=== throw_turn_sched_flat ===
<file path="config.mk">
export PLATFORM = sky130hd
export DESIGN_NAME = throw_turn_sched_flat
export DESIGN_NICKNAME = d
export VERILOG_FILES = /design/src/rtl/throw_turn_sched_if.sv /design/src/rtl/throw_turn_sched.sv /design/src/flat_wrapper.sv
export SDC_FILE = /design/constraint.sdc
export NUM_CORES = 1
export LEC_CHECK = 0
export ABC_AREA = 1
export ABC_CLOCK_PERIOD_IN_PS = 4120
export CAP_MARGIN = 30
export CELL_PAD_IN_SITES_DETAIL_PLACEMENT = 0
export CELL_PAD_IN_SITES_GLOBAL_PLACEMENT = 2
export CORE_MARGIN = 3
export CORE_UTILIZATION = 35
export DETAILED_ROUTE_END_ITERATION = 8
export HOLD_SLACK_MARGIN = 0.1
export PLACE_DENSITY = 0.9
export SETUP_SLACK_MARGIN = 0.3
export SYNTH_ARGS = -nofsm -noshare
export SYNTH_HDL_FRONTEND = slang
export SYNTH_SLANG_ARGS = --single-unit
</file>
<file path="constraint.sdc">
create_clock -name clk -period 4.12 [get_ports clk]
set_input_delay 0.824 -clock clk [delete_from_list [all_inputs] [get_ports clk]]
set_output_delay 0.824 -clock clk [all_outputs]
set_load 0.02 [all_outputs]
</file>
<file path="src/rtl/throw_turn_sched_if.sv">
// Handshake bundle between the turn sequencer, the button/top FSM, the two
// throw controllers and the HUD.
interface throw_turn_sched_if;
  logic       start;
  logic       btn_throw;
  logic       throw_done_cat;
  logic       throw_done_dog;
  logic       hit_by_cat;
  logic       hit_by_dog;
  logic       enable_cat;
  logic       enable_dog;
  logic [9:0] throw_force;
  logic [6:0] wind_force;
  logic       turn;
  logic [6:0] hp_cat;
  logic [6:0] hp_dog;
  logic       charging;
  logic       game_over;
  logic       winner;

  modport master (
    output start, btn_throw, throw_done_cat, throw_done_dog, hit_by_cat, hit_by_dog,
    input  enable_cat, enable_dog, throw_force, wind_force, turn,
    input  hp_cat, hp_dog, charging, game_over, winner
  );

  modport slave (
    input  start, btn_throw, throw_done_cat, throw_done_dog, hit_by_cat, hit_by_dog,
    output enable_cat, enable_dog, throw_force, wind_force, turn,
    output hp_cat, hp_dog, charging, game_over, winner
  );
endinterface

</file>
<file path="src/rtl/throw_turn_sched.sv">
// Turn sequencer for the cat/dog throwers: wind draw, ping-pong force charge,
// hit/HP bookkeeping and winner. Optional AIM forfeit timer: TURN_TIMEOUT_EN.
module throw_turn_sched #(
  parameter int CHARGE_DIV     = 650000,
  parameter int FORCE_STEP     = 2,
  parameter int FORCE_MAX      = 100,
  parameter int HP_INIT        = 100,
  parameter int DAMAGE         = 20,
  parameter int FLIGHT_TIMEOUT = 130000000,
  parameter int AIM_TIMEOUT    = 650000000
) (
  input logic               clk,
  input logic               rst,
  throw_turn_sched_if.slave bus
);

  localparam logic [2:0] S_IDLE    = 3'd0;
  localparam logic [2:0] S_AIM     = 3'd1;
  localparam logic [2:0] S_CHARGE  = 3'd2;
  localparam logic [2:0] S_FLIGHT  = 3'd3;
  localparam logic [2:0] S_RESOLVE = 3'd4;
  localparam logic [2:0] S_SWITCH  = 3'd5;
  localparam logic [2:0] S_OVER    = 3'd6;

  localparam int CW = (CHARGE_DIV > 1) ? $clog2(CHARGE_DIV) : 1;
  localparam int FW = (FLIGHT_TIMEOUT > 1) ? $clog2(FLIGHT_TIMEOUT) : 1;

  generate
    if (FORCE_MAX > 1023 || FORCE_MAX < 1 || HP_INIT > 127 || HP_INIT < 1 ||
        CHARGE_DIV < 1 || FLIGHT_TIMEOUT < 1 || AIM_TIMEOUT < 1) begin : g_param_chk
      $error("throw_turn_sched: parameter out of range");
    end
  endgenerate

  logic [2:0]    state_reg;
  logic [15:0]   lfsr_reg;
  logic [9:0]    force_reg;
  logic          dir_up_reg;
  logic [6:0]    wind_reg;
  logic          turn_reg;
  logic [6:0]    hp_cat_reg;
  logic [6:0]    hp_dog_reg;
  logic          winner_reg;
  logic          hit_reg;
  logic [CW-1:0] chg_cnt_reg;
  logic [FW-1:0] flight_cnt_reg;
`ifdef TURN_TIMEOUT_EN
  localparam int AW = (AIM_TIMEOUT > 1) ? $clog2(AIM_TIMEOUT) : 1;
  logic [AW-1:0] aim_cnt_reg;
`endif

  function automatic logic [6:0] wind_of(input logic [15:0] l);
    logic [6:0] w;
    w = l[6:0];
    return (w > 7'd100) ? (w - 7'd27) : w;
  endfunction

  logic        lfsr_fb;
  logic        done_act;
  logic        hit_act;
  logic [6:0]  opp_hp;
  logic [6:0]  opp_hp_new;
  logic [10:0] force_up;

  assign lfsr_fb    = lfsr_reg[15] ^ lfsr_reg[13] ^ lfsr_reg[12] ^ lfsr_reg[10];
  assign done_act   = turn_reg ? bus.throw_done_dog : bus.throw_done_cat;
  assign hit_act    = turn_reg ? bus.hit_by_dog : bus.hit_by_cat;
  assign opp_hp     = turn_reg ? hp_cat_reg : hp_dog_reg;
  assign opp_hp_new = !hit_reg ? opp_hp :
                      (opp_hp <= 7'(DAMAGE)) ? 7'd0 : (opp_hp - 7'(DAMAGE));
  assign force_up   = {1'b0, force_reg} + 11'(FORCE_STEP);

  always_ff @(posedge clk) begin
    if (rst) begin
      state_reg      <= S_IDLE;
      lfsr_reg       <= 16'hACE1;
      force_reg      <= '0;
      dir_up_reg     <= 1'b1;
      wind_reg       <= 7'd50;
      turn_reg       <= 1'b0;
      hp_cat_reg     <= 7'(HP_INIT);
      hp_dog_reg     <= 7'(HP_INIT);
      winner_reg     <= 1'b0;
      hit_reg        <= 1'b0;
      chg_cnt_reg    <= '0;
      flight_cnt_reg <= '0;
`ifdef TURN_TIMEOUT_EN
      aim_cnt_reg    <= '0;
`endif
    end else begin
      lfsr_reg <= {lfsr_reg[14:0], lfsr_fb};
      case (state_reg)
        S_IDLE, S_OVER: begin
          if (bus.start) begin
            hp_cat_reg <= 7'(HP_INIT);
            hp_dog_reg <= 7'(HP_INIT);
            turn_reg   <= 1'b0;
            wind_reg   <= wind_of(lfsr_reg);
            force_reg  <= '0;
            hit_reg    <= 1'b0;
            state_reg  <= S_AIM;
          end
        end
        S_AIM: begin
          force_reg <= '0;
          if (bus.btn_throw) begin
            chg_cnt_reg <= '0;
            dir_up_reg  <= 1'b1;
            state_reg   <= S_CHARGE;
`ifdef TURN_TIMEOUT_EN
            aim_cnt_reg <= '0;
          end else if (aim_cnt_reg == AW'(AIM_TIMEOUT - 1)) begin
            // Forfeit: skip the throw entirely, HP untouched.
            aim_cnt_reg <= '0;
            state_reg   <= S_SWITCH;
          end else begin
            aim_cnt_reg <= aim_cnt_reg + 1'b1;
`endif
          end
        end
        S_CHARGE: begin
          if (!bus.btn_throw) begin
            flight_cnt_reg <= '0;
            hit_reg        <= 1'b0;
            state_reg      <= S_FLIGHT;
          end else if (chg_cnt_reg == CW'(CHARGE_DIV - 1)) begin
            chg_cnt_reg <= '0;
            // Ping-pong between 0 and FORCE_MAX, clamping at both ends.
            if (dir_up_reg) begin
              if (force_up >= 11'(FORCE_MAX)) begin
                force_reg  <= 10'(FORCE_MAX);
                dir_up_reg <= 1'b0;
              end else begin
                force_reg <= force_up[9:0];
              end
            end else begin
              if (force_reg <= 10'(FORCE_STEP)) begin
                force_reg  <= '0;
                dir_up_reg <= 1'b1;
              end else begin
                force_reg <= force_reg - 10'(FORCE_STEP);
              end
            end
          end else begin
            chg_cnt_reg <= chg_cnt_reg + 1'b1;
          end
        end
        S_FLIGHT: begin
          if (hit_act) hit_reg <= 1'b1;
          if (done_act || flight_cnt_reg == FW'(FLIGHT_TIMEOUT - 1)) begin
            flight_cnt_reg <= '0;
            state_reg      <= S_RESOLVE;
          end else begin
            flight_cnt_reg <= flight_cnt_reg + 1'b1;
          end
        end
        S_RESOLVE: begin
          hit_reg <= 1'b0;
          if (turn_reg) hp_cat_reg <= opp_hp_new;
          else          hp_dog_reg <= opp_hp_new;
          if (opp_hp_new == 7'd0) begin
            winner_reg <= turn_reg;
            state_reg  <= S_OVER;
          end else begin
            state_reg <= S_SWITCH;
          end
        end
        S_SWITCH: begin
          // Hold the turn until the active thrower is back at idle.
          if (!done_act) begin
            turn_reg  <= ~turn_reg;
            wind_reg  <= wind_of(lfsr_reg);
            state_reg <= S_AIM;
          end
        end
        default: state_reg <= S_IDLE;
      endcase
    end
  end

  assign bus.enable_cat  = (state_reg == S_FLIGHT) && !turn_reg;
  assign bus.enable_dog  = (state_reg == S_FLIGHT) && turn_reg;
  assign bus.throw_force = force_reg;
  assign bus.wind_force  = wind_reg;
  assign bus.turn        = turn_reg;
  assign bus.hp_cat      = hp_cat_reg;
  assign bus.hp_dog      = hp_dog_reg;
  assign bus.charging    = (state_reg == S_CHARGE);
  assign bus.game_over   = (state_reg == S_OVER);
  assign bus.winner      = winner_reg;

endmodule

</file>
<file path="src/flat_wrapper.sv">
// flat-port wrapper written by rule: the top's interface ports become plain ports
module throw_turn_sched_flat 
#(
  parameter int CHARGE_DIV     = 650000,
  parameter int FORCE_STEP     = 2,
  parameter int FORCE_MAX      = 100,
  parameter int HP_INIT        = 100,
  parameter int DAMAGE         = 20,
  parameter int FLIGHT_TIMEOUT = 130000000,
  parameter int AIM_TIMEOUT    = 650000000
)
  (clk, rst, bus_start, bus_btn_throw, bus_throw_done_cat, bus_throw_done_dog, bus_hit_by_cat, bus_hit_by_dog, bus_enable_cat, bus_enable_dog, bus_throw_force, bus_wind_force, bus_turn, bus_hp_cat, bus_hp_dog, bus_charging, bus_game_over, bus_winner);
  throw_turn_sched_if bus_i ();
  input logic clk;
  input logic rst;
  input wire logic [$bits(bus_i.start)-1:0] bus_start;
  input wire logic [$bits(bus_i.btn_throw)-1:0] bus_btn_throw;
  input wire logic [$bits(bus_i.throw_done_cat)-1:0] bus_throw_done_cat;
  input wire logic [$bits(bus_i.throw_done_dog)-1:0] bus_throw_done_dog;
  input wire logic [$bits(bus_i.hit_by_cat)-1:0] bus_hit_by_cat;
  input wire logic [$bits(bus_i.hit_by_dog)-1:0] bus_hit_by_dog;
  output wire logic [$bits(bus_i.enable_cat)-1:0] bus_enable_cat;
  output wire logic [$bits(bus_i.enable_dog)-1:0] bus_enable_dog;
  output wire logic [$bits(bus_i.throw_force)-1:0] bus_throw_force;
  output wire logic [$bits(bus_i.wind_force)-1:0] bus_wind_force;
  output wire logic [$bits(bus_i.turn)-1:0] bus_turn;
  output wire logic [$bits(bus_i.hp_cat)-1:0] bus_hp_cat;
  output wire logic [$bits(bus_i.hp_dog)-1:0] bus_hp_dog;
  output wire logic [$bits(bus_i.charging)-1:0] bus_charging;
  output wire logic [$bits(bus_i.game_over)-1:0] bus_game_over;
  output wire logic [$bits(bus_i.winner)-1:0] bus_winner;
  assign bus_i.start = bus_start;
  assign bus_i.btn_throw = bus_btn_throw;
  assign bus_i.throw_done_cat = bus_throw_done_cat;
  assign bus_i.throw_done_dog = bus_throw_done_dog;
  assign bus_i.hit_by_cat = bus_hit_by_cat;
  assign bus_i.hit_by_dog = bus_hit_by_dog;
  assign bus_enable_cat = bus_i.enable_cat;
  assign bus_enable_dog = bus_i.enable_dog;
  assign bus_throw_force = bus_i.throw_force;
  assign bus_wind_force = bus_i.wind_force;
  assign bus_turn = bus_i.turn;
  assign bus_hp_cat = bus_i.hp_cat;
  assign bus_hp_dog = bus_i.hp_dog;
  assign bus_charging = bus_i.charging;
  assign bus_game_over = bus_i.game_over;
  assign bus_winner = bus_i.winner;
  throw_turn_sched #(.CHARGE_DIV(CHARGE_DIV), .FORCE_STEP(FORCE_STEP), .FORCE_MAX(FORCE_MAX), .HP_INIT(HP_INIT), .DAMAGE(DAMAGE), .FLIGHT_TIMEOUT(FLIGHT_TIMEOUT), .AIM_TIMEOUT(AIM_TIMEOUT)) u_core (.clk(clk), .rst(rst), .bus(bus_i));
endmodule
</file>
throw_turn_sched_flat, gate-type map:
(2 px per µm)
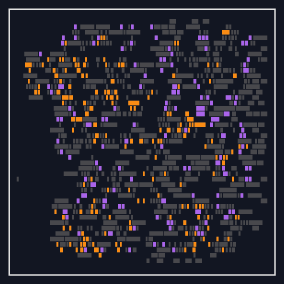
| colour | family | cells |
|---|---|---|
| purple | inverting AOI/OAI gates | 129 |
| orange | NOR gates | 161 |

throw_turn_sched_flat, routed metal, one colour a layer:
(4 px per µm)
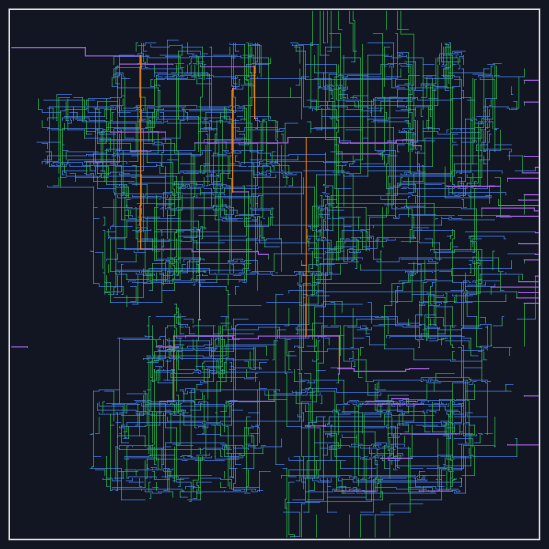
| colour | layer | wire length |
|---|---|---|
| blue | metal 1 | 7,040 µm |
| green | metal 2 | 6,370 µm |
| purple | metal 3 | 498 µm |
| orange | metal 4 | 184 µm |

==> CHANGELOG.md <==
## Flow update

* Endpoints failing hold at 0
* Initial DRC count at 335
* Worst r2r src: u_core.bus.turn
* I/O Buffers at about 43
* Layout clock buffers at 11
* Post-layout period usage at 0.7287
* GPL Wtd Cong at 0.8675
* Floorplan core density at 0.3625
* Cts bufs inserted at 9
* Worst setup SP type: register
* Comb power frac at 0.356
* Seq cells at 100
* ANT cells at 0
* Sequential power at 1.19 mW
* Flop share of the area at 0.3094
* Ys cells at roughly 850
* Slew Limit Fails at 0
* Main power group: registers
* # DRC at 0
* Distinct lib cells at roughly 45
* Dominant logic cell type in the layout: nand2_1
* Post-route insts no fill at about 1,100
* Bufs and invs on worst path at 2
* Critical path class: register to primary output
* Post-Synth Adder-Cell Area at 0.02021
* Max incr delay on CP at between 800 and 900 ps
* Vias after detailed routing at 5,388
* Inverter count at ~110
* NumNets Final at 899
* GR Util met1 at 0.2209
* Power Density at 490.0 nW/µm²
* Global-route wire length before repair at approximately 24,000 µm
* Cts-stage hold buffer count at 0
* Reg area at roughly 2000 µm²
* Clock Path Buffers at 2
* Xor+xnor area frac at 0.02830
* Die height at roughly 130 µm
* Fillers at between 1,500 and 2,000
* Sequential Power Share at 0.376
* Place WS at between 1000 and 1500 ps
* Req. time, crit path at 3300 ps
* H-tree levels at 3
* Net switching power at around 1.2 mW
* Outcome: completed
* CP endpoint kind: primary output
* Synth Area in Simple Gates at 0.3634
* Critical Path, Cell by Cell: inv_2 > nor2_1 > clkdlybuf4s50_1
* Clock Network Area Fraction at 0.04505
* Combinational power at 1.13 mW

=== serial_compare_ctrl ===
serial_compare_ctrl, clock distribution:
(4 px per µm)
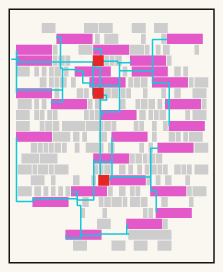
serial_compare_ctrl, supply network:
(6 px per µm) Pins as bars on the die edge.
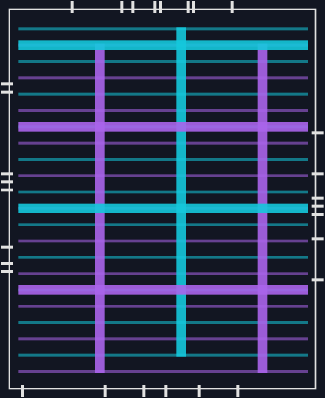
serial_compare_ctrl, gate-type map:
(4 px per µm)
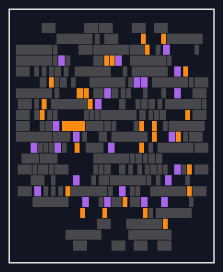
$ cat src/rtl/serial_compare_ctrl.sv
// serial_compare_ctrl: MSB-first magnitude compare of two words through one external 1-bit comparator.
// Define EARLY_EXIT_EN to stop at the first differing bit (variable latency); default is constant time.
module serial_compare_ctrl #(
  parameter int WIDTH = 8
) (
  input  logic             clk,
  input  logic             rst,
  input  logic             start,
  input  logic [WIDTH-1:0] a_in,
  input  logic [WIDTH-1:0] b_in,
  output logic             cmp_a,
  output logic             cmp_b,
  input  logic             cmp_lt,
  input  logic             cmp_eq,
  input  logic             cmp_gt,
  output logic             busy,
  output logic             done,
  output logic             lesser,
  output logic             equals,
  output logic             greater
);
  localparam int IW = $clog2(WIDTH);
  typedef enum logic [1:0] {IDLE, COMPARE, DONE} state_t;
  state_t state_q, state_d;
  logic [IW-1:0] idx_q, idx_d;
  logic [WIDTH-1:0] a_q, a_d, b_q, b_d;
  logic lt_q, lt_d, eq_q, eq_d, gt_q, gt_d;
  logic found_q, found_d, rgt_q, rgt_d;
  logic first, last, decisive, accept, lt_now;
  always_comb begin
    first = !cmp_eq && !found_q;
    last = idx_q == '0;
`ifdef EARLY_EXIT_EN
    decisive = first || last;
`else
    decisive = last;
`endif
    // eq > gt > lt priority; an all-zero response falls through to lesser
    lt_now = !cmp_gt && (cmp_lt || !cmp_eq);
    accept = start && (state_q == IDLE || state_q == DONE);
    state_d = state_q;
    idx_d = idx_q;
    a_d = a_q;
    b_d = b_q;
    lt_d = lt_q;
    eq_d = eq_q;
    gt_d = gt_q;
    found_d = found_q;
    rgt_d = rgt_q;
    if (state_q == COMPARE) begin
      found_d = found_q || first;
      rgt_d = first ? cmp_gt : rgt_q;
      state_d = decisive ? DONE : COMPARE;
      idx_d = decisive ? idx_q : idx_q - 1'b1;
      gt_d = decisive ? (first ? cmp_gt : found_q && rgt_q) : gt_q;
      lt_d = decisive ? (first ? lt_now : found_q && !rgt_q) : lt_q;
      eq_d = decisive ? !first && !found_q : eq_q;
    end else if (accept) begin
      state_d = COMPARE;
      a_d = a_in;
      b_d = b_in;
      idx_d = IW'(WIDTH - 1);
      {lt_d, eq_d, gt_d, found_d, rgt_d} = '0;
    end else if (state_q == DONE) begin
      state_d = IDLE;
    end
  end
  always_ff @(posedge clk or posedge rst) begin
    if (rst) begin
      state_q <= IDLE;
      idx_q <= '0;
      a_q <= '0;
      b_q <= '0;
      {lt_q, eq_q, gt_q, found_q, rgt_q} <= '0;
    end else begin
      state_q <= state_d;
      idx_q <= idx_d;
      a_q <= a_d;
      b_q <= b_d;
      {lt_q, eq_q, gt_q, found_q, rgt_q} <= {lt_d, eq_d, gt_d, found_d, rgt_d};
    end
  end
  assign busy = state_q == COMPARE;
  assign done = state_q == DONE;
  assign cmp_a = busy && a_q[idx_q];
  assign cmp_b = busy && b_q[idx_q];
  assign lesser = lt_q;
  assign equals = eq_q;
  assign greater = gt_q;
endmodule

$ cat config.mk
export PLATFORM = sky130hd
export DESIGN_NAME = serial_compare_ctrl
export DESIGN_NICKNAME = d
export VERILOG_FILES = /design/src/rtl/serial_compare_ctrl.sv
export SDC_FILE = /design/constraint.sdc
export NUM_CORES = 1
export LEC_CHECK = 0
export ABC_AREA = 1
export CORE_ASPECT_RATIO = 1.25
export CORE_UTILIZATION = 45
export DETAILED_ROUTE_END_ITERATION = 12
export GPL_TIMING_DRIVEN = 0
export PLACE_DENSITY = 0.81
export SETUP_SLACK_MARGIN = 0.05
export SLEW_MARGIN = 5
export SYNTH_ARGS = -nofsm -noshare
export SYNTH_HDL_FRONTEND = slang
export SYNTH_SLANG_ARGS = --single-unit
export TNS_END_PERCENT = 30
$ cat constraint.sdc
create_clock -name clk -period 4.15 [get_ports clk]
set_clock_uncertainty 0.15 [all_clocks]
set_input_delay 0.83 -clock clk [delete_from_list [all_inputs] [get_ports clk]]
set_output_delay 0.83 -clock clk [all_outputs]
set_load 0.03 [all_outputs]
==> CHANGELOG.md <==
## Flow update

* Buffer share of cell area at 0.1733
* Xor+xnor area frac at 0
* Die height at ~63 µm
* Most common cell in the synthesized netlist: nand2_1
* Place WS at 1427 ps
* I/O Buffers at 27
* Cts-stage hold buffer count at 0
* Most Crowded Layer GR: met2
* Tool warning count at 30
* Total power draw at 459.2 µW
* NumNets Final at 234
* Fillers at ~270
* Post-route insts no fill at ~240
* Via density at roughly 5
* Final ANT Viol Nets at 0
* Sw Share at 0.1970
* ANT cells at 0
* Launch point of the worst path: idx_q[0]
* Power Density at between 200 and 300 nW/µm²
* Bufs and invs on worst path at 3
* Number of global-route vias before repair at approximately 1,000
* Worst hold slack at ~350 ps
* Ys cells at ~180
* Final setup fails at 0
* Overall fraction of global-route tracks in use at 0.1778
* DIE AREA at about 3200 µm²
* Clock Network Area Fraction at 0.03084
* Leading cell kind: flip-flops and latches
* Leakage power at 0.8761 nW
* Worst min path class: register to register
* Critical path depth at 8
* Max incr delay on CP at ~690 ps
* Hold Path End: equals
* CTS clk-pin slew, worst paths at about 150 ps
* GPL Wtd Cong at between 0.7 and 0.8
* Post-layout period usage at 0.7501
* Largest delay share family, worst path: buffers and inverters
* Outcome: completed
* Seq cells at 26
* Design area at about 1700 µm²
* Most frequent cells in the layout: nand2_1 (42), clkdlybuf4s50_1 (27), inv_1 (26), nor2_1 (26), dfrtp_1 (26)
* EDFF count, synth at 0
* CP max-delay cell: clkdlybuf4s50_1
* M2 GR Usage at 0.3083
Notes on 'clock distribution' of serial_compare_ctrl above:
[magenta] flip-flops | count: 26
[red] clock drivers | count: 3
[cyan] clock wires | length: 323 µm
flops lie: spread over the die

Notes on 'supply network' of serial_compare_ctrl above:
| colour | net |
|---|---|
| cyan | VDD |
| purple | VSS |
met1 rails: 22
met4 straps: 3
signal pins: 29
met5 straps: 4
rows: 21

Notes on 'gate-type map' of serial_compare_ctrl above:
| colour | family | cells |
|---|---|---|
| purple | inverting AOI/OAI gates | 24 |
| orange | NOR gates | 28 |


=== stepper_pulse_gen_flat ===
[src/rtl/stepper_pulse_gen_if.sv]
`default_nettype none
// ------------------------------------------------------------------------
// stepper_pulse_gen_if: move command / STEP-DIR status bundle, rev 1.0
// ------------------------------------------------------------------------
interface stepper_pulse_gen_if #(
  parameter int STEP_W = 64
) ();
  logic              cmd_valid;
  logic              cmd_ready;
  logic [STEP_W-1:0] steps1;
  logic              dir1;
  logic [STEP_W-1:0] steps2;
  logic              dir2;
  logic              abort;
  logic              step1_out;
  logic              dir1_out;
  logic              step2_out;
  logic              dir2_out;
  logic              busy;
  logic              done;
  logic [STEP_W-1:0] remaining1;
  logic [STEP_W-1:0] remaining2;

  modport master (
    output cmd_valid, steps1, dir1, steps2, dir2, abort,
    input  cmd_ready, step1_out, dir1_out, step2_out, dir2_out,
           busy, done, remaining1, remaining2
  );

  modport slave (
    input  cmd_valid, steps1, dir1, steps2, dir2, abort,
    output cmd_ready, step1_out, dir1_out, step2_out, dir2_out,
           busy, done, remaining1, remaining2
  );
endinterface
`default_nettype wire

[src/rtl/stepper_pulse_gen.sv]
`default_nettype none
// ------------------------------------------------------------------------
// stepper_pulse_gen: two-channel STEP/DIR pulse generator, rev 1.0
// ------------------------------------------------------------------------
module stepper_pulse_gen #(
  parameter int STEP_W      = 64,
  parameter int HALF_PERIOD = 25000,
  parameter int DIR_SETUP   = 50
) (
  input  wire logic          clk,
  input  wire logic          reset,
  stepper_pulse_gen_if.slave bus
);

  localparam int TMR_MAX = (HALF_PERIOD > DIR_SETUP) ? HALF_PERIOD : DIR_SETUP;
  localparam int TMR_W   = (TMR_MAX > 1) ? $clog2(TMR_MAX) : 1;
  localparam logic [TMR_W-1:0]  SETUP_LAST = TMR_W'(DIR_SETUP - 1);
  localparam logic [TMR_W-1:0]  PHASE_LAST = TMR_W'(HALF_PERIOD - 1);
  localparam logic [TMR_W-1:0]  TMR_ONE    = TMR_W'(1);
  localparam logic [STEP_W-1:0] STEP_ONE   = STEP_W'(1);

  typedef enum logic [1:0] {
    S_IDLE  = 2'd0,
    S_SETUP = 2'd1,
    S_RUN   = 2'd2,
    S_DONE  = 2'd3
  } state_t;

  state_t            state, state_nx;
  logic [TMR_W-1:0]  timer, timer_nx;
  logic              high_phase, high_phase_nx;
  logic [STEP_W-1:0] rem1, rem1_nx, rem2, rem2_nx;
  logic              step1, step1_nx, step2, step2_nx;
  logic              dir1, dir1_nx, dir2, dir2_nx;
  logic              busy, busy_nx, done, done_nx, ready, ready_nx;
  logic              rem1_nz, rem2_nz;

  assign rem1_nz = |rem1;
  assign rem2_nz = |rem2;

  always_ff @(posedge clk or posedge reset) begin
    if (reset) begin
      state      <= S_IDLE;
      timer      <= '0;
      high_phase <= 1'b0;
      rem1       <= '0;
      rem2       <= '0;
      step1      <= 1'b0;
      step2      <= 1'b0;
      dir1       <= 1'b0;
      dir2       <= 1'b0;
      busy       <= 1'b0;
      done       <= 1'b0;
      ready      <= 1'b1;
    end else begin
      state      <= state_nx;
      timer      <= timer_nx;
      high_phase <= high_phase_nx;
      rem1       <= rem1_nx;
      rem2       <= rem2_nx;
      step1      <= step1_nx;
      step2      <= step2_nx;
      dir1       <= dir1_nx;
      dir2       <= dir2_nx;
      busy       <= busy_nx;
      done       <= done_nx;
      ready      <= ready_nx;
    end
  end

  always_comb begin
    state_nx      = state;
    timer_nx      = timer;
    high_phase_nx = high_phase;
    rem1_nx       = rem1;
    rem2_nx       = rem2;
    step1_nx      = step1;
    step2_nx      = step2;
    dir1_nx       = dir1;
    dir2_nx       = dir2;
    busy_nx       = busy;
    done_nx       = 1'b0;
    ready_nx      = ready;

    case (state)
      S_IDLE: begin
        if (bus.cmd_valid) begin
          // A zero/zero command also passes through SETUP for one cycle so
          // that its done strobe lands one cycle after the accept edge.
          state_nx = S_SETUP;
          timer_nx = '0;
          rem1_nx  = bus.steps1;
          rem2_nx  = bus.steps2;
          dir1_nx  = bus.dir1;
          dir2_nx  = bus.dir2;
          busy_nx  = (|bus.steps1) | (|bus.steps2);
          ready_nx = 1'b0;
        end
      end

      S_SETUP: begin
        if (bus.abort || (!rem1_nz && !rem2_nz)) begin
          state_nx = S_DONE;
          done_nx  = 1'b1;
          busy_nx  = 1'b0;
        end else if (timer == SETUP_LAST) begin
          state_nx      = S_RUN;
          timer_nx      = '0;
          high_phase_nx = 1'b1;
          step1_nx      = rem1_nz;
          step2_nx      = rem2_nz;
        end else begin
          timer_nx = timer + TMR_ONE;
        end
      end

      S_RUN: begin
        if (bus.abort) begin
          // Truncated pulses are not counted; remaining shows un-issued steps.
          state_nx      = S_DONE;
          step1_nx      = 1'b0;
          step2_nx      = 1'b0;
          high_phase_nx = 1'b0;
          done_nx       = 1'b1;
          busy_nx       = 1'b0;
        end else if (timer == PHASE_LAST) begin
          timer_nx = '0;
          if (high_phase) begin
            high_phase_nx = 1'b0;
            step1_nx      = 1'b0;
            step2_nx      = 1'b0;
            if (step1) rem1_nx = rem1 - STEP_ONE;
            if (step2) rem2_nx = rem2 - STEP_ONE;
          end else if (!rem1_nz && !rem2_nz) begin
            state_nx = S_DONE;
            done_nx  = 1'b1;
            busy_nx  = 1'b0;
          end else begin
            high_phase_nx = 1'b1;
            step1_nx      = rem1_nz;
            step2_nx      = rem2_nz;
          end
        end else begin
          timer_nx = timer + TMR_ONE;
        end
      end

      S_DONE: begin
        state_nx = S_IDLE;
        ready_nx = 1'b1;
      end

      default: begin
        state_nx = S_IDLE;
      end
    endcase
  end

  assign bus.cmd_ready  = ready;
  assign bus.step1_out  = step1;
  assign bus.dir1_out   = dir1;
  assign bus.step2_out  = step2;
  assign bus.dir2_out   = dir2;
  assign bus.busy       = busy;
  assign bus.done       = done;
  assign bus.remaining1 = rem1;
  assign bus.remaining2 = rem2;

endmodule
`default_nettype wire
[src/flat_wrapper.sv]
// flat-port wrapper written by rule: the top's interface ports become plain ports
module stepper_pulse_gen_flat 
#(
  parameter int STEP_W      = 64,
  parameter int HALF_PERIOD = 25000,
  parameter int DIR_SETUP   = 50
)
  (clk, reset, bus_cmd_valid, bus_steps1, bus_dir1, bus_steps2, bus_dir2, bus_abort, bus_cmd_ready, bus_step1_out, bus_dir1_out, bus_step2_out, bus_dir2_out, bus_busy, bus_done, bus_remaining1, bus_remaining2);
  stepper_pulse_gen_if #(.STEP_W(STEP_W)) bus_i ();
  input  wire logic clk;
  input  wire logic reset;
  input wire logic [$bits(bus_i.cmd_valid)-1:0] bus_cmd_valid;
  input wire logic [$bits(bus_i.steps1)-1:0] bus_steps1;
  input wire logic [$bits(bus_i.dir1)-1:0] bus_dir1;
  input wire logic [$bits(bus_i.steps2)-1:0] bus_steps2;
  input wire logic [$bits(bus_i.dir2)-1:0] bus_dir2;
  input wire logic [$bits(bus_i.abort)-1:0] bus_abort;
  output wire logic [$bits(bus_i.cmd_ready)-1:0] bus_cmd_ready;
  output wire logic [$bits(bus_i.step1_out)-1:0] bus_step1_out;
  output wire logic [$bits(bus_i.dir1_out)-1:0] bus_dir1_out;
  output wire logic [$bits(bus_i.step2_out)-1:0] bus_step2_out;
  output wire logic [$bits(bus_i.dir2_out)-1:0] bus_dir2_out;
  output wire logic [$bits(bus_i.busy)-1:0] bus_busy;
  output wire logic [$bits(bus_i.done)-1:0] bus_done;
  output wire logic [$bits(bus_i.remaining1)-1:0] bus_remaining1;
  output wire logic [$bits(bus_i.remaining2)-1:0] bus_remaining2;
  assign bus_i.cmd_valid = bus_cmd_valid;
  assign bus_i.steps1 = bus_steps1;
  assign bus_i.dir1 = bus_dir1;
  assign bus_i.steps2 = bus_steps2;
  assign bus_i.dir2 = bus_dir2;
  assign bus_i.abort = bus_abort;
  assign bus_cmd_ready = bus_i.cmd_ready;
  assign bus_step1_out = bus_i.step1_out;
  assign bus_dir1_out = bus_i.dir1_out;
  assign bus_step2_out = bus_i.step2_out;
  assign bus_dir2_out = bus_i.dir2_out;
  assign bus_busy = bus_i.busy;
  assign bus_done = bus_i.done;
  assign bus_remaining1 = bus_i.remaining1;
  assign bus_remaining2 = bus_i.remaining2;
  stepper_pulse_gen #(.STEP_W(STEP_W), .HALF_PERIOD(HALF_PERIOD), .DIR_SETUP(DIR_SETUP)) u_core (.clk(clk), .reset(reset), .bus(bus_i));
endmodule
[config.mk]
export PLATFORM = sky130hd
export DESIGN_NAME = stepper_pulse_gen_flat
export DESIGN_NICKNAME = d
export VERILOG_FILES = /design/src/rtl/stepper_pulse_gen_if.sv /design/src/rtl/stepper_pulse_gen.sv /design/src/flat_wrapper.sv
export SDC_FILE = /design/constraint.sdc
export NUM_CORES = 1
export LEC_CHECK = 0
export CAP_MARGIN = 10
export CORE_ASPECT_RATIO = 1.25
export CORE_MARGIN = 1
export CORE_UTILIZATION = 42
export CTS_BUF_LIST = sky130_fd_sc_hd__clkbuf_4 sky130_fd_sc_hd__clkbuf_8
export CTS_CLUSTER_SIZE = 25
export DETAILED_ROUTE_END_ITERATION = 12
export GPL_TIMING_DRIVEN = 1
export PLACE_DENSITY = 0.72
export SYNTH_ARGS = -nofsm -noshare
export SYNTH_HDL_FRONTEND = slang
export SYNTH_SLANG_ARGS = --single-unit
[constraint.sdc]
create_clock -name clk -period 6.8 [get_ports clk]
set_input_delay 1.36 -clock clk [delete_from_list [all_inputs] [get_ports clk]]
set_output_delay 1.36 -clock clk [all_outputs]
set_load 0.05 [all_outputs]
stepper_pulse_gen_flat, supply network:
(2 px per µm) Pins as bars on the die edge.
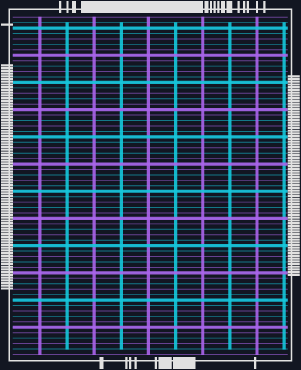
| colour | net |
|---|---|
| cyan | VDD |
| purple | VSS |
met5 straps: 12
met1 rails: 63
signal pins: 269
met4 straps: 10

stepper_pulse_gen_flat, routed metal, one colour a layer:
(3 px per µm)
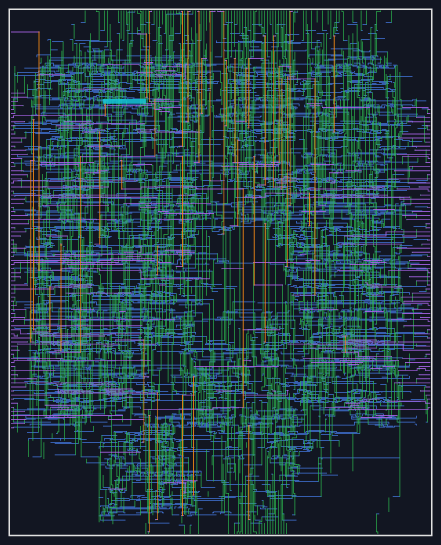
| colour | layer | wire length |
|---|---|---|
| orange | metal 4 | 1,700 µm |
| cyan | metal 5 | 12.9 µm |
| blue | metal 1 | 14,500 µm |
| green | metal 2 | 17,800 µm |
| purple | metal 3 | 3,010 µm |

==> CHANGELOG.md <==
## Flow update

* Max Used Layer: met5
* CP max-delay cell: nor4_1
* Critical Path AT at between 4000 and 5000 ps
* Place WS at 2613 ps
* Outcome: completed
* Total of max-cap violations at 0
* Worst r2r src: u_core.bus.remaining1[25]
* Leakage power at ~4.8 nW
* I/O pin total at about 270
* GR Util met1 at 0.3594
* Metal2 WL at roughly 18,000 µm
* Most Crowded Layer GR: met2
* Area leader share at 0.3785
* Area Growth Syn to Fin at 32.48%
* Worst min path class: register to register
* ANT cells at 0
* CTS clk-pin slew, worst paths at about 80 ps
* Die height at 174.9 µm
* Fraction of layout cells with a size suffix above 1 at 0.04947
* Global-route met3 utilization at 0.06468
* Post-Syn Nets at 1,424
* Post-Route WL at ~37,000 µm
* Distinct lib cells at ~67
* Synthesized instance count at 1,281
* DIE AREA at between 20,000 and 25,000 µm²
* Tap cells at 288
* MI comb cells at between 1,000 and 1,500
* Synthesized area per cell at 7.845 µm²
* Chip width at 140.4 µm
* Routed length on met3 at about 3000 µm
* Leading cell kind: combinational gates

=== complex_accumulator ===
[src/rtl/complex_accumulator.sv]
// Sums a frame of N full-precision complex products, then rounds and narrows the sum to signed QI.QF.
// Optional build macro ACC_SAT_EN: out-of-range results clamp instead of wrap.
module complex_accumulator #(
  parameter int unsigned QI = 3,
  parameter int unsigned QF = 3,
  parameter int unsigned N  = 4
) (
  input  logic                             clk,
  input  logic                             rst_n,
  input  logic                             in_valid,
  output logic                             in_ready,
  input  logic signed [2*QI+2*QF:0]        in_re,
  input  logic signed [2*QI+2*QF:0]        in_im,
  output logic                             out_valid,
  input  logic                             out_ready,
  output logic signed [QI+QF-1:0]          out_re,
  output logic signed [QI+QF-1:0]          out_im,
  output logic                             out_ovf
);

  localparam int unsigned PW = 2*QI + 2*QF + 1;
  localparam int unsigned CW = $clog2(N);
  localparam int unsigned AW = PW + CW;
  localparam int unsigned SW = AW + 1;
  localparam int unsigned RW = SW - QF;
  localparam int unsigned OW = QI + QF;

  localparam logic signed [RW-1:0] RMAX = RW'((2**(OW-1)) - 1);
  localparam logic signed [RW-1:0] RMIN = RW'(-(2**(OW-1)));
  localparam logic [CW-1:0]        LAST = CW'(N - 1);

  typedef enum logic {S_ACC = 1'b0, S_OUT = 1'b1} state_t;

  state_t                state, state_d;
  logic [CW-1:0]         cnt, cnt_d;
  logic signed [AW-1:0]  acc_re, acc_re_d, acc_im, acc_im_d;
  logic signed [AW-1:0]  sum_re, sum_im;
  logic signed [OW-1:0]  out_re_d, out_im_d;
  logic                  out_ovf_d, in_ready_d, out_valid_d;
  logic [OW:0]           nar_re, nar_im;

  // Round half toward +inf, arithmetic shift, then wrap or clamp; MSB of the result flags overflow.
  function automatic logic [OW:0] narrow(input logic signed [AW-1:0] sum);
    logic signed [SW-1:0] s;
    logic signed [RW-1:0] r;
    logic                 ovf;
    logic [OW-1:0]        v;
    s   = SW'(sum) + (SW'(1) << (QF - 1));
    r   = RW'(s >>> QF);
    ovf = (r > RMAX) || (r < RMIN);
`ifdef ACC_SAT_EN
    if (r > RMAX)      v = RMAX[OW-1:0];
    else if (r < RMIN) v = RMIN[OW-1:0];
    else               v = r[OW-1:0];
`else
    v = r[OW-1:0];
`endif
    return {ovf, v};
  endfunction

  // First beat of a frame loads rather than adds, so no clear cycle is needed.
  always_comb begin
    sum_re = ((cnt == '0) ? AW'(0) : acc_re) + AW'(in_re);
    sum_im = ((cnt == '0) ? AW'(0) : acc_im) + AW'(in_im);
    nar_re = narrow(sum_re);
    nar_im = narrow(sum_im);
  end

  always_ff @(posedge clk or negedge rst_n) begin
    if (!rst_n) begin
      state     <= S_ACC;
      cnt       <= '0;
      acc_re    <= '0;
      acc_im    <= '0;
      out_re    <= '0;
      out_im    <= '0;
      out_ovf   <= 1'b0;
      in_ready  <= 1'b1;
      out_valid <= 1'b0;
    end else begin
      state     <= state_d;
      cnt       <= cnt_d;
      acc_re    <= acc_re_d;
      acc_im    <= acc_im_d;
      out_re    <= out_re_d;
      out_im    <= out_im_d;
      out_ovf   <= out_ovf_d;
      in_ready  <= in_ready_d;
      out_valid <= out_valid_d;
    end
  end

  always_comb begin
    state_d     = state;
    cnt_d       = cnt;
    acc_re_d    = acc_re;
    acc_im_d    = acc_im;
    out_re_d    = out_re;
    out_im_d    = out_im;
    out_ovf_d   = out_ovf;
    in_ready_d  = in_ready;
    out_valid_d = out_valid;
    case (state)
      S_ACC: begin
        if (in_valid) begin
          acc_re_d = sum_re;
          acc_im_d = sum_im;
          if (cnt == LAST) begin
            cnt_d       = '0;
            out_re_d    = nar_re[OW-1:0];
            out_im_d    = nar_im[OW-1:0];
            out_ovf_d   = nar_re[OW] | nar_im[OW];
            state_d     = S_OUT;
            in_ready_d  = 1'b0;
            out_valid_d = 1'b1;
          end else begin
            cnt_d = cnt + CW'(1);
          end
        end
      end
      S_OUT: begin
        if (out_ready) begin
          state_d     = S_ACC;
          in_ready_d  = 1'b1;
          out_valid_d = 1'b0;
        end
      end
      default: state_d = S_ACC;
    endcase
  end

endmodule

[config.mk]
export PLATFORM = sky130hd
export DESIGN_NAME = complex_accumulator
export DESIGN_NICKNAME = d
export VERILOG_FILES = /design/src/rtl/complex_accumulator.sv
export SDC_FILE = /design/constraint.sdc
export NUM_CORES = 1
export LEC_CHECK = 0
export CORE_MARGIN = 2
export CORE_UTILIZATION = 34
export DETAILED_ROUTE_END_ITERATION = 10
export PLACE_DENSITY = 0.63
export SYNTH_ARGS = -nofsm -noshare
export SYNTH_HDL_FRONTEND = slang
export SYNTH_SLANG_ARGS = --single-unit
[constraint.sdc]
create_clock -name clk -period 4.5 [get_ports clk]
set_input_delay 0.675 -clock clk [delete_from_list [all_inputs] [get_ports clk]]
set_output_delay 0.675 -clock clk [all_outputs]
set_load 0.03 [all_outputs]
complex_accumulator, supply network:
(3 px per µm) Pins as bars on the die edge.
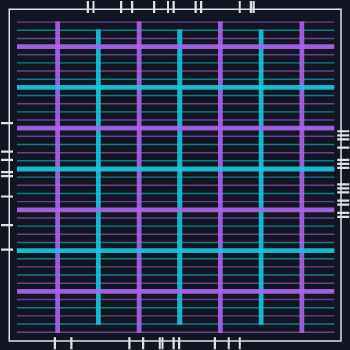
| colour | net |
|---|---|
| purple | VSS |
| cyan | VDD |
met4 straps: 7
met5 straps: 7
signal pins: 45
rows: 38
met1 rails: 39

complex_accumulator, routed metal, one colour a layer:
(4 px per µm)
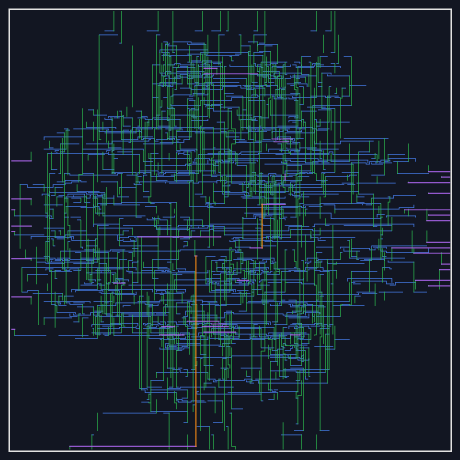
| colour | layer | wire length |
|---|---|---|
| green | metal 2 | 4,260 µm |
| blue | metal 1 | 4,520 µm |
| purple | metal 3 | 250 µm |
| orange | metal 4 | 58.5 µm |

==> CHANGELOG.md <==
## Flow update

* Outcome: completed
* Total of max-cap violations at 0
* Place WS at about 360 ps
* Critical path depth at 14
* Tool warning count at 27
* Post-Syn Nets at between 500 and 600
* Synthesized area per cell at ~8.2 µm²
* GR Util met1 at 0.2220
* Sequential power at between 700 and 800 µW
* R2r endpoint: out_ovf
* GPL Wtd Cong at 0.8644
* Comb power frac at 0.694
* DIE AREA at 12,130 µm²
* Post-synth ARST share at 1.000
* CP dominant cell by count: ha_1
* Hold Path End: in_ready
* Overall fraction of global-route tracks in use at 0.1565
* Placed Cells at 643
* Worst r2r src: cnt[0]
* EDFF count, synth at 0
* Hold wc startpoint: in_ready
* Synth Seq Share at 0.3141
complex_accumulator, the clock network:
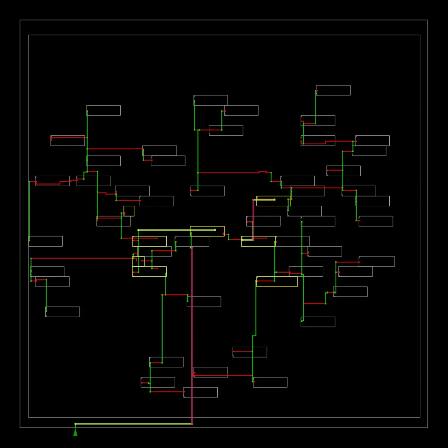
Seq cells: 48
Clock Skew: 5.788 ps


=== pce_multitap_pad ===
pce_multitap_pad, routed metal, one colour a layer:
(6 px per µm)
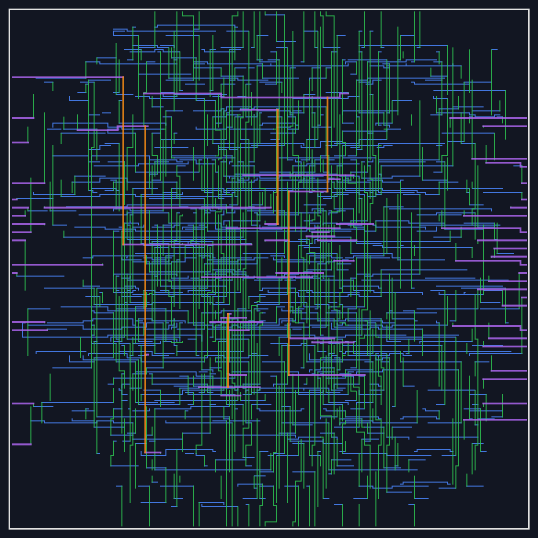
pce_multitap_pad, clock distribution:
(3 px per µm)
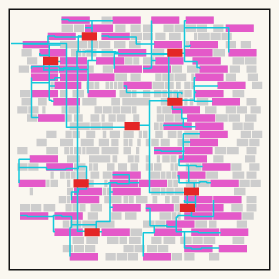
==> config.mk <==
export PLATFORM = sky130hd
export DESIGN_NAME = pce_multitap_pad
export DESIGN_NICKNAME = d
export VERILOG_FILES = /design/src/rtl/pce_pad_pkg.sv /design/src/rtl/pce_sync_edge.sv /design/src/rtl/pce_multitap_pad.sv
export SDC_FILE = /design/constraint.sdc
export NUM_CORES = 1
export LEC_CHECK = 0
export CORE_MARGIN = 2
export CORE_UTILIZATION = 55
export DETAILED_ROUTE_END_ITERATION = 10
export PLACE_DENSITY = 0.85
export SLEW_MARGIN = 20
export SYNTH_ARGS = -nofsm -noshare
export SYNTH_HDL_FRONTEND = slang
export SYNTH_SLANG_ARGS = --single-unit
==> constraint.sdc <==
create_clock -name system_clock -period 3.6 [get_ports system_clock]
set_input_delay 0.36 -clock system_clock [delete_from_list [all_inputs] [get_ports system_clock]]
set_output_delay 0.36 -clock system_clock [all_outputs]
set_load 0.05 [all_outputs]
==> src/rtl/pce_pad_pkg.sv <==
// Shared constants and nibble helpers for the PC Engine multitap responder.
// Button indices follow the native pad word: i, ii, select, start, dirs, iii..vi.
package pce_pad_pkg;

  localparam int BTN_I      = 0;
  localparam int BTN_II     = 1;
  localparam int BTN_SELECT = 2;
  localparam int BTN_START  = 3;
  localparam int BTN_UP     = 4;
  localparam int BTN_RIGHT  = 5;
  localparam int BTN_DOWN   = 6;
  localparam int BTN_LEFT   = 7;
  localparam int BTN_III    = 8;
  localparam int BTN_IV     = 9;
  localparam int BTN_V      = 10;
  localparam int BTN_VI     = 11;

  localparam int BTNS_PER_PAD = 12;
  localparam int MAX_PORTS    = 5;

  localparam logic [3:0] NIB_NO_PAD = 4'hF;
  localparam logic [3:0] NIB_6B_ID  = 4'h0;
  localparam logic [3:0] NIB_CLR    = 4'h0;

  typedef logic [BTNS_PER_PAD-1:0] pad_t;

  // All nibbles are MSB-first in the order the console expects on D[3:0].
  function automatic logic [3:0] dir_nib(input pad_t b);
    return {b[BTN_UP], b[BTN_RIGHT], b[BTN_DOWN], b[BTN_LEFT]};
  endfunction

  function automatic logic [3:0] std_nib(input pad_t b);
    return {b[BTN_I], b[BTN_II], b[BTN_SELECT], b[BTN_START]};
  endfunction

  function automatic logic [3:0] ext_nib(input pad_t b);
    return {b[BTN_III], b[BTN_IV], b[BTN_V], b[BTN_VI]};
  endfunction

endpackage

==> src/rtl/pce_sync_edge.sv <==
// Synchroniser for an asynchronous console strobe, giving a registered level
// plus one-cycle rise/fall pulses that are aligned with that level.
module pce_sync_edge #(
  parameter int   SYNC_STAGES = 2,
  parameter logic RESET_VAL   = 1'b0
) (
  input  logic clk_i,
  input  logic rst_i,
  input  logic async_i,
  output logic level_o,
  output logic rise_o,
  output logic fall_o
);

  logic [SYNC_STAGES-1:0] chain_q;
  logic                   level_q;
  logic                   rise_q;
  logic                   fall_q;

  // Pulses are registered alongside the level so that downstream logic sees
  // the new level and its edge pulse in the same cycle.
  always_ff @(posedge clk_i or posedge rst_i) begin
    if (rst_i) begin
      chain_q <= {SYNC_STAGES{RESET_VAL}};
      level_q <= RESET_VAL;
      rise_q  <= 1'b0;
      fall_q  <= 1'b0;
    end else begin
      chain_q <= {chain_q[SYNC_STAGES-2:0], async_i};
      level_q <= chain_q[SYNC_STAGES-1];
      rise_q  <= chain_q[SYNC_STAGES-1] & ~level_q;
      fall_q  <= ~chain_q[SYNC_STAGES-1] & level_q;
    end
  end

  assign level_o = level_q;
  assign rise_o  = rise_q;
  assign fall_o  = fall_q;

endmodule

==> src/rtl/pce_multitap_pad.sv <==
// PC Engine multitap responder: walks 1..NUM_PORTS pads on SEL rises, toggles the
// 6-button bank on every CLR rise, and serves nibbles from a per-scan snapshot.
module pce_multitap_pad
  import pce_pad_pkg::*;
#(
  parameter  int NUM_PORTS   = 5,
  parameter  int SYNC_STAGES = 2,
  localparam int PW          = $clog2(NUM_PORTS + 1),
  localparam int SW          = NUM_PORTS * BTNS_PER_PAD
) (
  input  logic                 system_clock,
  input  logic                 reset,
  input  logic                 sel,
  input  logic                 clr,
  input  logic [NUM_PORTS-1:0] six_button,
  input  logic [SW-1:0]        pad_buttons,
  output logic [3:0]           d,
  output logic [PW-1:0]        port_idx,
  output logic                 bank
);

  logic s_sel, sel_rise, sel_fall_unused;
  logic s_clr, clr_rise, clr_fall;

  pce_sync_edge #(
    .SYNC_STAGES (SYNC_STAGES),
    .RESET_VAL   (1'b0)
  ) u_sel_sync (
    .clk_i   (system_clock),
    .rst_i   (reset),
    .async_i (sel),
    .level_o (s_sel),
    .rise_o  (sel_rise),
    .fall_o  (sel_fall_unused)
  );

  pce_sync_edge #(
    .SYNC_STAGES (SYNC_STAGES),
    .RESET_VAL   (1'b0)
  ) u_clr_sync (
    .clk_i   (system_clock),
    .rst_i   (reset),
    .async_i (clr),
    .level_o (s_clr),
    .rise_o  (clr_rise),
    .fall_o  (clr_fall)
  );

  logic [PW-1:0] idx_q, idx_d;
  logic          bank_q, bank_d;
  logic [SW-1:0] snap_q, snap_d;
  logic [3:0]    d_q, d_d;
  pad_t          pad_sel;
  logic          six_sel;

  always_ff @(posedge system_clock or posedge reset) begin
    if (reset) begin
      idx_q  <= '0;
      bank_q <= 1'b0;
      snap_q <= '1;
      d_q    <= NIB_NO_PAD;
    end else begin
      idx_q  <= idx_d;
      bank_q <= bank_d;
      snap_q <= snap_d;
      d_q    <= d_d;
    end
  end

  // One event per cycle: clr rise beats clr fall beats sel rise.
  always_comb begin
    idx_d  = idx_q;
    bank_d = bank_q;
    snap_d = snap_q;
    if (clr_rise) begin
      idx_d  = '0;
      bank_d = ~bank_q;
    end else if (clr_fall) begin
      snap_d = pad_buttons;
    end else if (sel_rise && !s_clr) begin
      if (idx_q != PW'(NUM_PORTS)) idx_d = idx_q + PW'(1);
    end
  end

  always_comb begin
    pad_sel = '1;
    six_sel = 1'b0;
    for (int p = 0; p < NUM_PORTS; p++) begin
      if (idx_d == PW'(p)) begin
        pad_sel = snap_d[p*BTNS_PER_PAD +: BTNS_PER_PAD];
        six_sel = six_button[p];
      end
    end
  end

  // Computed from next-state pointer/bank/snapshot so d moves on the event edge.
  always_comb begin
    d_d = NIB_NO_PAD;
    if (s_clr) begin
      d_d = NIB_CLR;
    end else if (idx_d == PW'(NUM_PORTS)) begin
      d_d = NIB_NO_PAD;
    end else if (six_sel && bank_d) begin
      d_d = s_sel ? NIB_6B_ID : ext_nib(pad_sel);
    end else begin
      d_d = s_sel ? dir_nib(pad_sel) : std_nib(pad_sel);
    end
  end

  assign d        = d_q;
  assign port_idx = idx_q;
  assign bank     = bank_q;

endmodule

==> CHANGELOG.md <==
## Flow update

* CP max-delay cell: dfrtp_1
* WL/cell at approximately 19 µm
* Hold Path End: u_sel_sync.chain_q[1]
* Global-route wire length before repair at 13,920 µm
* Clock Skew at 11.86 ps
* Req. time, crit path at between 3000 and 4000 ps
* Initial DRC count at between 150 and 200
* Overall fraction of global-route tracks in use at 0.2456
* Floorplan core density at 0.5581
* Post-Synth Adder-Cell Area at 0.006711
* Warnings, synthesis at 0
* Sw Share at 0.2774
* DRT Pass-1 Iters at 4
* Slew Limit Fails at 0
* Skew-Pair Late Insertion Delay at between 300 and 400 ps
* Dominant flop cell: dfstp_2
* DP HPWL at 6337 µm
* Comb area share at 0.3367
* MI comb cells at about 200
* Critical path depth at 9
* Biggest area cells: dfstp_2 (45%), mux2_2 (17%), dfrtp_1 (8.7%), a21oi_1 (2.3%), buf_2 (1.6%)
* Post-Synth AOI/OAI Area at 0.1443
* Largest delay share family, worst path: AND-OR/OR-AND gates
* CTS Root Cell: clkbuf_8
* GR Util met1 at 0.3306
* FMAX at about 340 MHz
* Max_slew headroom at 0.5235
* GRT overflow at 0
* CP dominant cell by count: o2bb2ai_1
* Flop share of the area at 0.4209
* Place WS at just over 700 ps
* Outcome: completed
* Global-route met3 utilization at 0.06476
* Clock Network Area Fraction at 0.04461
* Final ANT Viol Nets at 0
* Fraction of layout cells with a size suffix above 1 at 0.4211
* Total of max-cap violations at 0
* DIE AREA at 7454 µm²
* Logic area at 1605 µm²
* Worst setup SP type: register
* Dominant combinational family: multiplexers
* Final setup fails at 0
* Number of flip-flops in the largest register at 60
* Critical path class: register to register
* Chip width at ~86 µm
* Synth Area in Simple Gates at 0.08691
* Most Crowded Layer GR: met2
* GPL Wtd Cong at slightly above 0.9
* R2r endpoint: d[0]
* Worst hold slack at about 370 ps
* Launch point of the worst path: port_idx[0]
* Critical Path AT at 3180 ps
Notes on 'routed metal, one colour a layer' of pce_multitap_pad above:
| colour | layer | wire length |
|---|---|---|
| purple | metal 3 | 527 µm |
| orange | metal 4 | 160 µm |
| green | metal 2 | 4,280 µm |
| blue | metal 1 | 3,830 µm |

Notes on 'clock distribution' of pce_multitap_pad above:
[magenta] flip-flops | count: 77
[cyan] clock wires | length: 931 µm
[red] clock drivers | count: 9
routed clock nets: 10
flops lie: spread over the die


=== cm0_dap_ap_cdc_slave ===
===== src/rtl/cm0_dap_ap_cdc_slave_pkg.sv =====
// Shared DAP definitions for the AP-side transfer endpoint: state encodings
// and the default access watchdog width.
package cm0_dap_ap_cdc_slave_pkg;

  typedef enum logic [1:0] {
    ST_IDLE   = 2'b00,
    ST_ACCESS = 2'b01,
    ST_ACK    = 2'b10
  } ap_state_t;

  localparam int unsigned DAP_TIMEOUT_W = 8;

endpackage


===== src/rtl/cm0_dap_cdc_capt_sync.sv =====
// Two-flop synchroniser for a single asynchronous level entering the AP clock
// domain. During scan shift the metastability stage is bypassed so the cell
// behaves as a single scan flop.
module cm0_dap_cdc_capt_sync
  import cm0_dap_ap_cdc_slave_pkg::*;
(
  input  logic clk,
  input  logic rst_n,
  input  logic se,
  input  logic d,
  output logic q
);

  logic meta;

  // capture the async level, then resolve it through a second stage
  always_ff @(posedge clk or negedge rst_n) begin
    if (!rst_n) begin
      meta <= 1'b0;
      q    <= 1'b0;
    end else begin
      meta <= d;
      q    <= se ? d : meta;
    end
  end

endmodule


===== src/rtl/cm0_dap_ap_cdc_slave.sv =====
// AP-domain endpoint of the DP->AP transfer path. Synchronises the DP request
// level, captures the launched command, runs one access on the AP register
// core and returns read data, error and a four-phase ack level. The data, err
// and ack outputs come straight from single flops so the DP side can sample
// them without seeing glitches.
//
// state  | meaning
// IDLE   | waiting for a new request level (with ack low)
// ACCESS | strobe issued, waiting for core done or watchdog expiry
// ACK    | result held, ack high, waiting for request level to drop
module cm0_dap_ap_cdc_slave
  import cm0_dap_ap_cdc_slave_pkg::*;
#(
  parameter bit          PRESENT   = 1'b1,
  parameter int unsigned TIMEOUT_W = DAP_TIMEOUT_W
) (
  input  logic        dapclk,
  input  logic        dapreset_n,
  input  logic        SE,
  input  logic        dp_req_dp_i,
  input  logic        dp_rnw_i,
  input  logic [3:0]  dp_regaddr_i,
  input  logic [31:0] dp_data_i,
  output logic        ap_req_o,
  output logic        ap_rnw_o,
  output logic [3:0]  ap_addr_o,
  output logic [31:0] ap_wdata_o,
  input  logic        ap_done_i,
  input  logic [31:0] ap_rdata_i,
  input  logic        ap_slverr_i,
  output logic [31:0] ap_data_ap_o,
  output logic        ap_err_ap_o,
  output logic        ap_ack_ap_o,
  output logic        ap_busy_o
);

  generate
    if (PRESENT) begin : g_present
      // watchdog value on the last cycle before a forced completion
      localparam logic [TIMEOUT_W-1:0] WDOG_LAST = ~TIMEOUT_W'(1);

      logic                 req_s;
      ap_state_t            state;
      logic [TIMEOUT_W-1:0] wdog;
      logic                 wdog_last;

      cm0_dap_cdc_capt_sync u_req_sync (
        .clk   (dapclk),
        .rst_n (dapreset_n),
        .se    (SE),
        .d     (dp_req_dp_i),
        .q     (req_s)
      );

      assign wdog_last = (wdog == WDOG_LAST);
      assign ap_busy_o = (state != ST_IDLE);

      // transfer sequencer; all results toward the DP domain are registered here
      always_ff @(posedge dapclk or negedge dapreset_n) begin
        if (!dapreset_n) begin
          state        <= ST_IDLE;
          wdog         <= '0;
          ap_req_o     <= 1'b0;
          ap_rnw_o     <= 1'b0;
          ap_addr_o    <= '0;
          ap_wdata_o   <= '0;
          ap_data_ap_o <= '0;
          ap_err_ap_o  <= 1'b0;
          ap_ack_ap_o  <= 1'b0;
        end else begin
          ap_req_o <= 1'b0;
          case (state)
            ST_IDLE: begin
              if (req_s && !ap_ack_ap_o) begin
                state      <= ST_ACCESS;
                ap_req_o   <= 1'b1;
                ap_rnw_o   <= dp_rnw_i;
                ap_addr_o  <= dp_regaddr_i;
                ap_wdata_o <= dp_data_i;
                wdog       <= '0;
              end
            end
            ST_ACCESS: begin
              if (ap_done_i || wdog_last) begin
                // a real done wins over a simultaneous watchdog expiry
                ap_err_ap_o <= ap_done_i ? ap_slverr_i : 1'b1;
                if (ap_done_i && ap_rnw_o) begin
                  ap_data_ap_o <= ap_rdata_i;
                end
                if (req_s) begin
                  state       <= ST_ACK;
                  ap_ack_ap_o <= 1'b1;
                end else begin
                  // DP side went away mid-access: finish quietly, no ack
                  state <= ST_IDLE;
                end
              end else begin
                wdog <= wdog + TIMEOUT_W'(1);
              end
            end
            ST_ACK: begin
              if (!req_s) begin
                state       <= ST_IDLE;
                ap_ack_ap_o <= 1'b0;
              end
            end
            default: begin
              state       <= ST_IDLE;
              ap_ack_ap_o <= 1'b0;
            end
          endcase
        end
      end
    end else begin : g_absent
      assign ap_req_o     = 1'b0;
      assign ap_rnw_o     = 1'b0;
      assign ap_addr_o    = '0;
      assign ap_wdata_o   = '0;
      assign ap_data_ap_o = '0;
      assign ap_err_ap_o  = 1'b0;
      assign ap_ack_ap_o  = 1'b0;
      assign ap_busy_o    = 1'b0;
    end
  endgenerate

endmodule


===== config.mk =====
export PLATFORM = sky130hd
export DESIGN_NAME = cm0_dap_ap_cdc_slave
export DESIGN_NICKNAME = d
export VERILOG_FILES = /design/src/rtl/cm0_dap_ap_cdc_slave_pkg.sv /design/src/rtl/cm0_dap_cdc_capt_sync.sv /design/src/rtl/cm0_dap_ap_cdc_slave.sv
export SDC_FILE = /design/constraint.sdc
export NUM_CORES = 1
export LEC_CHECK = 0
export ABC_CLOCK_PERIOD_IN_PS = 1600
export CAP_MARGIN = 5
export CORE_UTILIZATION = 38
export CTS_CLUSTER_SIZE = 10
export DETAILED_ROUTE_END_ITERATION = 12
export PLACE_DENSITY = 0.76
export SLEW_MARGIN = 30
export SYNTH_ARGS = -nofsm -noshare
export SYNTH_HDL_FRONTEND = slang
export SYNTH_SLANG_ARGS = --single-unit
export TNS_END_PERCENT = 30

===== constraint.sdc =====
create_clock -name dapclk -period 1.6 [get_ports dapclk]
set_input_delay 0.32 -clock dapclk [delete_from_list [all_inputs] [get_ports dapclk]]
set_output_delay 0.32 -clock dapclk [all_outputs]
set_load 0.02 [all_outputs]

cm0_dap_ap_cdc_slave, routed metal, one colour a layer:
(4 px per µm)
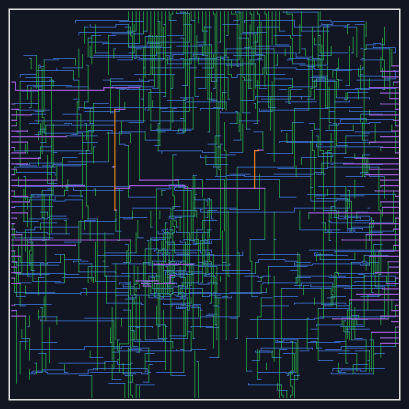
| colour | layer | wire length |
|---|---|---|
| orange | metal 4 | 35.6 µm |
| green | metal 2 | 4,150 µm |
| purple | metal 3 | 537 µm |
| blue | metal 1 | 3,710 µm |

==> CHANGELOG.md <==
## Flow update

* Clock Path Buffers at 2
* Max Used Layer: met4
* Largest delay share family, worst path: flip-flops
* Max incr delay on CP at ~460 ps
* Design area at approximately 5500 µm²
* Fillers at 722
* Synthesized instance count at approximately 220
* Clock network power share at 0.171
* Largest net degree at the start of global routing at around 46
* Most common cell in the synthesized netlist: dfrtp_1
* Tool warning count at 29
* Endpoints failing hold at 0
* Reg area at 2105 µm²
* Net switching power at slightly below 4 mW
* Routed length on met3 at approximately 540 µm
* Floorplan core density at 0.3936
* DIE AREA at approximately 9500 µm²
* Outcome: completed
* Dominant logic cell type in the layout: dfrtp_1
* Worst hold slack at between 300 and 400 ps
* Metal2 WL at between 4000 and 5000 µm
* Critical path depth at 5
* Clock Network Area Fraction at 0.04483
* Area Growth Syn to Fin at 60.21%
* Setup Total Neg Slack at 0 ps
* Main power group: combinational cells
* Max_slew headroom at 0.7948
* Post-Route WL at approximately 8400 µm
* Total power draw at about 11 mW
* Cts-stage hold buffer count at 1
* Initial antenna violation count at 0
* Synth Seq Share at 0.6094
* R2r endpoint: ap_data_ap_o[18]
* # DRC at 0
* Critical Path, Cell by Cell: buf_6 > and2b_2 > nand3_4 > clkbuf_16 > mux2_2
* Number of global-route vias before repair at 2,621
* Overall fraction of global-route tracks in use at 0.1693
* CP max-delay cell: dfrtp_2
* CTS Root Cell: clkbuf_8
* Synth Cell Area at between 3000 and 4000 µm²
* Dominant combinational family: multiplexers
* Most Crowded Layer GR: met2
* Final ANT Viol Nets at 0
* H-tree levels at 3
* Global-route met3 utilization at 0.04676
* Tap cells at about 110
cm0_dap_ap_cdc_slave, gate-type map:
(3 px per µm)
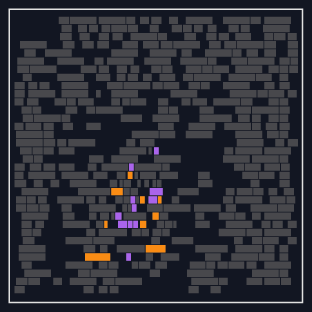
| colour | family | cells |
|---|---|---|
| purple | inverting AOI/OAI gates | 11 |
| orange | NOR gates | 9 |


=== ps2_host_tx_flat ===
ps2_host_tx_flat, the clock network:
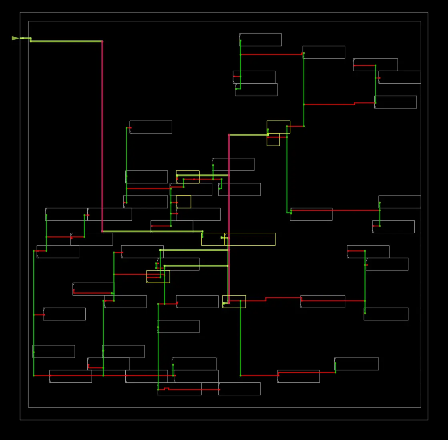
$ cat src/rtl/ps2_pkg.sv
// Shared definitions for the PS/2 host transmitter: FSM states, frame geometry
// and the odd-parity helper used to build the outgoing frame.
package ps2_pkg;

   typedef enum logic [2:0] {
      ST_IDLE,
      ST_INHIBIT,
      ST_REQ,
      ST_SHIFT,
      ST_ACK,
      ST_WAIT_IDLE
   } ps2_state_e;

   localparam int PS2_FRAME_BITS = 10;  // 8 data + parity + stop
   localparam int PS2_ACK_EDGE   = 11;  // device clock edge carrying the acknowledge

   function automatic logic odd_parity(input logic [7:0] data);
      return ~^data;
   endfunction

   // Frame bit i is driven after device clock falling edge i+1.
   function automatic logic [PS2_FRAME_BITS-1:0] build_frame(input logic [7:0] data);
      return {1'b1, odd_parity(data), data};
   endfunction

endpackage

$ cat src/rtl/ps2_host_tx_if.sv
// Command handshake between the CPU-side GPIO logic (master) and the PS/2
// host transmitter (slave).
interface ps2_host_tx_if;

   logic [7:0] tx_data;
   logic       tx_valid;
   logic       tx_ready;
   logic       tx_done;
   logic       tx_err;

   modport master (
      output tx_data, tx_valid,
      input  tx_ready, tx_done, tx_err
   );

   modport slave (
      input  tx_data, tx_valid,
      output tx_ready, tx_done, tx_err
   );

endinterface

$ cat src/rtl/ps2_line_sync.sv
// PS/2 pad conditioning: 2-flop synchronisers on clock and data, falling-edge
// pulse on the clock. Define PS2_TX_FILTER_EN to add a 4-sample clock glitch filter.
module ps2_line_sync (
   input  logic clk,
   input  logic rst,
   input  logic ps2c_i,
   input  logic ps2d_i,
   output logic clk_level,
   output logic clk_fall,
   output logic data_level
);

   logic [1:0] c_sync;
   logic [1:0] d_sync;
   logic       c_level;
   logic       c_level_q;

   // NOTE: synchroniser flops reset to 1, the idle bus level, so leaving
   // reset never looks like a device clock falling edge.
   always_ff @(posedge clk or negedge rst) begin
      if (!rst) begin
         c_sync <= 2'b11;
         d_sync <= 2'b11;
      end else begin
         c_sync <= {c_sync[0], ps2c_i};
         d_sync <= {d_sync[0], ps2d_i};
      end
   end

`ifdef PS2_TX_FILTER_EN
   logic       c_filt;
   logic [1:0] filt_cnt;

   // A new clock level is taken only after 4 consecutive samples agree on it.
   always_ff @(posedge clk or negedge rst) begin
      if (!rst) begin
         c_filt   <= 1'b1;
         filt_cnt <= 2'd0;
      end else if (c_sync[1] == c_filt) begin
         filt_cnt <= 2'd0;
      end else if (filt_cnt == 2'd3) begin
         c_filt   <= c_sync[1];
         filt_cnt <= 2'd0;
      end else begin
         filt_cnt <= filt_cnt + 2'd1;
      end
   end

   assign c_level = c_filt;
`else
   assign c_level = c_sync[1];
`endif

   always_ff @(posedge clk or negedge rst) begin
      if (!rst) c_level_q <= 1'b1;
      else      c_level_q <= c_level;
   end

   assign clk_level  = c_level;
   assign clk_fall   = c_level_q & ~c_level;
   assign data_level = d_sync[1];

endmodule

$ cat src/rtl/ps2_host_tx.sv
// PS/2 host-to-device transmitter: request-to-send, LSB-first shift with odd
// parity and stop, acknowledge check. PS2_TX_FILTER_EN enables the clock glitch filter.
module ps2_host_tx
   import ps2_pkg::*;
#(
   parameter int INHIBIT_CYC = 3000,
   parameter int HOLD_CYC    = 25,
   parameter int TIMEOUT_CYC = 50000
) (
   input  logic          clk,
   input  logic          rst,
   ps2_host_tx_if.slave  tx,
   output logic          rx_inhibit,
   input  logic          ps2c_i,
   input  logic          ps2d_i,
   output logic          ps2c_oe,
   output logic          ps2d_oe
);

   localparam int CNT_MAX0 = (INHIBIT_CYC > HOLD_CYC) ? INHIBIT_CYC : HOLD_CYC;
   localparam int CNT_MAX  = (CNT_MAX0 > TIMEOUT_CYC) ? CNT_MAX0 : TIMEOUT_CYC;
   localparam int CNT_W    = $clog2(CNT_MAX + 1);
   localparam int BIT_W    = $clog2(PS2_ACK_EDGE + 1);

   ps2_state_e                state;
   logic [PS2_FRAME_BITS-1:0] frame;
   logic [BIT_W-1:0]          bit_cnt;
   logic [CNT_W-1:0]          cyc_cnt;
   logic                      clk_level;
   logic                      clk_fall;
   logic                      data_level;
   logic                      timeout_hit;

   ps2_line_sync u_sync (
      .clk        (clk),
      .rst        (rst),
      .ps2c_i     (ps2c_i),
      .ps2d_i     (ps2d_i),
      .clk_level  (clk_level),
      .clk_fall   (clk_fall),
      .data_level (data_level)
   );

   assign timeout_hit = (cyc_cnt == CNT_W'(TIMEOUT_CYC - 1));

   // NOTE: every output is assigned here with <= alongside the state, so the
   // pads and pulses come straight from flops and cannot glitch.
   always_ff @(posedge clk or negedge rst) begin
      if (!rst) begin
         state       <= ST_IDLE;
         frame       <= '0;
         bit_cnt     <= '0;
         cyc_cnt     <= '0;
         ps2c_oe     <= 1'b0;
         ps2d_oe     <= 1'b0;
         rx_inhibit  <= 1'b0;
         tx.tx_ready <= 1'b1;
         tx.tx_done  <= 1'b0;
         tx.tx_err   <= 1'b0;
      end else begin
         tx.tx_done <= 1'b0;
         tx.tx_err  <= 1'b0;
         case (state)
            ST_IDLE: begin
               if (tx.tx_valid) begin
                  frame       <= build_frame(tx.tx_data);
                  bit_cnt     <= '0;
                  cyc_cnt     <= '0;
                  ps2c_oe     <= 1'b1;
                  rx_inhibit  <= 1'b1;
                  tx.tx_ready <= 1'b0;
                  state       <= ST_INHIBIT;
               end
            end

            ST_INHIBIT: begin
               if (cyc_cnt == CNT_W'(INHIBIT_CYC - 1)) begin
                  cyc_cnt <= '0;
                  ps2d_oe <= 1'b1;
                  state   <= ST_REQ;
               end else begin
                  cyc_cnt <= cyc_cnt + CNT_W'(1);
               end
            end

            ST_REQ: begin
               if (cyc_cnt == CNT_W'(HOLD_CYC - 1)) begin
                  cyc_cnt <= '0;
                  ps2c_oe <= 1'b0;
                  state   <= ST_SHIFT;
               end else begin
                  cyc_cnt <= cyc_cnt + CNT_W'(1);
               end
            end

            // A device edge always beats a simultaneous timeout.
            ST_SHIFT: begin
               if (clk_fall) begin
                  ps2d_oe <= ~frame[bit_cnt];
                  bit_cnt <= bit_cnt + BIT_W'(1);
                  cyc_cnt <= '0;
                  if (bit_cnt == BIT_W'(PS2_FRAME_BITS - 1)) state <= ST_ACK;
               end else if (timeout_hit) begin
                  ps2c_oe     <= 1'b0;
                  ps2d_oe     <= 1'b0;
                  rx_inhibit  <= 1'b0;
                  tx.tx_ready <= 1'b1;
                  tx.tx_err   <= 1'b1;
                  state       <= ST_IDLE;
               end else begin
                  cyc_cnt <= cyc_cnt + CNT_W'(1);
               end
            end

            ST_ACK: begin
               if (clk_fall) begin
                  bit_cnt <= bit_cnt + BIT_W'(1);
                  cyc_cnt <= '0;
                  if (!data_level) begin
                     state <= ST_WAIT_IDLE;
                  end else begin
                     rx_inhibit  <= 1'b0;
                     tx.tx_ready <= 1'b1;
                     tx.tx_err   <= 1'b1;
                     state       <= ST_IDLE;
                  end
               end else if (timeout_hit) begin
                  ps2c_oe     <= 1'b0;
                  ps2d_oe     <= 1'b0;
                  rx_inhibit  <= 1'b0;
                  tx.tx_ready <= 1'b1;
                  tx.tx_err   <= 1'b1;
                  state       <= ST_IDLE;
               end else begin
                  cyc_cnt <= cyc_cnt + CNT_W'(1);
               end
            end

            ST_WAIT_IDLE: begin
               if (clk_fall) begin
                  cyc_cnt <= '0;
               end else if (clk_level && data_level) begin
                  rx_inhibit  <= 1'b0;
                  tx.tx_ready <= 1'b1;
                  tx.tx_done  <= 1'b1;
                  state       <= ST_IDLE;
               end else if (timeout_hit) begin
                  ps2c_oe     <= 1'b0;
                  ps2d_oe     <= 1'b0;
                  rx_inhibit  <= 1'b0;
                  tx.tx_ready <= 1'b1;
                  tx.tx_err   <= 1'b1;
                  state       <= ST_IDLE;
               end else begin
                  cyc_cnt <= cyc_cnt + CNT_W'(1);
               end
            end

            default: state <= ST_IDLE;
         endcase
      end
   end

endmodule

$ cat src/flat_wrapper.sv
// flat-port wrapper written by rule: the top's interface ports become plain ports
module ps2_host_tx_flat import ps2_pkg::*;
#(
   parameter int INHIBIT_CYC = 3000,
   parameter int HOLD_CYC    = 25,
   parameter int TIMEOUT_CYC = 50000
)
  (clk, rst, rx_inhibit, ps2c_i, ps2d_i, ps2c_oe, ps2d_oe, tx_tx_data, tx_tx_valid, tx_tx_ready, tx_tx_done, tx_tx_err);
  ps2_host_tx_if tx_i ();
  input  logic clk;
  input  logic rst;
  output logic rx_inhibit;
  input  logic ps2c_i;
  input  logic ps2d_i;
  output logic ps2c_oe;
  output logic ps2d_oe;
  input wire logic [$bits(tx_i.tx_data)-1:0] tx_tx_data;
  input wire logic [$bits(tx_i.tx_valid)-1:0] tx_tx_valid;
  output wire logic [$bits(tx_i.tx_ready)-1:0] tx_tx_ready;
  output wire logic [$bits(tx_i.tx_done)-1:0] tx_tx_done;
  output wire logic [$bits(tx_i.tx_err)-1:0] tx_tx_err;
  assign tx_i.tx_data = tx_tx_data;
  assign tx_i.tx_valid = tx_tx_valid;
  assign tx_tx_ready = tx_i.tx_ready;
  assign tx_tx_done = tx_i.tx_done;
  assign tx_tx_err = tx_i.tx_err;
  ps2_host_tx #(.INHIBIT_CYC(INHIBIT_CYC), .HOLD_CYC(HOLD_CYC), .TIMEOUT_CYC(TIMEOUT_CYC)) u_core (.clk(clk), .rst(rst), .tx(tx_i), .rx_inhibit(rx_inhibit), .ps2c_i(ps2c_i), .ps2d_i(ps2d_i), .ps2c_oe(ps2c_oe), .ps2d_oe(ps2d_oe));
endmodule
$ cat config.mk
export PLATFORM = sky130hd
export DESIGN_NAME = ps2_host_tx_flat
export DESIGN_NICKNAME = d
export VERILOG_FILES = /design/src/rtl/ps2_pkg.sv /design/src/rtl/ps2_host_tx_if.sv /design/src/rtl/ps2_line_sync.sv /design/src/rtl/ps2_host_tx.sv /design/src/flat_wrapper.sv
export SDC_FILE = /design/constraint.sdc
export NUM_CORES = 1
export LEC_CHECK = 0
export CAP_MARGIN = 20
export CORE_MARGIN = 1.5
export CORE_UTILIZATION = 35
export CTS_CLUSTER_SIZE = 12
export DETAILED_ROUTE_END_ITERATION = 12
export SYNTH_ARGS = -nofsm -noshare
export SYNTH_HDL_FRONTEND = slang
export SYNTH_HIERARCHICAL = 1
export SYNTH_SLANG_ARGS = --single-unit
$ cat constraint.sdc
create_clock -name clk -period 2.1 [get_ports clk]
set_clock_uncertainty 0.2 [all_clocks]
set_input_delay 0.42 -clock clk [delete_from_list [all_inputs] [get_ports clk]]
set_output_delay 0.42 -clock clk [all_outputs]
set_load 0.01 [all_outputs]
==> CHANGELOG.md <==
## Flow update

* Tool warning count at 30
* Synth Cell Area at around 2600 µm²
* Outcome: finished, violations left
* Non-clock buffer count in the final layout at 75
* Failing checks: negative setup slack
* Chip width at about 89 µm
* # Post-CTS Setup Buffers at 2
* Commonest cells post-synth: dfrtp_1 (38), nor2_1 (25), nand2_1 (12), xor2_1 (11), mux2_2 (9)
* Register-to-Register Path Depth at 8
* Sequential Power Share at 0.336
* Critical Path AT at between 2000 and 2500 ps
* I/O pin total at 19
* Global-route wire length before repair at roughly 10,000 µm
* Max_slew headroom at 0.7192
* Rows at 31
* Bufs and invs on worst path at 2
* Launch point of the worst path: u_core/cyc_cnt[0]
* Final setup fails at 9
* Top Registers: u_core/cyc_cnt x16, u_core/frame x10, u_core/bit_cnt x4
* CP max-delay cell: dfrtp_1
* Sequential power at about 1.2 mW
* R2R setup slack at -70 ps
* Number of global-route vias before repair at approximately 2,100
* Synth Area in Simple Gates at 0.2062
* Most common cell in the synthesized netlist: dfrtp_1
* Tap cells at a little under 100
* Floorplan core density at 0.3583
* Placed Cells at 400
* Dominant logic cell type in the layout: buf_4
* Cts-stage hold buffer count at 1
* Worst setup slack after layout at -71.69 ps
* Worst setup SP type: register
* Slew Limit Fails at 0
* Last element of the critical path: u_core/cyc_cnt[3]
* Biggest area cells: dfrtp_1 (37%), dfstp_2 (6.1%), mux2_2 (3.9%), xor2_1 (3.7%), nor2_1 (3.6%)
* CTS clk-pin slew, worst paths at roughly 100 ps
* Least-Margin Pin Slew at around 420 ps
* GPL Wtd Cong at around 0.86
* Comb area share at 0.4237
* Global-route met3 utilization at 0.03509
* Synth Seq Share at 0.4288
* Net switching power at ~1.3 mW
* Overall fraction of global-route tracks in use at 0.1659
* Hold wc startpoint: u_core/u_sync/d_sync[0]
* Buffer share of cell area at 0.1787
* WL/cell at between 10 and 15 µm
About 'the clock network' of ps2_host_tx_flat:
Seq cells: 44
Skew-Pair Late Insertion Delay: 310 ps
CTS sink count: 44
Layout clock buffers: 5
cts bufs inserted: 5


=== agc_ema_ctrl ===
agc_ema_ctrl, the clock network:
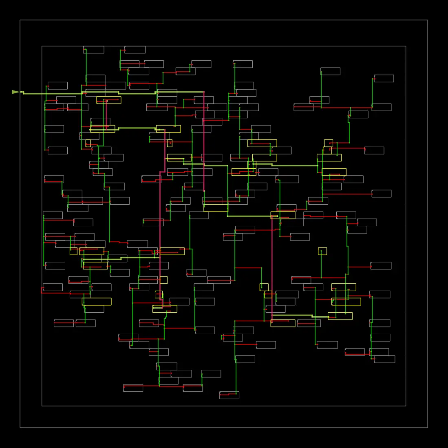
agc_ema_ctrl, supply network:
(2 px per µm) Pins as bars on the die edge.
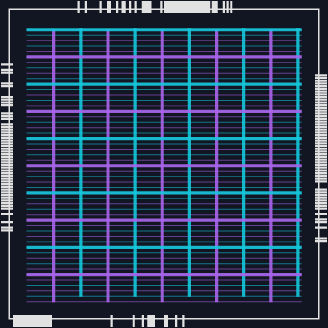
agc_ema_ctrl, gate-type map:
(2 px per µm)
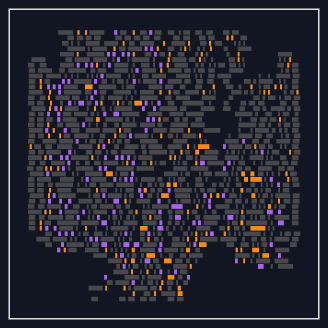
File: src/rtl/agc_ema_ctrl.sv
// agc_ema_ctrl: sequencer that feeds an external EMA filter for an AGC loop.
// Holds one pending detector sample and strobes it into the filter no
// faster than once every MIN_GAP clocks. The coefficient is the acquisition
// coefficient while acquiring, and attack/release while tracking (chosen by
// comparing the sample with the current filter level).
//
// Ports:
//   clk, rst                    clock, synchronous active-high reset
//   enable, restart, freeze     control (level / pulse / level)
//   coeff_acq/attack/release    coefficients, BWIDTH each
//   sample_in, sample_valid     detector magnitude and its qualifier
//   ema_out, ema_valid_out      filter accumulator feedback and stage-2 valid
//   ema_data, ema_coeff         sample and coefficient presented to the filter
//   ema_valid                   one-cycle filter strobe
//   state                       00 IDLE, 01 ACQ, 10 TRACK, 11 FREEZE
//   settled                     high in TRACK/FREEZE
//   drop_cnt                    saturating count of overwritten samples
module agc_ema_ctrl #(
  parameter int unsigned DWIDTH   = 27,
  parameter int unsigned BWIDTH   = 13,
  parameter int unsigned OUTWIDTH = 48,
  parameter int unsigned ACQ_LEN  = 64,
  parameter int unsigned MIN_GAP  = 4
) (
  input  logic                clk,
  input  logic                rst,
  input  logic                enable,
  input  logic                restart,
  input  logic                freeze,
  input  logic [BWIDTH-1:0]   coeff_acq,
  input  logic [BWIDTH-1:0]   coeff_attack,
  input  logic [BWIDTH-1:0]   coeff_release,
  input  logic [DWIDTH-1:0]   sample_in,
  input  logic                sample_valid,
  input  logic [OUTWIDTH-1:0] ema_out,
  input  logic                ema_valid_out,
  output logic [DWIDTH-1:0]   ema_data,
  output logic [BWIDTH-1:0]   ema_coeff,
  output logic                ema_valid,
  output logic [1:0]          state,
  output logic                settled,
  output logic [15:0]         drop_cnt
);

  localparam int unsigned LVL_LSB = 14;
  localparam int unsigned GAP_W   = 8;
  localparam int unsigned ACQ_W   = 16;
  localparam int unsigned DROP_W  = 16;
  localparam logic [GAP_W-1:0] GAP_MAX  = GAP_W'(MIN_GAP - 1);
  localparam logic [ACQ_W-1:0] ACQ_LAST = ACQ_W'(ACQ_LEN - 1);

  typedef enum logic [1:0] {
    S_IDLE   = 2'b00,
    S_ACQ    = 2'b01,
    S_TRACK  = 2'b10,
    S_FREEZE = 2'b11
  } state_t;

  state_t              st_q, st_d;
  logic [ACQ_W-1:0]    acq_q, acq_d;
  logic                pend_q, pend_d;
  logic [DWIDTH-1:0]   pdata_q, pdata_d;
  logic [GAP_W-1:0]    gap_q, gap_d;
  logic [DROP_W-1:0]   drop_d;
  logic [DWIDTH-1:0]   data_d;
  logic [BWIDTH-1:0]   coeff_d;
  logic [DWIDTH-1:0]   level_q, level_d;
  logic                lvl_vld_q;
  logic                issue;
  logic                load;

  // Fractional bits below the level's LSB are never needed.
  logic unused_ema_frac;
  assign unused_ema_frac = ^ema_out[LVL_LSB-1:0];

  assign state = st_q;

  // Next-state, strobe and bookkeeping logic.
  always_comb begin
    st_d    = st_q;
    acq_d   = acq_q;
    pend_d  = pend_q;
    pdata_d = pdata_q;
    gap_d   = gap_q;
    drop_d  = drop_cnt;
    data_d  = ema_data;
    coeff_d = ema_coeff;
    level_d = level_q;
    issue   = pend_q && ((st_q == S_ACQ) || (st_q == S_TRACK)) && (gap_q >= GAP_MAX);
    load    = sample_valid && enable && (st_q != S_IDLE);

    // Strobe: present the pending sample and restart the spacing counter.
    if (issue) begin
      gap_d  = '0;
      data_d = pdata_q;
      if (st_q == S_ACQ) begin
        coeff_d = coeff_acq;
      end else if (pdata_q > level_q) begin
        coeff_d = coeff_attack;
      end else begin
        coeff_d = coeff_release;
      end
    end else if (gap_q < GAP_MAX) begin
      gap_d = gap_q + GAP_W'(1);
    end

    // Pending slot: a load in the issuing cycle replaces the value being
    // issued, so it is not an overwrite.
    if (!enable) begin
      pend_d = 1'b0;
    end else if (load) begin
      pend_d  = 1'b1;
      pdata_d = sample_in;
      if (pend_q && !issue && (drop_cnt != '1)) begin
        drop_d = drop_cnt + DROP_W'(1);
      end
    end else if (issue) begin
      pend_d = 1'b0;
    end

    // Accumulator is updated the edge after stage-2 valid; sample it then.
    if (lvl_vld_q) begin
      level_d = DWIDTH'(ema_out[OUTWIDTH-1:LVL_LSB]);
    end

    if (!enable) begin
      st_d = S_IDLE;
    end else if (restart) begin
      st_d  = S_ACQ;
      acq_d = '0;
    end else begin
      case (st_q)
        S_IDLE: begin
          st_d  = S_ACQ;
          acq_d = '0;
        end
        S_ACQ: begin
          if (issue) begin
            acq_d = acq_q + ACQ_W'(1);
            if (acq_q == ACQ_LAST) begin
              st_d = S_TRACK;
            end
          end
        end
        S_TRACK: begin
          if (freeze) begin
            st_d = S_FREEZE;
          end
        end
        S_FREEZE: begin
          if (!freeze) begin
            st_d = S_TRACK;
          end
        end
        default: st_d = S_IDLE;
      endcase
    end
  end

  // State and output registers.
  always_ff @(posedge clk) begin
    if (rst) begin
      st_q      <= S_IDLE;
      acq_q     <= '0;
      pend_q    <= 1'b0;
      pdata_q   <= '0;
      gap_q     <= GAP_MAX;
      drop_cnt  <= '0;
      ema_valid <= 1'b0;
      ema_data  <= '0;
      ema_coeff <= '0;
      settled   <= 1'b0;
      level_q   <= '0;
      lvl_vld_q <= 1'b0;
    end else begin
      st_q      <= st_d;
      acq_q     <= acq_d;
      pend_q    <= pend_d;
      pdata_q   <= pdata_d;
      gap_q     <= gap_d;
      drop_cnt  <= drop_d;
      ema_valid <= issue;
      ema_data  <= data_d;
      ema_coeff <= coeff_d;
      settled   <= (st_d == S_TRACK) || (st_d == S_FREEZE);
      level_q   <= level_d;
      lvl_vld_q <= ema_valid_out;
    end
  end

endmodule

File: config.mk
export PLATFORM = sky130hd
export DESIGN_NAME = agc_ema_ctrl
export DESIGN_NICKNAME = d
export VERILOG_FILES = /design/src/rtl/agc_ema_ctrl.sv
export SDC_FILE = /design/constraint.sdc
export NUM_CORES = 1
export LEC_CHECK = 0
export ABC_AREA = 1
export CELL_PAD_IN_SITES_DETAIL_PLACEMENT = 1
export CELL_PAD_IN_SITES_GLOBAL_PLACEMENT = 1
export CORE_MARGIN = 8
export CORE_UTILIZATION = 34
export CTS_BUF_LIST = sky130_fd_sc_hd__clkbuf_4 sky130_fd_sc_hd__clkbuf_8 sky130_fd_sc_hd__clkbuf_16
export CTS_CLUSTER_SIZE = 12
export DETAILED_ROUTE_END_ITERATION = 8
export GPL_ROUTABILITY_DRIVEN = 0
export GPL_TIMING_DRIVEN = 1
export PLACE_DENSITY = 0.9
export SETUP_SLACK_MARGIN = 0.5
export SYNTH_ARGS = -nofsm -noshare
export SYNTH_HDL_FRONTEND = slang
export SYNTH_SLANG_ARGS = --single-unit
File: constraint.sdc
create_clock -name clk -period 2.3 [get_ports clk]
set_input_delay 0.23 -clock clk [delete_from_list [all_inputs] [get_ports clk]]
set_output_delay 0.23 -clock clk [all_outputs]
set_load 0.01 [all_outputs]
==> CHANGELOG.md <==
## Flow update

* Worst-path maximum fanout at 5
* Placed Cells at ~1,200
* Max Used Layer: met5
* Global-route met3 utilization at 0.06166
* Ys cells at about 870
* Outcome: completed
* Synthesized area per cell at around 7.5 µm²
* Sequential power at about 2.6 mW
* Most Crowded Layer GR: met2
* Req. time, crit path at about 2600 ps
* Hold depth at 3
* Power Density at around 650 nW/µm²
* Critical path depth at 14
* R2r endpoint: ema_coeff[3]
* Least-Margin Pin Slew at roughly 490 ps
* Rows at 50
* Max incr delay on CP at about 330 ps
* Xor+xnor area frac at 0.01758
* Non-clock buffer count in the final layout at ~220
* DP HPWL at roughly 16,000 µm
* CP dominant cell by count: nand2_4
* Warnings, synthesis at 0
* Last element of the critical path: ema_coeff[3]
* Worst min path class: input pin to register
* Ys flops at between 100 and 150
* Routed length on met3 at about 1600 µm
* Layout clock buffers at 18
* Overall fraction of global-route tracks in use at 0.1977
* Cts-stage hold buffer count at 0
* Dominant combinational family: simple AND/OR/NAND/NOR gates
* Internal power at between 4 and 5 mW
* Post-route insts no fill at 1,315
* Post-layout period usage at 0.8966
* Via density at around 5.3
* Leakage power at approximately 4.1 nW
* Critical Path AT at 2380 ps
* Global-route wire length before repair at 37,670 µm
Notes on 'the clock network' of agc_ema_ctrl above:
cts bufs inserted: 17
Skew-Pair Late Insertion Delay: 430 ps
CTS sink count: 140
Clock group: 2.88 mW

Notes on 'supply network' of agc_ema_ctrl above:
| colour | net |
|---|---|
| cyan | VDD |
| purple | VSS |
met4 straps: 10
rows: 50

Notes on 'gate-type map' of agc_ema_ctrl above:
| colour | family | cells |
|---|---|---|
| orange | NOR gates | 147 |
| purple | inverting AOI/OAI gates | 139 |


=== tiny45_shifter ===
tiny45_shifter, routed metal, one colour a layer:
(4 px per µm)
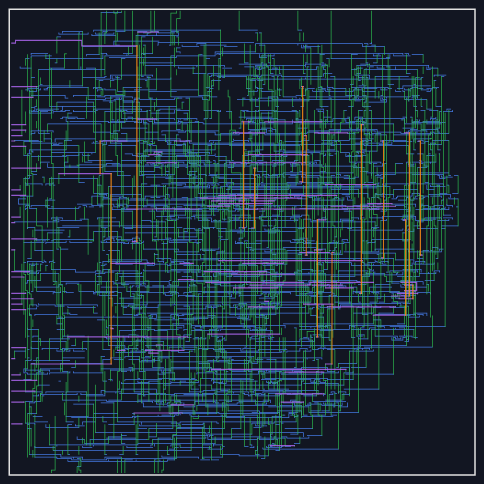
tiny45_shifter, supply network:
(3 px per µm) Pins as bars on the die edge.
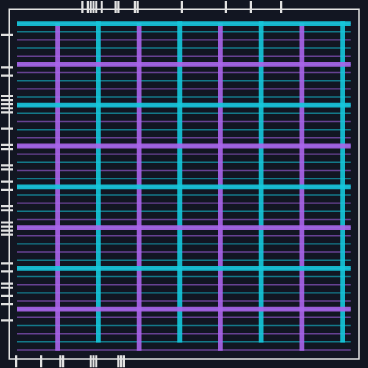
tiny45_shifter, the clock network:
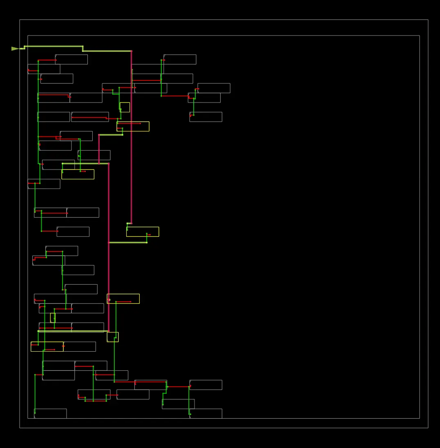
[src/rtl/tiny45_pkg.sv]
// Shared definitions for the tiny45 shifter: ALU opcode encodings, FSM state
// encoding, shift-kind enumeration and the opcode-to-shift-kind decoder.
package tiny45_pkg;

    localparam int DATA_W  = 32;
    localparam int NIB_W   = 4;
    localparam int NIB_CNT = DATA_W / NIB_W;

    // ALU-format opcodes handled by the shifter
    localparam logic [3:0] OP_SLL = 4'b0001;
    localparam logic [3:0] OP_SRL = 4'b0101;
    localparam logic [3:0] OP_SRA = 4'b1101;

    typedef enum logic {
        ST_IDLE  = 1'b0,
        ST_SHIFT = 1'b1
    } state_t;

    typedef enum logic [1:0] {
        SH_SLL = 2'd0,
        SH_SRL = 2'd1,
        SH_SRA = 2'd2
    } shift_kind_t;

    // Opcode bit 2 selects direction, bit 3 selects sign fill on right shifts.
    // Only bits [3:2] are passed in; bit 0 (enable) is handled by the caller.
    function automatic shift_kind_t decode_kind(input logic [1:0] op_hi);
        shift_kind_t kind;
        if (!op_hi[0]) begin
            kind = SH_SLL;
        end else if (!op_hi[1]) begin
            kind = SH_SRL;
        end else begin
            kind = SH_SRA;
        end
        return kind;
    endfunction

endpackage

[src/rtl/tiny45_barrel_shift.sv]
// Purely combinational 32-bit logarithmic barrel shifter: five stages, each
// conditionally shifting by 1, 2, 4, 8 or 16 according to one amount bit.
module tiny45_barrel_shift
    import tiny45_pkg::*;
(
    input  logic [DATA_W-1:0] data,
    input  logic [4:0]        amt,
    input  shift_kind_t       kind,
    output logic [DATA_W-1:0] result
);

    logic [5:0][DATA_W-1:0] stage;
    logic                   fill;

    // Vacated bits on a right shift take the sign only for arithmetic shifts
    assign fill     = (kind == SH_SRA) ? data[DATA_W-1] : 1'b0;
    assign stage[0] = data;

    generate
        for (genvar gi = 0; gi < 5; gi++) begin : g_stage
            localparam int SH = 1 << gi;
            logic [DATA_W-1:0] moved;

            // Stage gi shifts by 2**gi when amount bit gi is set
            always_comb begin
                if (kind == SH_SLL) begin
                    moved = {stage[gi][DATA_W-1-SH:0], {SH{1'b0}}};
                end else begin
                    moved = {{SH{fill}}, stage[gi][DATA_W-1:SH]};
                end
            end

            assign stage[gi+1] = amt[gi] ? moved : stage[gi];
        end
    endgenerate

    assign result = stage[5];

endmodule

[src/rtl/tiny45_shifter.sv]
// Nibble-serial shifter: captures an operation on start, then streams the
// 32-bit shift result out as eight 4-bit nibbles, least significant first.
// A start on the last unstalled nibble chains the next operation seamlessly.
module tiny45_shifter
    import tiny45_pkg::*;
(
    input  logic        clk,
    input  logic        rstn,
    input  logic        start,
    input  logic [3:0]  op,
    input  logic [31:0] a,
    input  logic [4:0]  b,
    input  logic        stall,
    output logic [3:0]  d,
    output logic        d_valid,
    output logic        busy,
    output logic        done
);

    state_t             state_reg, state_next;
    logic [2:0]         cnt_reg, cnt_next;
    logic [3:0]         op_reg, op_next;
    logic [DATA_W-1:0]  a_reg, a_next;
    logic [4:0]         b_reg, b_next;

    logic               last_beat;
    logic               accept;
    logic [DATA_W-1:0]  shifted;
    logic [DATA_W-1:0]  result;
    logic [NIB_CNT-1:0][NIB_W-1:0] nibbles;

    // Opcode bit 1 carries no meaning for the shifter
    logic               unused_op_bit;
    assign unused_op_bit = op_reg[1];

    // The final nibble is retired only when it is not being held by stall
    assign last_beat = (state_reg == ST_SHIFT) && (cnt_reg == 3'd7) && !stall;
    assign accept    = start && ((state_reg == ST_IDLE) || last_beat);

    tiny45_barrel_shift u_barrel (
        .data   (a_reg),
        .amt    (b_reg),
        .kind   (decode_kind(op_reg[3:2])),
        .result (shifted)
    );

    // Opcodes with bit 0 clear stream zeros but keep normal timing
    assign result = op_reg[0] ? shifted : '0;

    generate
        for (genvar gi = 0; gi < NIB_CNT; gi++) begin : g_nib
            assign nibbles[gi] = result[gi*NIB_W +: NIB_W];
        end
    endgenerate

    // State register
    always_ff @(posedge clk or negedge rstn) begin
        if (!rstn) begin
            state_reg <= ST_IDLE;
        end else begin
            state_reg <= state_next;
        end
    end

    // Next-state logic: leave SHIFT only on a retired final nibble without a new start
    always_comb begin
        state_next = state_reg;
        unique case (state_reg)
            ST_IDLE:  if (start)                 state_next = ST_SHIFT;
            ST_SHIFT: if (last_beat && !start)   state_next = ST_IDLE;
            default:                             state_next = ST_IDLE;
        endcase
    end

    // Capture operands on an accepted start; otherwise advance on unstalled beats
    always_comb begin
        cnt_next = cnt_reg;
        op_next  = op_reg;
        a_next   = a_reg;
        b_next   = b_reg;
        if (accept) begin
            cnt_next = 3'd0;
            op_next  = op;
            a_next   = a;
            b_next   = b;
        end else if ((state_reg == ST_SHIFT) && !stall) begin
            // Wraps 7 -> 0 on the way back to IDLE
            cnt_next = cnt_reg + 3'd1;
        end
    end

    // Counter and captured-operand registers
    always_ff @(posedge clk or negedge rstn) begin
        if (!rstn) begin
            cnt_reg <= 3'd0;
            op_reg  <= 4'd0;
            a_reg   <= '0;
            b_reg   <= 5'd0;
        end else begin
            cnt_reg <= cnt_next;
            op_reg  <= op_next;
            a_reg   <= a_next;
            b_reg   <= b_next;
        end
    end

    // Outputs: everything is quiet in IDLE; SHIFT presents the indexed nibble
    always_comb begin
        d       = 4'd0;
        d_valid = 1'b0;
        busy    = 1'b0;
        done    = 1'b0;
        if (state_reg == ST_SHIFT) begin
            d       = nibbles[cnt_reg];
            d_valid = 1'b1;
            busy    = 1'b1;
            done    = (cnt_reg == 3'd7) && !stall;
        end
    end

endmodule

[config.mk]
export PLATFORM = sky130hd
export DESIGN_NAME = tiny45_shifter
export DESIGN_NICKNAME = d
export VERILOG_FILES = /design/src/rtl/tiny45_pkg.sv /design/src/rtl/tiny45_barrel_shift.sv /design/src/rtl/tiny45_shifter.sv
export SDC_FILE = /design/constraint.sdc
export NUM_CORES = 1
export LEC_CHECK = 0
export ABC_AREA = 1
export CORE_MARGIN = 2
export CORE_UTILIZATION = 45
export DETAILED_ROUTE_END_ITERATION = 8
export DONT_BUFFER_PORTS = 1
export PLACE_DENSITY_LB_ADDON = 0.1
export SLEW_MARGIN = 40
export SYNTH_ARGS = -nofsm -noshare
export SYNTH_HDL_FRONTEND = slang
export SYNTH_HIERARCHICAL = 1
export SYNTH_SLANG_ARGS = --single-unit
export TNS_END_PERCENT = 30
[constraint.sdc]
create_clock -name clk -period 7.23 [get_ports clk]
set_input_delay 2.169 -clock clk [delete_from_list [all_inputs] [get_ports clk]]
set_output_delay 2.169 -clock clk [all_outputs]
set_load 0.03 [all_outputs]
==> CHANGELOG.md <==
## Flow update

* Outcome: completed
* Chip width at ~120 µm
* Final ANT Viol Nets at 0
* CTS Root Cell: clkbuf_16
* Worst min path class: register to register
* DRT Pass-1 Iters at 5
* Clock Skew at 3.942 ps
* Critical path depth at 18
* I/O Buffers at 0
* DP Area at about 5500 µm²
* Routed length on met3 at around 840 µm
* Mux share at 0
* Least-Margin Pin Slew at approximately 760 ps
* Clock Path Buffers at 2
* Clock Network Area Fraction at 0.02549
* Biggest area cells: nand2_1 (30%), dfrtp_1 (19%), nand3_1 (18%), nand3_2 (8.2%), inv_1 (3.2%)
* Most common cell in the synthesized netlist: nand2_1
* Post-synth ARST share at 1.000
* Synth Area in Simple Gates at 0.6419
* Commonest cells post-synth: nand2_1 (452), nand3_1 (200), inv_1 (48), nand3_2 (46), dfrtp_1 (44)
* FMAX at 170.5 MHz
* Inverter count at about 57
* Cts bufs inserted at 5
* R2R setup slack at 4730 ps
* Xor+xnor area frac at 0
* Initial antenna violation count at 0
* Layout clock buffers at 6
## Picture notes: 'routed metal, one colour a layer' of tiny45_shifter
| colour | layer | wire length |
|---|---|---|
| green | metal 2 | 7,400 µm |
| blue | metal 1 | 8,010 µm |
| orange | metal 4 | 425 µm |
| purple | metal 3 | 838 µm |

## Picture notes: 'supply network' of tiny45_shifter
| colour | net |
|---|---|
| cyan | VDD |
| purple | VSS |
met5 straps: 8
met1 rails: 41

## Picture notes: 'the clock network' of tiny45_shifter
CTS sink count: 44


=== mem_io_responder_flat ===
**src/rtl/mem_io_pkg.sv**
```systemverilog
// mem_io_pkg: shared widths, MMIO address and phase encoding for the LC-3 memory responder.
package mem_io_pkg;
    localparam int ADDR_W = 16;
    localparam int DATA_W = 16;
    localparam int SRAM_AW = 20;
    localparam logic [15:0] IO_ADDR = 16'hFFFF;
    typedef enum logic [1:0] {IDLE, P2, P3, HOLD} phase_t;
endpackage

```
**src/rtl/mem_io_if.sv**
```systemverilog
// mem_io_if: CPU-side MIO_EN/R_W bus between MAR/MDR and the memory responder.
interface mem_io_if #(
    parameter int ADDR_W = mem_io_pkg::ADDR_W,
    parameter int DATA_W = mem_io_pkg::DATA_W
);
    logic              MIO_EN;
    logic              R_W;
    logic [ADDR_W-1:0] ADDR;
    logic [DATA_W-1:0] Data_from_CPU;
    logic [DATA_W-1:0] Data_to_CPU;
    logic              Ready;
    logic              Err;
    modport master (output MIO_EN, R_W, ADDR, Data_from_CPU, input Data_to_CPU, Ready, Err);
    modport slave (input MIO_EN, R_W, ADDR, Data_from_CPU, output Data_to_CPU, Ready, Err);
endinterface

```
**src/rtl/mem_io_mmio.sv**
```systemverilog
// mem_io_mmio: switch/SRAM read-data mux and the hex display register at the MMIO address.
module mem_io_mmio #(
    parameter int DATA_W = mem_io_pkg::DATA_W
) (
    input  logic              Clk,
    input  logic              Reset,
    input  logic              sel,
    input  logic              we,
    input  logic [DATA_W-1:0] wdata,
    input  logic [DATA_W-1:0] Switches,
    input  logic [DATA_W-1:0] sram_rdata,
    output logic [DATA_W-1:0] rd_data,
    output logic [DATA_W-1:0] Hex_Data
);
    assign rd_data = sel ? Switches : sram_rdata;

    always_ff @(posedge Clk) begin
        if (Reset)
            Hex_Data <= '0;
        else if (sel && we)
            Hex_Data <= wdata;
    end
endmodule

```
**src/rtl/mem_io_responder.sv**
```systemverilog
// mem_io_responder: three-cycle SRAM/MMIO responder for the LC-3 MIO_EN/R_W bus.
module mem_io_responder #(
    parameter int               ADDR_W  = mem_io_pkg::ADDR_W,
    parameter int               DATA_W  = mem_io_pkg::DATA_W,
    parameter int               SRAM_AW = mem_io_pkg::SRAM_AW,
    parameter logic [ADDR_W-1:0] IO_ADDR = mem_io_pkg::IO_ADDR
) (
    input  logic               Clk,
    input  logic               Reset,
    mem_io_if.slave            bus,
    input  logic [DATA_W-1:0]  Switches,
    output logic [DATA_W-1:0]  Hex_Data,
    output logic [SRAM_AW-1:0] SRAM_ADDR,
    output logic               SRAM_CE_N,
    output logic               SRAM_OE_N,
    output logic               SRAM_WE_N,
    output logic               SRAM_UB_N,
    output logic               SRAM_LB_N,
    input  logic [DATA_W-1:0]  SRAM_DQ_in,
    output logic [DATA_W-1:0]  SRAM_DQ_out,
    output logic               SRAM_DQ_oe
);
    import mem_io_pkg::*;

    phase_t            state, state_d;
    logic              armed, err_d, en, is_io, p1, p2, p3, active;
    logic [DATA_W-1:0] rd_data;

    assign en     = bus.MIO_EN;
    assign is_io  = bus.ADDR == IO_ADDR;
    assign p1     = state == IDLE && armed && en;
    assign p2     = state == P2 && en;
    assign p3     = state == P3 && en;
    assign active = (p1 || p2 || p3) && !is_io;

    // MIO_EN still high right after P3 lands in unarmed IDLE; that is the overlong case.
    always_comb begin
        state_d = state;
        err_d   = 1'b0;
        case (state)
            IDLE: begin
                state_d = en ? (armed ? P2 : HOLD) : IDLE;
                err_d   = en && !armed;
            end
            P2: begin
                state_d = en ? P3 : IDLE;
                err_d   = !en;
            end
            P3: begin
                state_d = IDLE;
                err_d   = !en;
            end
            HOLD:    state_d = en ? HOLD : IDLE;
            default: state_d = IDLE;
        endcase
    end

    always_ff @(posedge Clk) begin
        if (Reset) begin
            state           <= IDLE;
            armed           <= 1'b1;
            bus.Err         <= 1'b0;
            bus.Data_to_CPU <= '0;
        end else begin
            state   <= state_d;
            armed   <= !en || (armed && !p1);
            bus.Err <= err_d;
            if (p2 && !bus.R_W)
                bus.Data_to_CPU <= rd_data;
        end
    end

    mem_io_mmio #(.DATA_W(DATA_W)) u_mmio (
        .Clk        (Clk),
        .Reset      (Reset),
        .sel        (is_io),
        .we         (p2 && bus.R_W),
        .wdata      (bus.Data_from_CPU),
        .Switches   (Switches),
        .sram_rdata (SRAM_DQ_in),
        .rd_data    (rd_data),
        .Hex_Data   (Hex_Data)
    );

    assign bus.Ready   = p3;
    assign SRAM_ADDR   = SRAM_AW'(bus.ADDR);
    assign SRAM_CE_N   = !active;
    assign SRAM_UB_N   = !active;
    assign SRAM_LB_N   = !active;
    assign SRAM_OE_N   = !(active && !bus.R_W);
    assign SRAM_WE_N   = !(p2 && !is_io && bus.R_W);
    assign SRAM_DQ_oe  = active && bus.R_W;
    assign SRAM_DQ_out = bus.Data_from_CPU;
endmodule
```
**src/flat_wrapper.sv**
```systemverilog
// flat-port wrapper written by rule: the top's interface ports become plain ports
module mem_io_responder_flat import mem_io_pkg::*;
#(
    parameter int               ADDR_W  = mem_io_pkg::ADDR_W,
    parameter int               DATA_W  = mem_io_pkg::DATA_W,
    parameter int               SRAM_AW = mem_io_pkg::SRAM_AW,
    parameter logic [ADDR_W-1:0] IO_ADDR = mem_io_pkg::IO_ADDR
)
  (Clk, Reset, Switches, Hex_Data, SRAM_ADDR, SRAM_CE_N, SRAM_OE_N, SRAM_WE_N, SRAM_UB_N, SRAM_LB_N, SRAM_DQ_in, SRAM_DQ_out, SRAM_DQ_oe, bus_MIO_EN, bus_R_W, bus_ADDR, bus_Data_from_CPU, bus_Data_to_CPU, bus_Ready, bus_Err);
  mem_io_if #(.ADDR_W(ADDR_W), .DATA_W(DATA_W)) bus_i ();
  input  logic Clk;
  input  logic Reset;
  input  logic [DATA_W-1:0] Switches;
  output logic [DATA_W-1:0] Hex_Data;
  output logic [SRAM_AW-1:0] SRAM_ADDR;
  output logic SRAM_CE_N;
  output logic SRAM_OE_N;
  output logic SRAM_WE_N;
  output logic SRAM_UB_N;
  output logic SRAM_LB_N;
  input  logic [DATA_W-1:0] SRAM_DQ_in;
  output logic [DATA_W-1:0] SRAM_DQ_out;
  output logic SRAM_DQ_oe;
  input wire logic [$bits(bus_i.MIO_EN)-1:0] bus_MIO_EN;
  input wire logic [$bits(bus_i.R_W)-1:0] bus_R_W;
  input wire logic [$bits(bus_i.ADDR)-1:0] bus_ADDR;
  input wire logic [$bits(bus_i.Data_from_CPU)-1:0] bus_Data_from_CPU;
  output wire logic [$bits(bus_i.Data_to_CPU)-1:0] bus_Data_to_CPU;
  output wire logic [$bits(bus_i.Ready)-1:0] bus_Ready;
  output wire logic [$bits(bus_i.Err)-1:0] bus_Err;
  assign bus_i.MIO_EN = bus_MIO_EN;
  assign bus_i.R_W = bus_R_W;
  assign bus_i.ADDR = bus_ADDR;
  assign bus_i.Data_from_CPU = bus_Data_from_CPU;
  assign bus_Data_to_CPU = bus_i.Data_to_CPU;
  assign bus_Ready = bus_i.Ready;
  assign bus_Err = bus_i.Err;
  mem_io_responder #(.ADDR_W(ADDR_W), .DATA_W(DATA_W), .SRAM_AW(SRAM_AW), .IO_ADDR(IO_ADDR)) u_core (.Clk(Clk), .Reset(Reset), .bus(bus_i), .Switches(Switches), .Hex_Data(Hex_Data), .SRAM_ADDR(SRAM_ADDR), .SRAM_CE_N(SRAM_CE_N), .SRAM_OE_N(SRAM_OE_N), .SRAM_WE_N(SRAM_WE_N), .SRAM_UB_N(SRAM_UB_N), .SRAM_LB_N(SRAM_LB_N), .SRAM_DQ_in(SRAM_DQ_in), .SRAM_DQ_out(SRAM_DQ_out), .SRAM_DQ_oe(SRAM_DQ_oe));
endmodule
```
**config.mk**
```make
export PLATFORM = sky130hd
export DESIGN_NAME = mem_io_responder_flat
export DESIGN_NICKNAME = d
export VERILOG_FILES = /design/src/rtl/mem_io_pkg.sv /design/src/rtl/mem_io_if.sv /design/src/rtl/mem_io_mmio.sv /design/src/rtl/mem_io_responder.sv /design/src/flat_wrapper.sv
export SDC_FILE = /design/constraint.sdc
export NUM_CORES = 1
export LEC_CHECK = 0
export CAP_MARGIN = 20
export CORE_AREA = 3 3 77 79
export DETAILED_ROUTE_END_ITERATION = 12
export DIE_AREA = 0 0 80 82
export PLACE_DENSITY = 0.85
export SLEW_MARGIN = 15
export SYNTH_ARGS = -nofsm -noshare
export SYNTH_HDL_FRONTEND = slang
export SYNTH_SLANG_ARGS = --single-unit
```
**constraint.sdc**
```tcl
create_clock -name Clk -period 3.1 [get_ports Clk]
set_clock_uncertainty 0.1 [all_clocks]
set_input_delay 0.62 -clock Clk [delete_from_list [all_inputs] [get_ports Clk]]
set_output_delay 0.62 -clock Clk [all_outputs]
set_load 0.02 [all_outputs]
```
mem_io_responder_flat, gate-type map:
(3 px per µm)
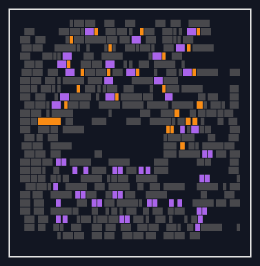
| colour | family | cells |
|---|---|---|
| orange | NOR gates | 24 |
| purple | inverting AOI/OAI gates | 51 |

mem_io_responder_flat, routed metal, one colour a layer:
(6 px per µm)
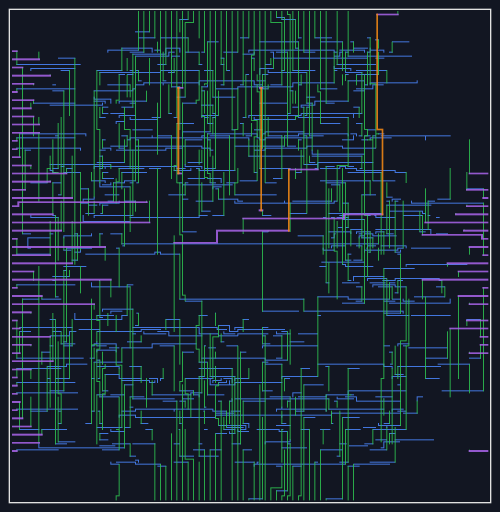
| colour | layer | wire length |
|---|---|---|
| green | metal 2 | 2,960 µm |
| blue | metal 1 | 2,210 µm |
| orange | metal 4 | 79.1 µm |
| purple | metal 3 | 392 µm |

==> CHANGELOG.md <==
## Flow update

* CTS sink count at 36
* Routed length on met3 at between 300 and 400 µm
* Main power group: registers
* I/O pin total at about 140
* Synthesized area per cell at a little under 8 µm²
* Dominant combinational family: buffers and inverters
* Die height at between 80 and 90 µm
* Last element of the critical path: SRAM_WE_N
* Register-to-Register Path Depth at 7
* Leading cell kind: buffers
* Slew Limit Fails at 0
* # Post-CTS Setup Buffers at 0
* NumNets Final at 433
* # DRC at 0
* CTS resizes at 6
* Cts-stage hold buffer count at 0
* Post-route minimum period at a little over 3000 ps
* Critical Path, Cell by Cell: clkdlybuf4s50_1 > nand4_1 > or4_4 > nand2b_1 > dlygate4sd2_1
* Comb power frac at 0.243
* H-tree levels at 2
* Top Registers: u_core.bus.Data_to_CPU x16, u_core.u_mmio.Hex_Data x16, u_core.state x2
* WL/cell at about 13 µm
* Post-layout period usage at 0.9758
* Internal power at 821.1 µW
* Vias after detailed routing at between 2,000 and 2,500
* DRT Pass-1 Iters at 3
* Post-Synth Adder-Cell Area at 0.03810
* Overall fraction of global-route tracks in use at 0.1698
* Most frequent cells in the layout: clkdlybuf4s50_1 (133), dfxtp_1 (36), nand2_1 (33), inv_1 (21), nor2_1 (18)
* Post-route insts no fill at around 430
* Seq cells at 36
* Tool warning count at 31
* Fillers at 497
* R2R setup slack at between 1000 and 1500 ps
* Synthesized instance count at between 200 and 300
* Peak VDD IR at around 0.17 mV
* Critical path class: input pin to primary output
* Yosys stat area at between 1500 and 2000 µm²
* Clock Path Buffers at 2
* Reg area at approximately 720 µm²
* Non-clock buffer count in the final layout at between 100 and 150
* Outcome: completed
* FMAX at 330.6 MHz
* Worst hold slack at ~370 ps
* Util after Layout at 0.6058
* Post-Synth AOI/OAI Area at 0.1663
* Sequential Power Share at 0.436
* CTS tree: yes
* M2 GR Usage at 0.3063
* Sequential power at 479 µW
* Critical Path AT at around 2300 ps

=== counter_preset_ctrl_flat ===
`config.mk`:
```
export PLATFORM = sky130hd
export DESIGN_NAME = counter_preset_ctrl_flat
export DESIGN_NICKNAME = d
export VERILOG_FILES = /design/src/rtl/counter_preset_ctrl_if.sv /design/src/rtl/counter_preset_ctrl.sv /design/src/flat_wrapper.sv
export SDC_FILE = /design/constraint.sdc
export NUM_CORES = 1
export LEC_CHECK = 0
export CAP_MARGIN = 20
export CORE_MARGIN = 2
export CORE_UTILIZATION = 38
export DETAILED_ROUTE_END_ITERATION = 12
export PLACE_DENSITY = 0.86
export SLEW_MARGIN = 20
export SYNTH_ARGS = -nofsm -noshare
export SYNTH_HDL_FRONTEND = slang
export SYNTH_SLANG_ARGS = --single-unit
export TNS_END_PERCENT = 30
```
`constraint.sdc`:
```
create_clock -name clk -period 1.53 [get_ports clk]
set_clock_uncertainty 0.2 [all_clocks]
set_input_delay 0.459 -clock clk [delete_from_list [all_inputs] [get_ports clk]]
set_output_delay 0.459 -clock clk [all_outputs]
set_load 0.05 [all_outputs]
```
`src/rtl/counter_preset_ctrl_if.sv`:
```
// rtl/counter_preset_ctrl_if.sv - link between counter_preset_ctrl and the downstream counter_preset
interface counter_preset_ctrl_if #(
    parameter int WIDTH = 4
) ();
    logic             load;
    logic [WIDTH-1:0] data_preset;
    logic             count_up;
    logic             carry_in;

    // Controller side drives the counter commands and watches its carry.
    modport master (
        output load,
        output data_preset,
        output count_up,
        input  carry_in
    );

    // Counter side obeys the commands and reports its carry.
    modport slave (
        input  load,
        input  data_preset,
        input  count_up,
        output carry_in
    );
endinterface

```
`src/rtl/counter_preset_ctrl.sv`:
```
// rtl/counter_preset_ctrl.sv - IDLE/LOAD/RUN controller for counter_preset; optional CTRL_PRESCALE_EN prescaler
module counter_preset_ctrl #(
    parameter int WIDTH = 4
) (
    input  logic                  clk,
    input  logic                  rst_n,
    input  logic                  start,
    input  logic                  stop,
    input  logic                  hold,
    input  logic                  auto_reload,
    input  logic [WIDTH-1:0]      period_in,
`ifdef CTRL_PRESCALE_EN
    input  logic [3:0]            presc,
`endif
    counter_preset_ctrl_if.master cnt_if,
    output logic                  busy,
    output logic                  tick,
    output logic [7:0]            period_cnt
);

    typedef enum logic [1:0] {
        IDLE = 2'd0,
        LOAD = 2'd1,
        RUN  = 2'd2
    } state_t;

    state_t           state;
    state_t           state_nxt;
    logic [WIDTH-1:0] preset_q;
    logic             tick_q;
    logic [7:0]       period_cnt_q;
    logic             load_c;
    logic             count_up_c;
    logic             terminal;
    logic             start_acc;

`ifdef CTRL_PRESCALE_EN
    logic [3:0]       psc_q;
`endif

    // stop always wins; an accepted start restarts from any state
    assign start_acc = start && !stop;

    // State register
    always_ff @(posedge clk) begin
        if (!rst_n) begin
            state <= IDLE;
        end else begin
            state <= state_nxt;
        end
    end

    // Next-state and counter commands
    always_comb begin
        state_nxt = state;
        load_c    = (state == LOAD);
`ifdef CTRL_PRESCALE_EN
        count_up_c = (state == RUN) && !hold && (psc_q == presc);
`else
        count_up_c = (state == RUN) && !hold;
`endif
        // carry_in only matters when we are actually asking the counter to step
        terminal  = (state == RUN) && count_up_c && cnt_if.carry_in;

        case (state)
            IDLE:    state_nxt = IDLE;
            LOAD:    state_nxt = RUN;
            RUN: begin
                if (terminal) begin
                    state_nxt = auto_reload ? LOAD : IDLE;
                end
            end
            default: state_nxt = IDLE;
        endcase

        if (start_acc) begin
            state_nxt = LOAD;
        end
        if (stop) begin
            state_nxt = IDLE;
        end
    end

    // Preset capture, registered tick and completed-period counter
    always_ff @(posedge clk) begin
        if (!rst_n) begin
            preset_q     <= '0;
            tick_q       <= 1'b0;
            period_cnt_q <= 8'd0;
        end else begin
            tick_q <= terminal;
            if (start_acc) begin
                preset_q <= period_in;
            end
            // a restart while already running keeps the period history
            if (start_acc && (state == IDLE)) begin
                period_cnt_q <= 8'd0;
            end else if (terminal) begin
                period_cnt_q <= period_cnt_q + 8'd1;
            end
        end
    end

`ifdef CTRL_PRESCALE_EN
    // Prescaler: restarts on every load, frozen while holding or outside RUN
    always_ff @(posedge clk) begin
        if (!rst_n) begin
            psc_q <= 4'd0;
        end else if (state == LOAD) begin
            psc_q <= 4'd0;
        end else if ((state == RUN) && !hold) begin
            psc_q <= (psc_q == presc) ? 4'd0 : psc_q + 4'd1;
        end
    end
`endif

    assign cnt_if.load        = load_c;
    assign cnt_if.count_up    = count_up_c;
    assign cnt_if.data_preset = preset_q;
    assign busy               = (state != IDLE);
    assign tick               = tick_q;
    assign period_cnt         = period_cnt_q;

endmodule

```
`src/flat_wrapper.sv`:
```
// flat-port wrapper written by rule: the top's interface ports become plain ports
module counter_preset_ctrl_flat 
#(
    parameter int WIDTH = 4
)
  (clk, rst_n, start, stop, hold, auto_reload, period_in, busy, tick, period_cnt, cnt_if_load, cnt_if_data_preset, cnt_if_count_up, cnt_if_carry_in);
  counter_preset_ctrl_if #(.WIDTH(WIDTH)) cnt_if_i ();
  input  logic clk;
  input  logic rst_n;
  input  logic start;
  input  logic stop;
  input  logic hold;
  input  logic auto_reload;
  input  logic [WIDTH-1:0] period_in;
  output logic busy;
  output logic tick;
  output logic [7:0] period_cnt;
  output wire logic [$bits(cnt_if_i.load)-1:0] cnt_if_load;
  output wire logic [$bits(cnt_if_i.data_preset)-1:0] cnt_if_data_preset;
  output wire logic [$bits(cnt_if_i.count_up)-1:0] cnt_if_count_up;
  input wire logic [$bits(cnt_if_i.carry_in)-1:0] cnt_if_carry_in;
  assign cnt_if_load = cnt_if_i.load;
  assign cnt_if_data_preset = cnt_if_i.data_preset;
  assign cnt_if_count_up = cnt_if_i.count_up;
  assign cnt_if_i.carry_in = cnt_if_carry_in;
  counter_preset_ctrl #(.WIDTH(WIDTH)) u_core (.clk(clk), .rst_n(rst_n), .start(start), .stop(stop), .hold(hold), .auto_reload(auto_reload), .period_in(period_in), .cnt_if(cnt_if_i), .busy(busy), .tick(tick), .period_cnt(period_cnt));
endmodule
```
counter_preset_ctrl_flat, routed metal, one colour a layer:
(10 px per µm)
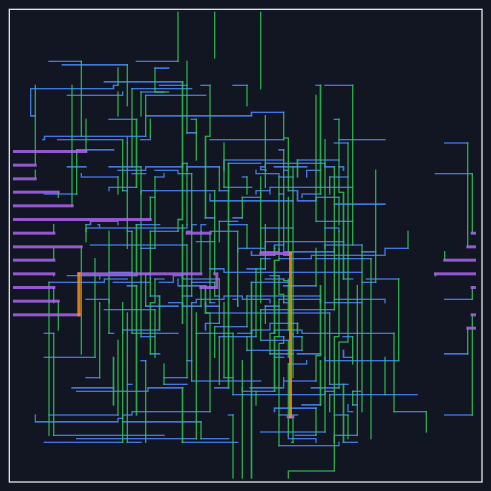
| colour | layer | wire length |
|---|---|---|
| purple | metal 3 | 98.0 µm |
| blue | metal 1 | 752 µm |
| orange | metal 4 | 20.4 µm |
| green | metal 2 | 1,030 µm |

==> CHANGELOG.md <==
## Flow update

* DRT Pass-1 Iters at 4
* Main power group: registers
* Critical Path AT at around 1200 ps
* Slew Limit Fails at 0
* Ys flops at 15
* Inverter count at 4
* Initial antenna violation count at 0
* Worst setup SP type: register
* Core ar. at approximately 1700 µm²
* Last element of the critical path: cnt_if_count_up
* Rows at 15
* Synth Seq Share at 0.4248
* Endpoints failing hold at 0
* Flop share of the area at 0.2381
* Clock Network Area Fraction at 0.01977
* Number of flip-flops in the largest register at 8
* I/O pin total at 27
* Layout clock buffers at 3
* Synthesized instance count at around 75
* EDFF count, synth at 0
* Non-clock buffer count in the final layout at 37
* Seq cells at 15
* Ys cells at around 75
* Design area at about 1400 µm²
* Internal power at roughly 560 µW
* Comb power frac at 0.191
* Commonest cells post-synth: dfxtp_1 (15), nor2_1 (9), mux2i_1 (7), nand2_1 (6), nor2b_1 (6)
* Synth Cell Area at 706.9 µm²
* Placed Cells at approximately 130
* Outcome: finished, violations left
* CP max-delay cell: dfxtp_4
* Reg area at around 330 µm²
* Power Density at approximately 560 nW/µm²
* Hold wc startpoint: start
* Post-Syn Nets at around 90
* Req. time, crit path at 870 ps
* CP endpoint kind: primary output
* Initial DRC count at 7
* CTS resizes at 24
* Clock group at between 200 and 250 µW
* Most common cell in the synthesized netlist: dfxtp_1
* Max Used Layer: met4
* R2R setup slack at -220 ps
* CTS tree: yes
* Worst setup slack after layout at -295.8 ps
* Failing checks: negative setup slack
* Combinational power at 147 µW
* Critical Path, Cell by Cell: clkinv_4 > ha_4 > nor2b_4 > buf_12
* Post-layout period usage at 1.193
* Number of global-route vias before repair at 638
* Fillers at approximately 110
* Overall fraction of global-route tracks in use at 0.1986
* Critical path class: register to primary output
* Metal2 WL at 1029 µm
* DIE AREA at between 2000 and 2500 µm²
* Area leader, netlist: dfxtp_1
* Place WS at -508.5 ps
* DP Area at approximately 1200 µm²
* Final ANT Viol Nets at 0
* Leading cell kind: buffers
* Dominant logic cell type in the layout: buf_12
* Final setup fails at 14
* Yosys stat area at roughly 700 µm²
* Floorplan core density at 0.4050
* H-tree levels at 1
* Logic area at about 450 µm²


## Gallery

Supply network.
Plate I
(4 px per µm) Pins as bars on the die edge.
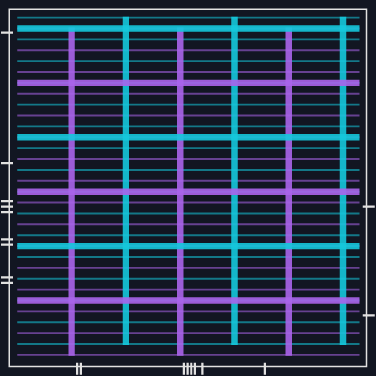
Plate II
(8 px per µm) Pins as bars on the die edge.
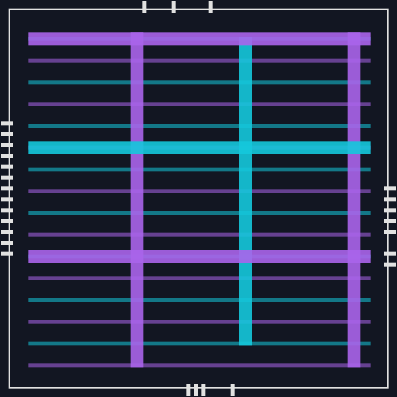
Plate III
(4 px per µm) Pins as bars on the die edge.
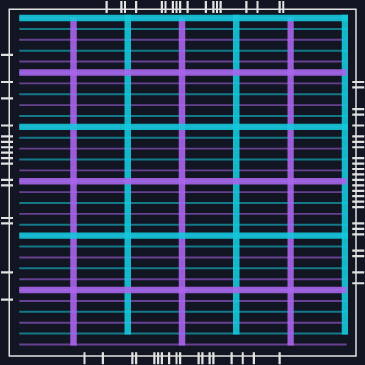
Plate IV
(4 px per µm) Pins as bars on the die edge.
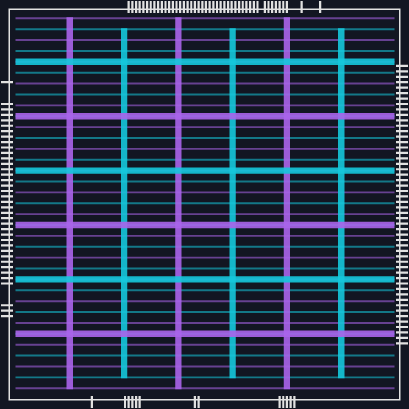
Plate V
(4 px per µm) Pins as bars on the die edge.
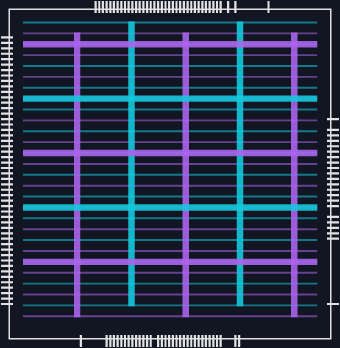
Plate VI
(3 px per µm) Pins as bars on the die edge.
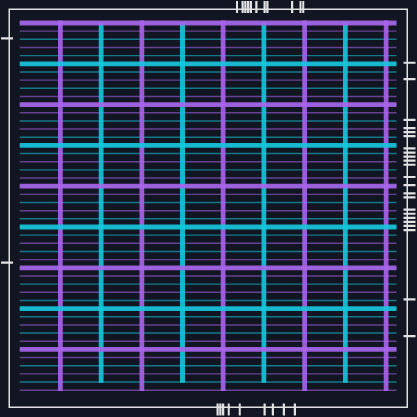
For cm0_dap_ap_cdc_slave, see Plate IV.
For throw_turn_sched_flat, see Plate VI.
For pce_multitap_pad, see Plate III.
For counter_preset_ctrl_flat, see Plate II.
For ps2_host_tx_flat, see Plate I.
For mem_io_responder_flat, see Plate V.
The one with the largest die is Plate VI.

Key to Plate V:
| colour | net |
|---|---|
| cyan | VDD |
| purple | VSS |
rows: 27
met5 straps: 5


==> screenshots <==
Routed metal, one colour a layer.
shot_01.png
(8 px per µm)
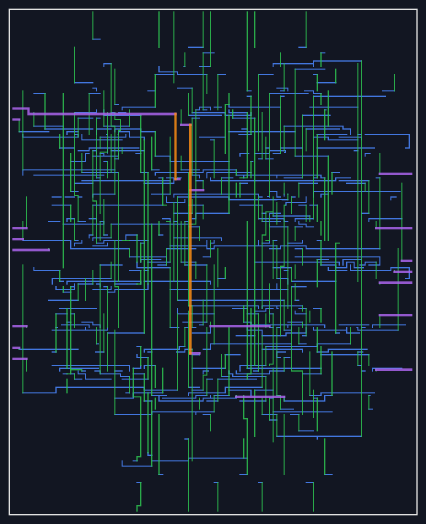
shot_02.png
(3 px per µm)
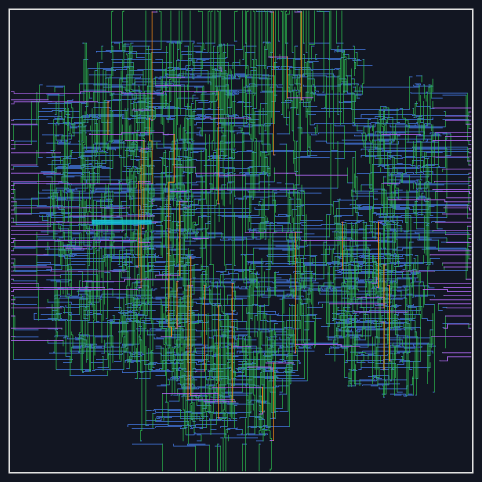
shot_03.png
(6 px per µm)
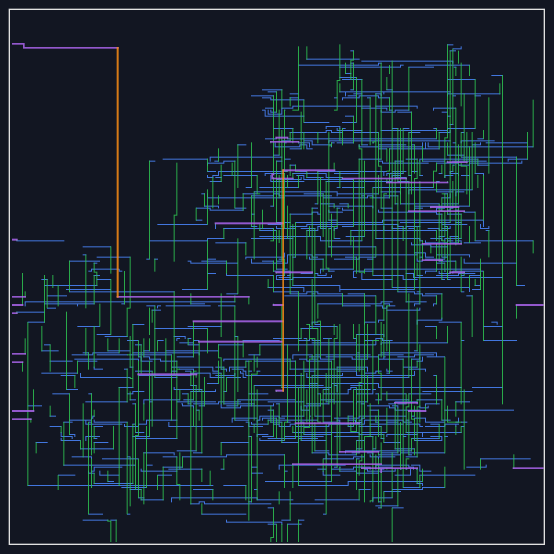
- least wire: shot_01.png
- agc_ema_ctrl = shot_02.png
- ps2_host_tx_flat = shot_03.png
- serial_compare_ctrl = shot_01.png

Key to shot_01.png:
| colour | layer | wire length |
|---|---|---|
| green | metal 2 | 1,350 µm |
| blue | metal 1 | 1,190 µm |
| orange | metal 4 | 36.7 µm |
| purple | metal 3 | 73.8 µm |

Power and IR drop assume default switching activity.
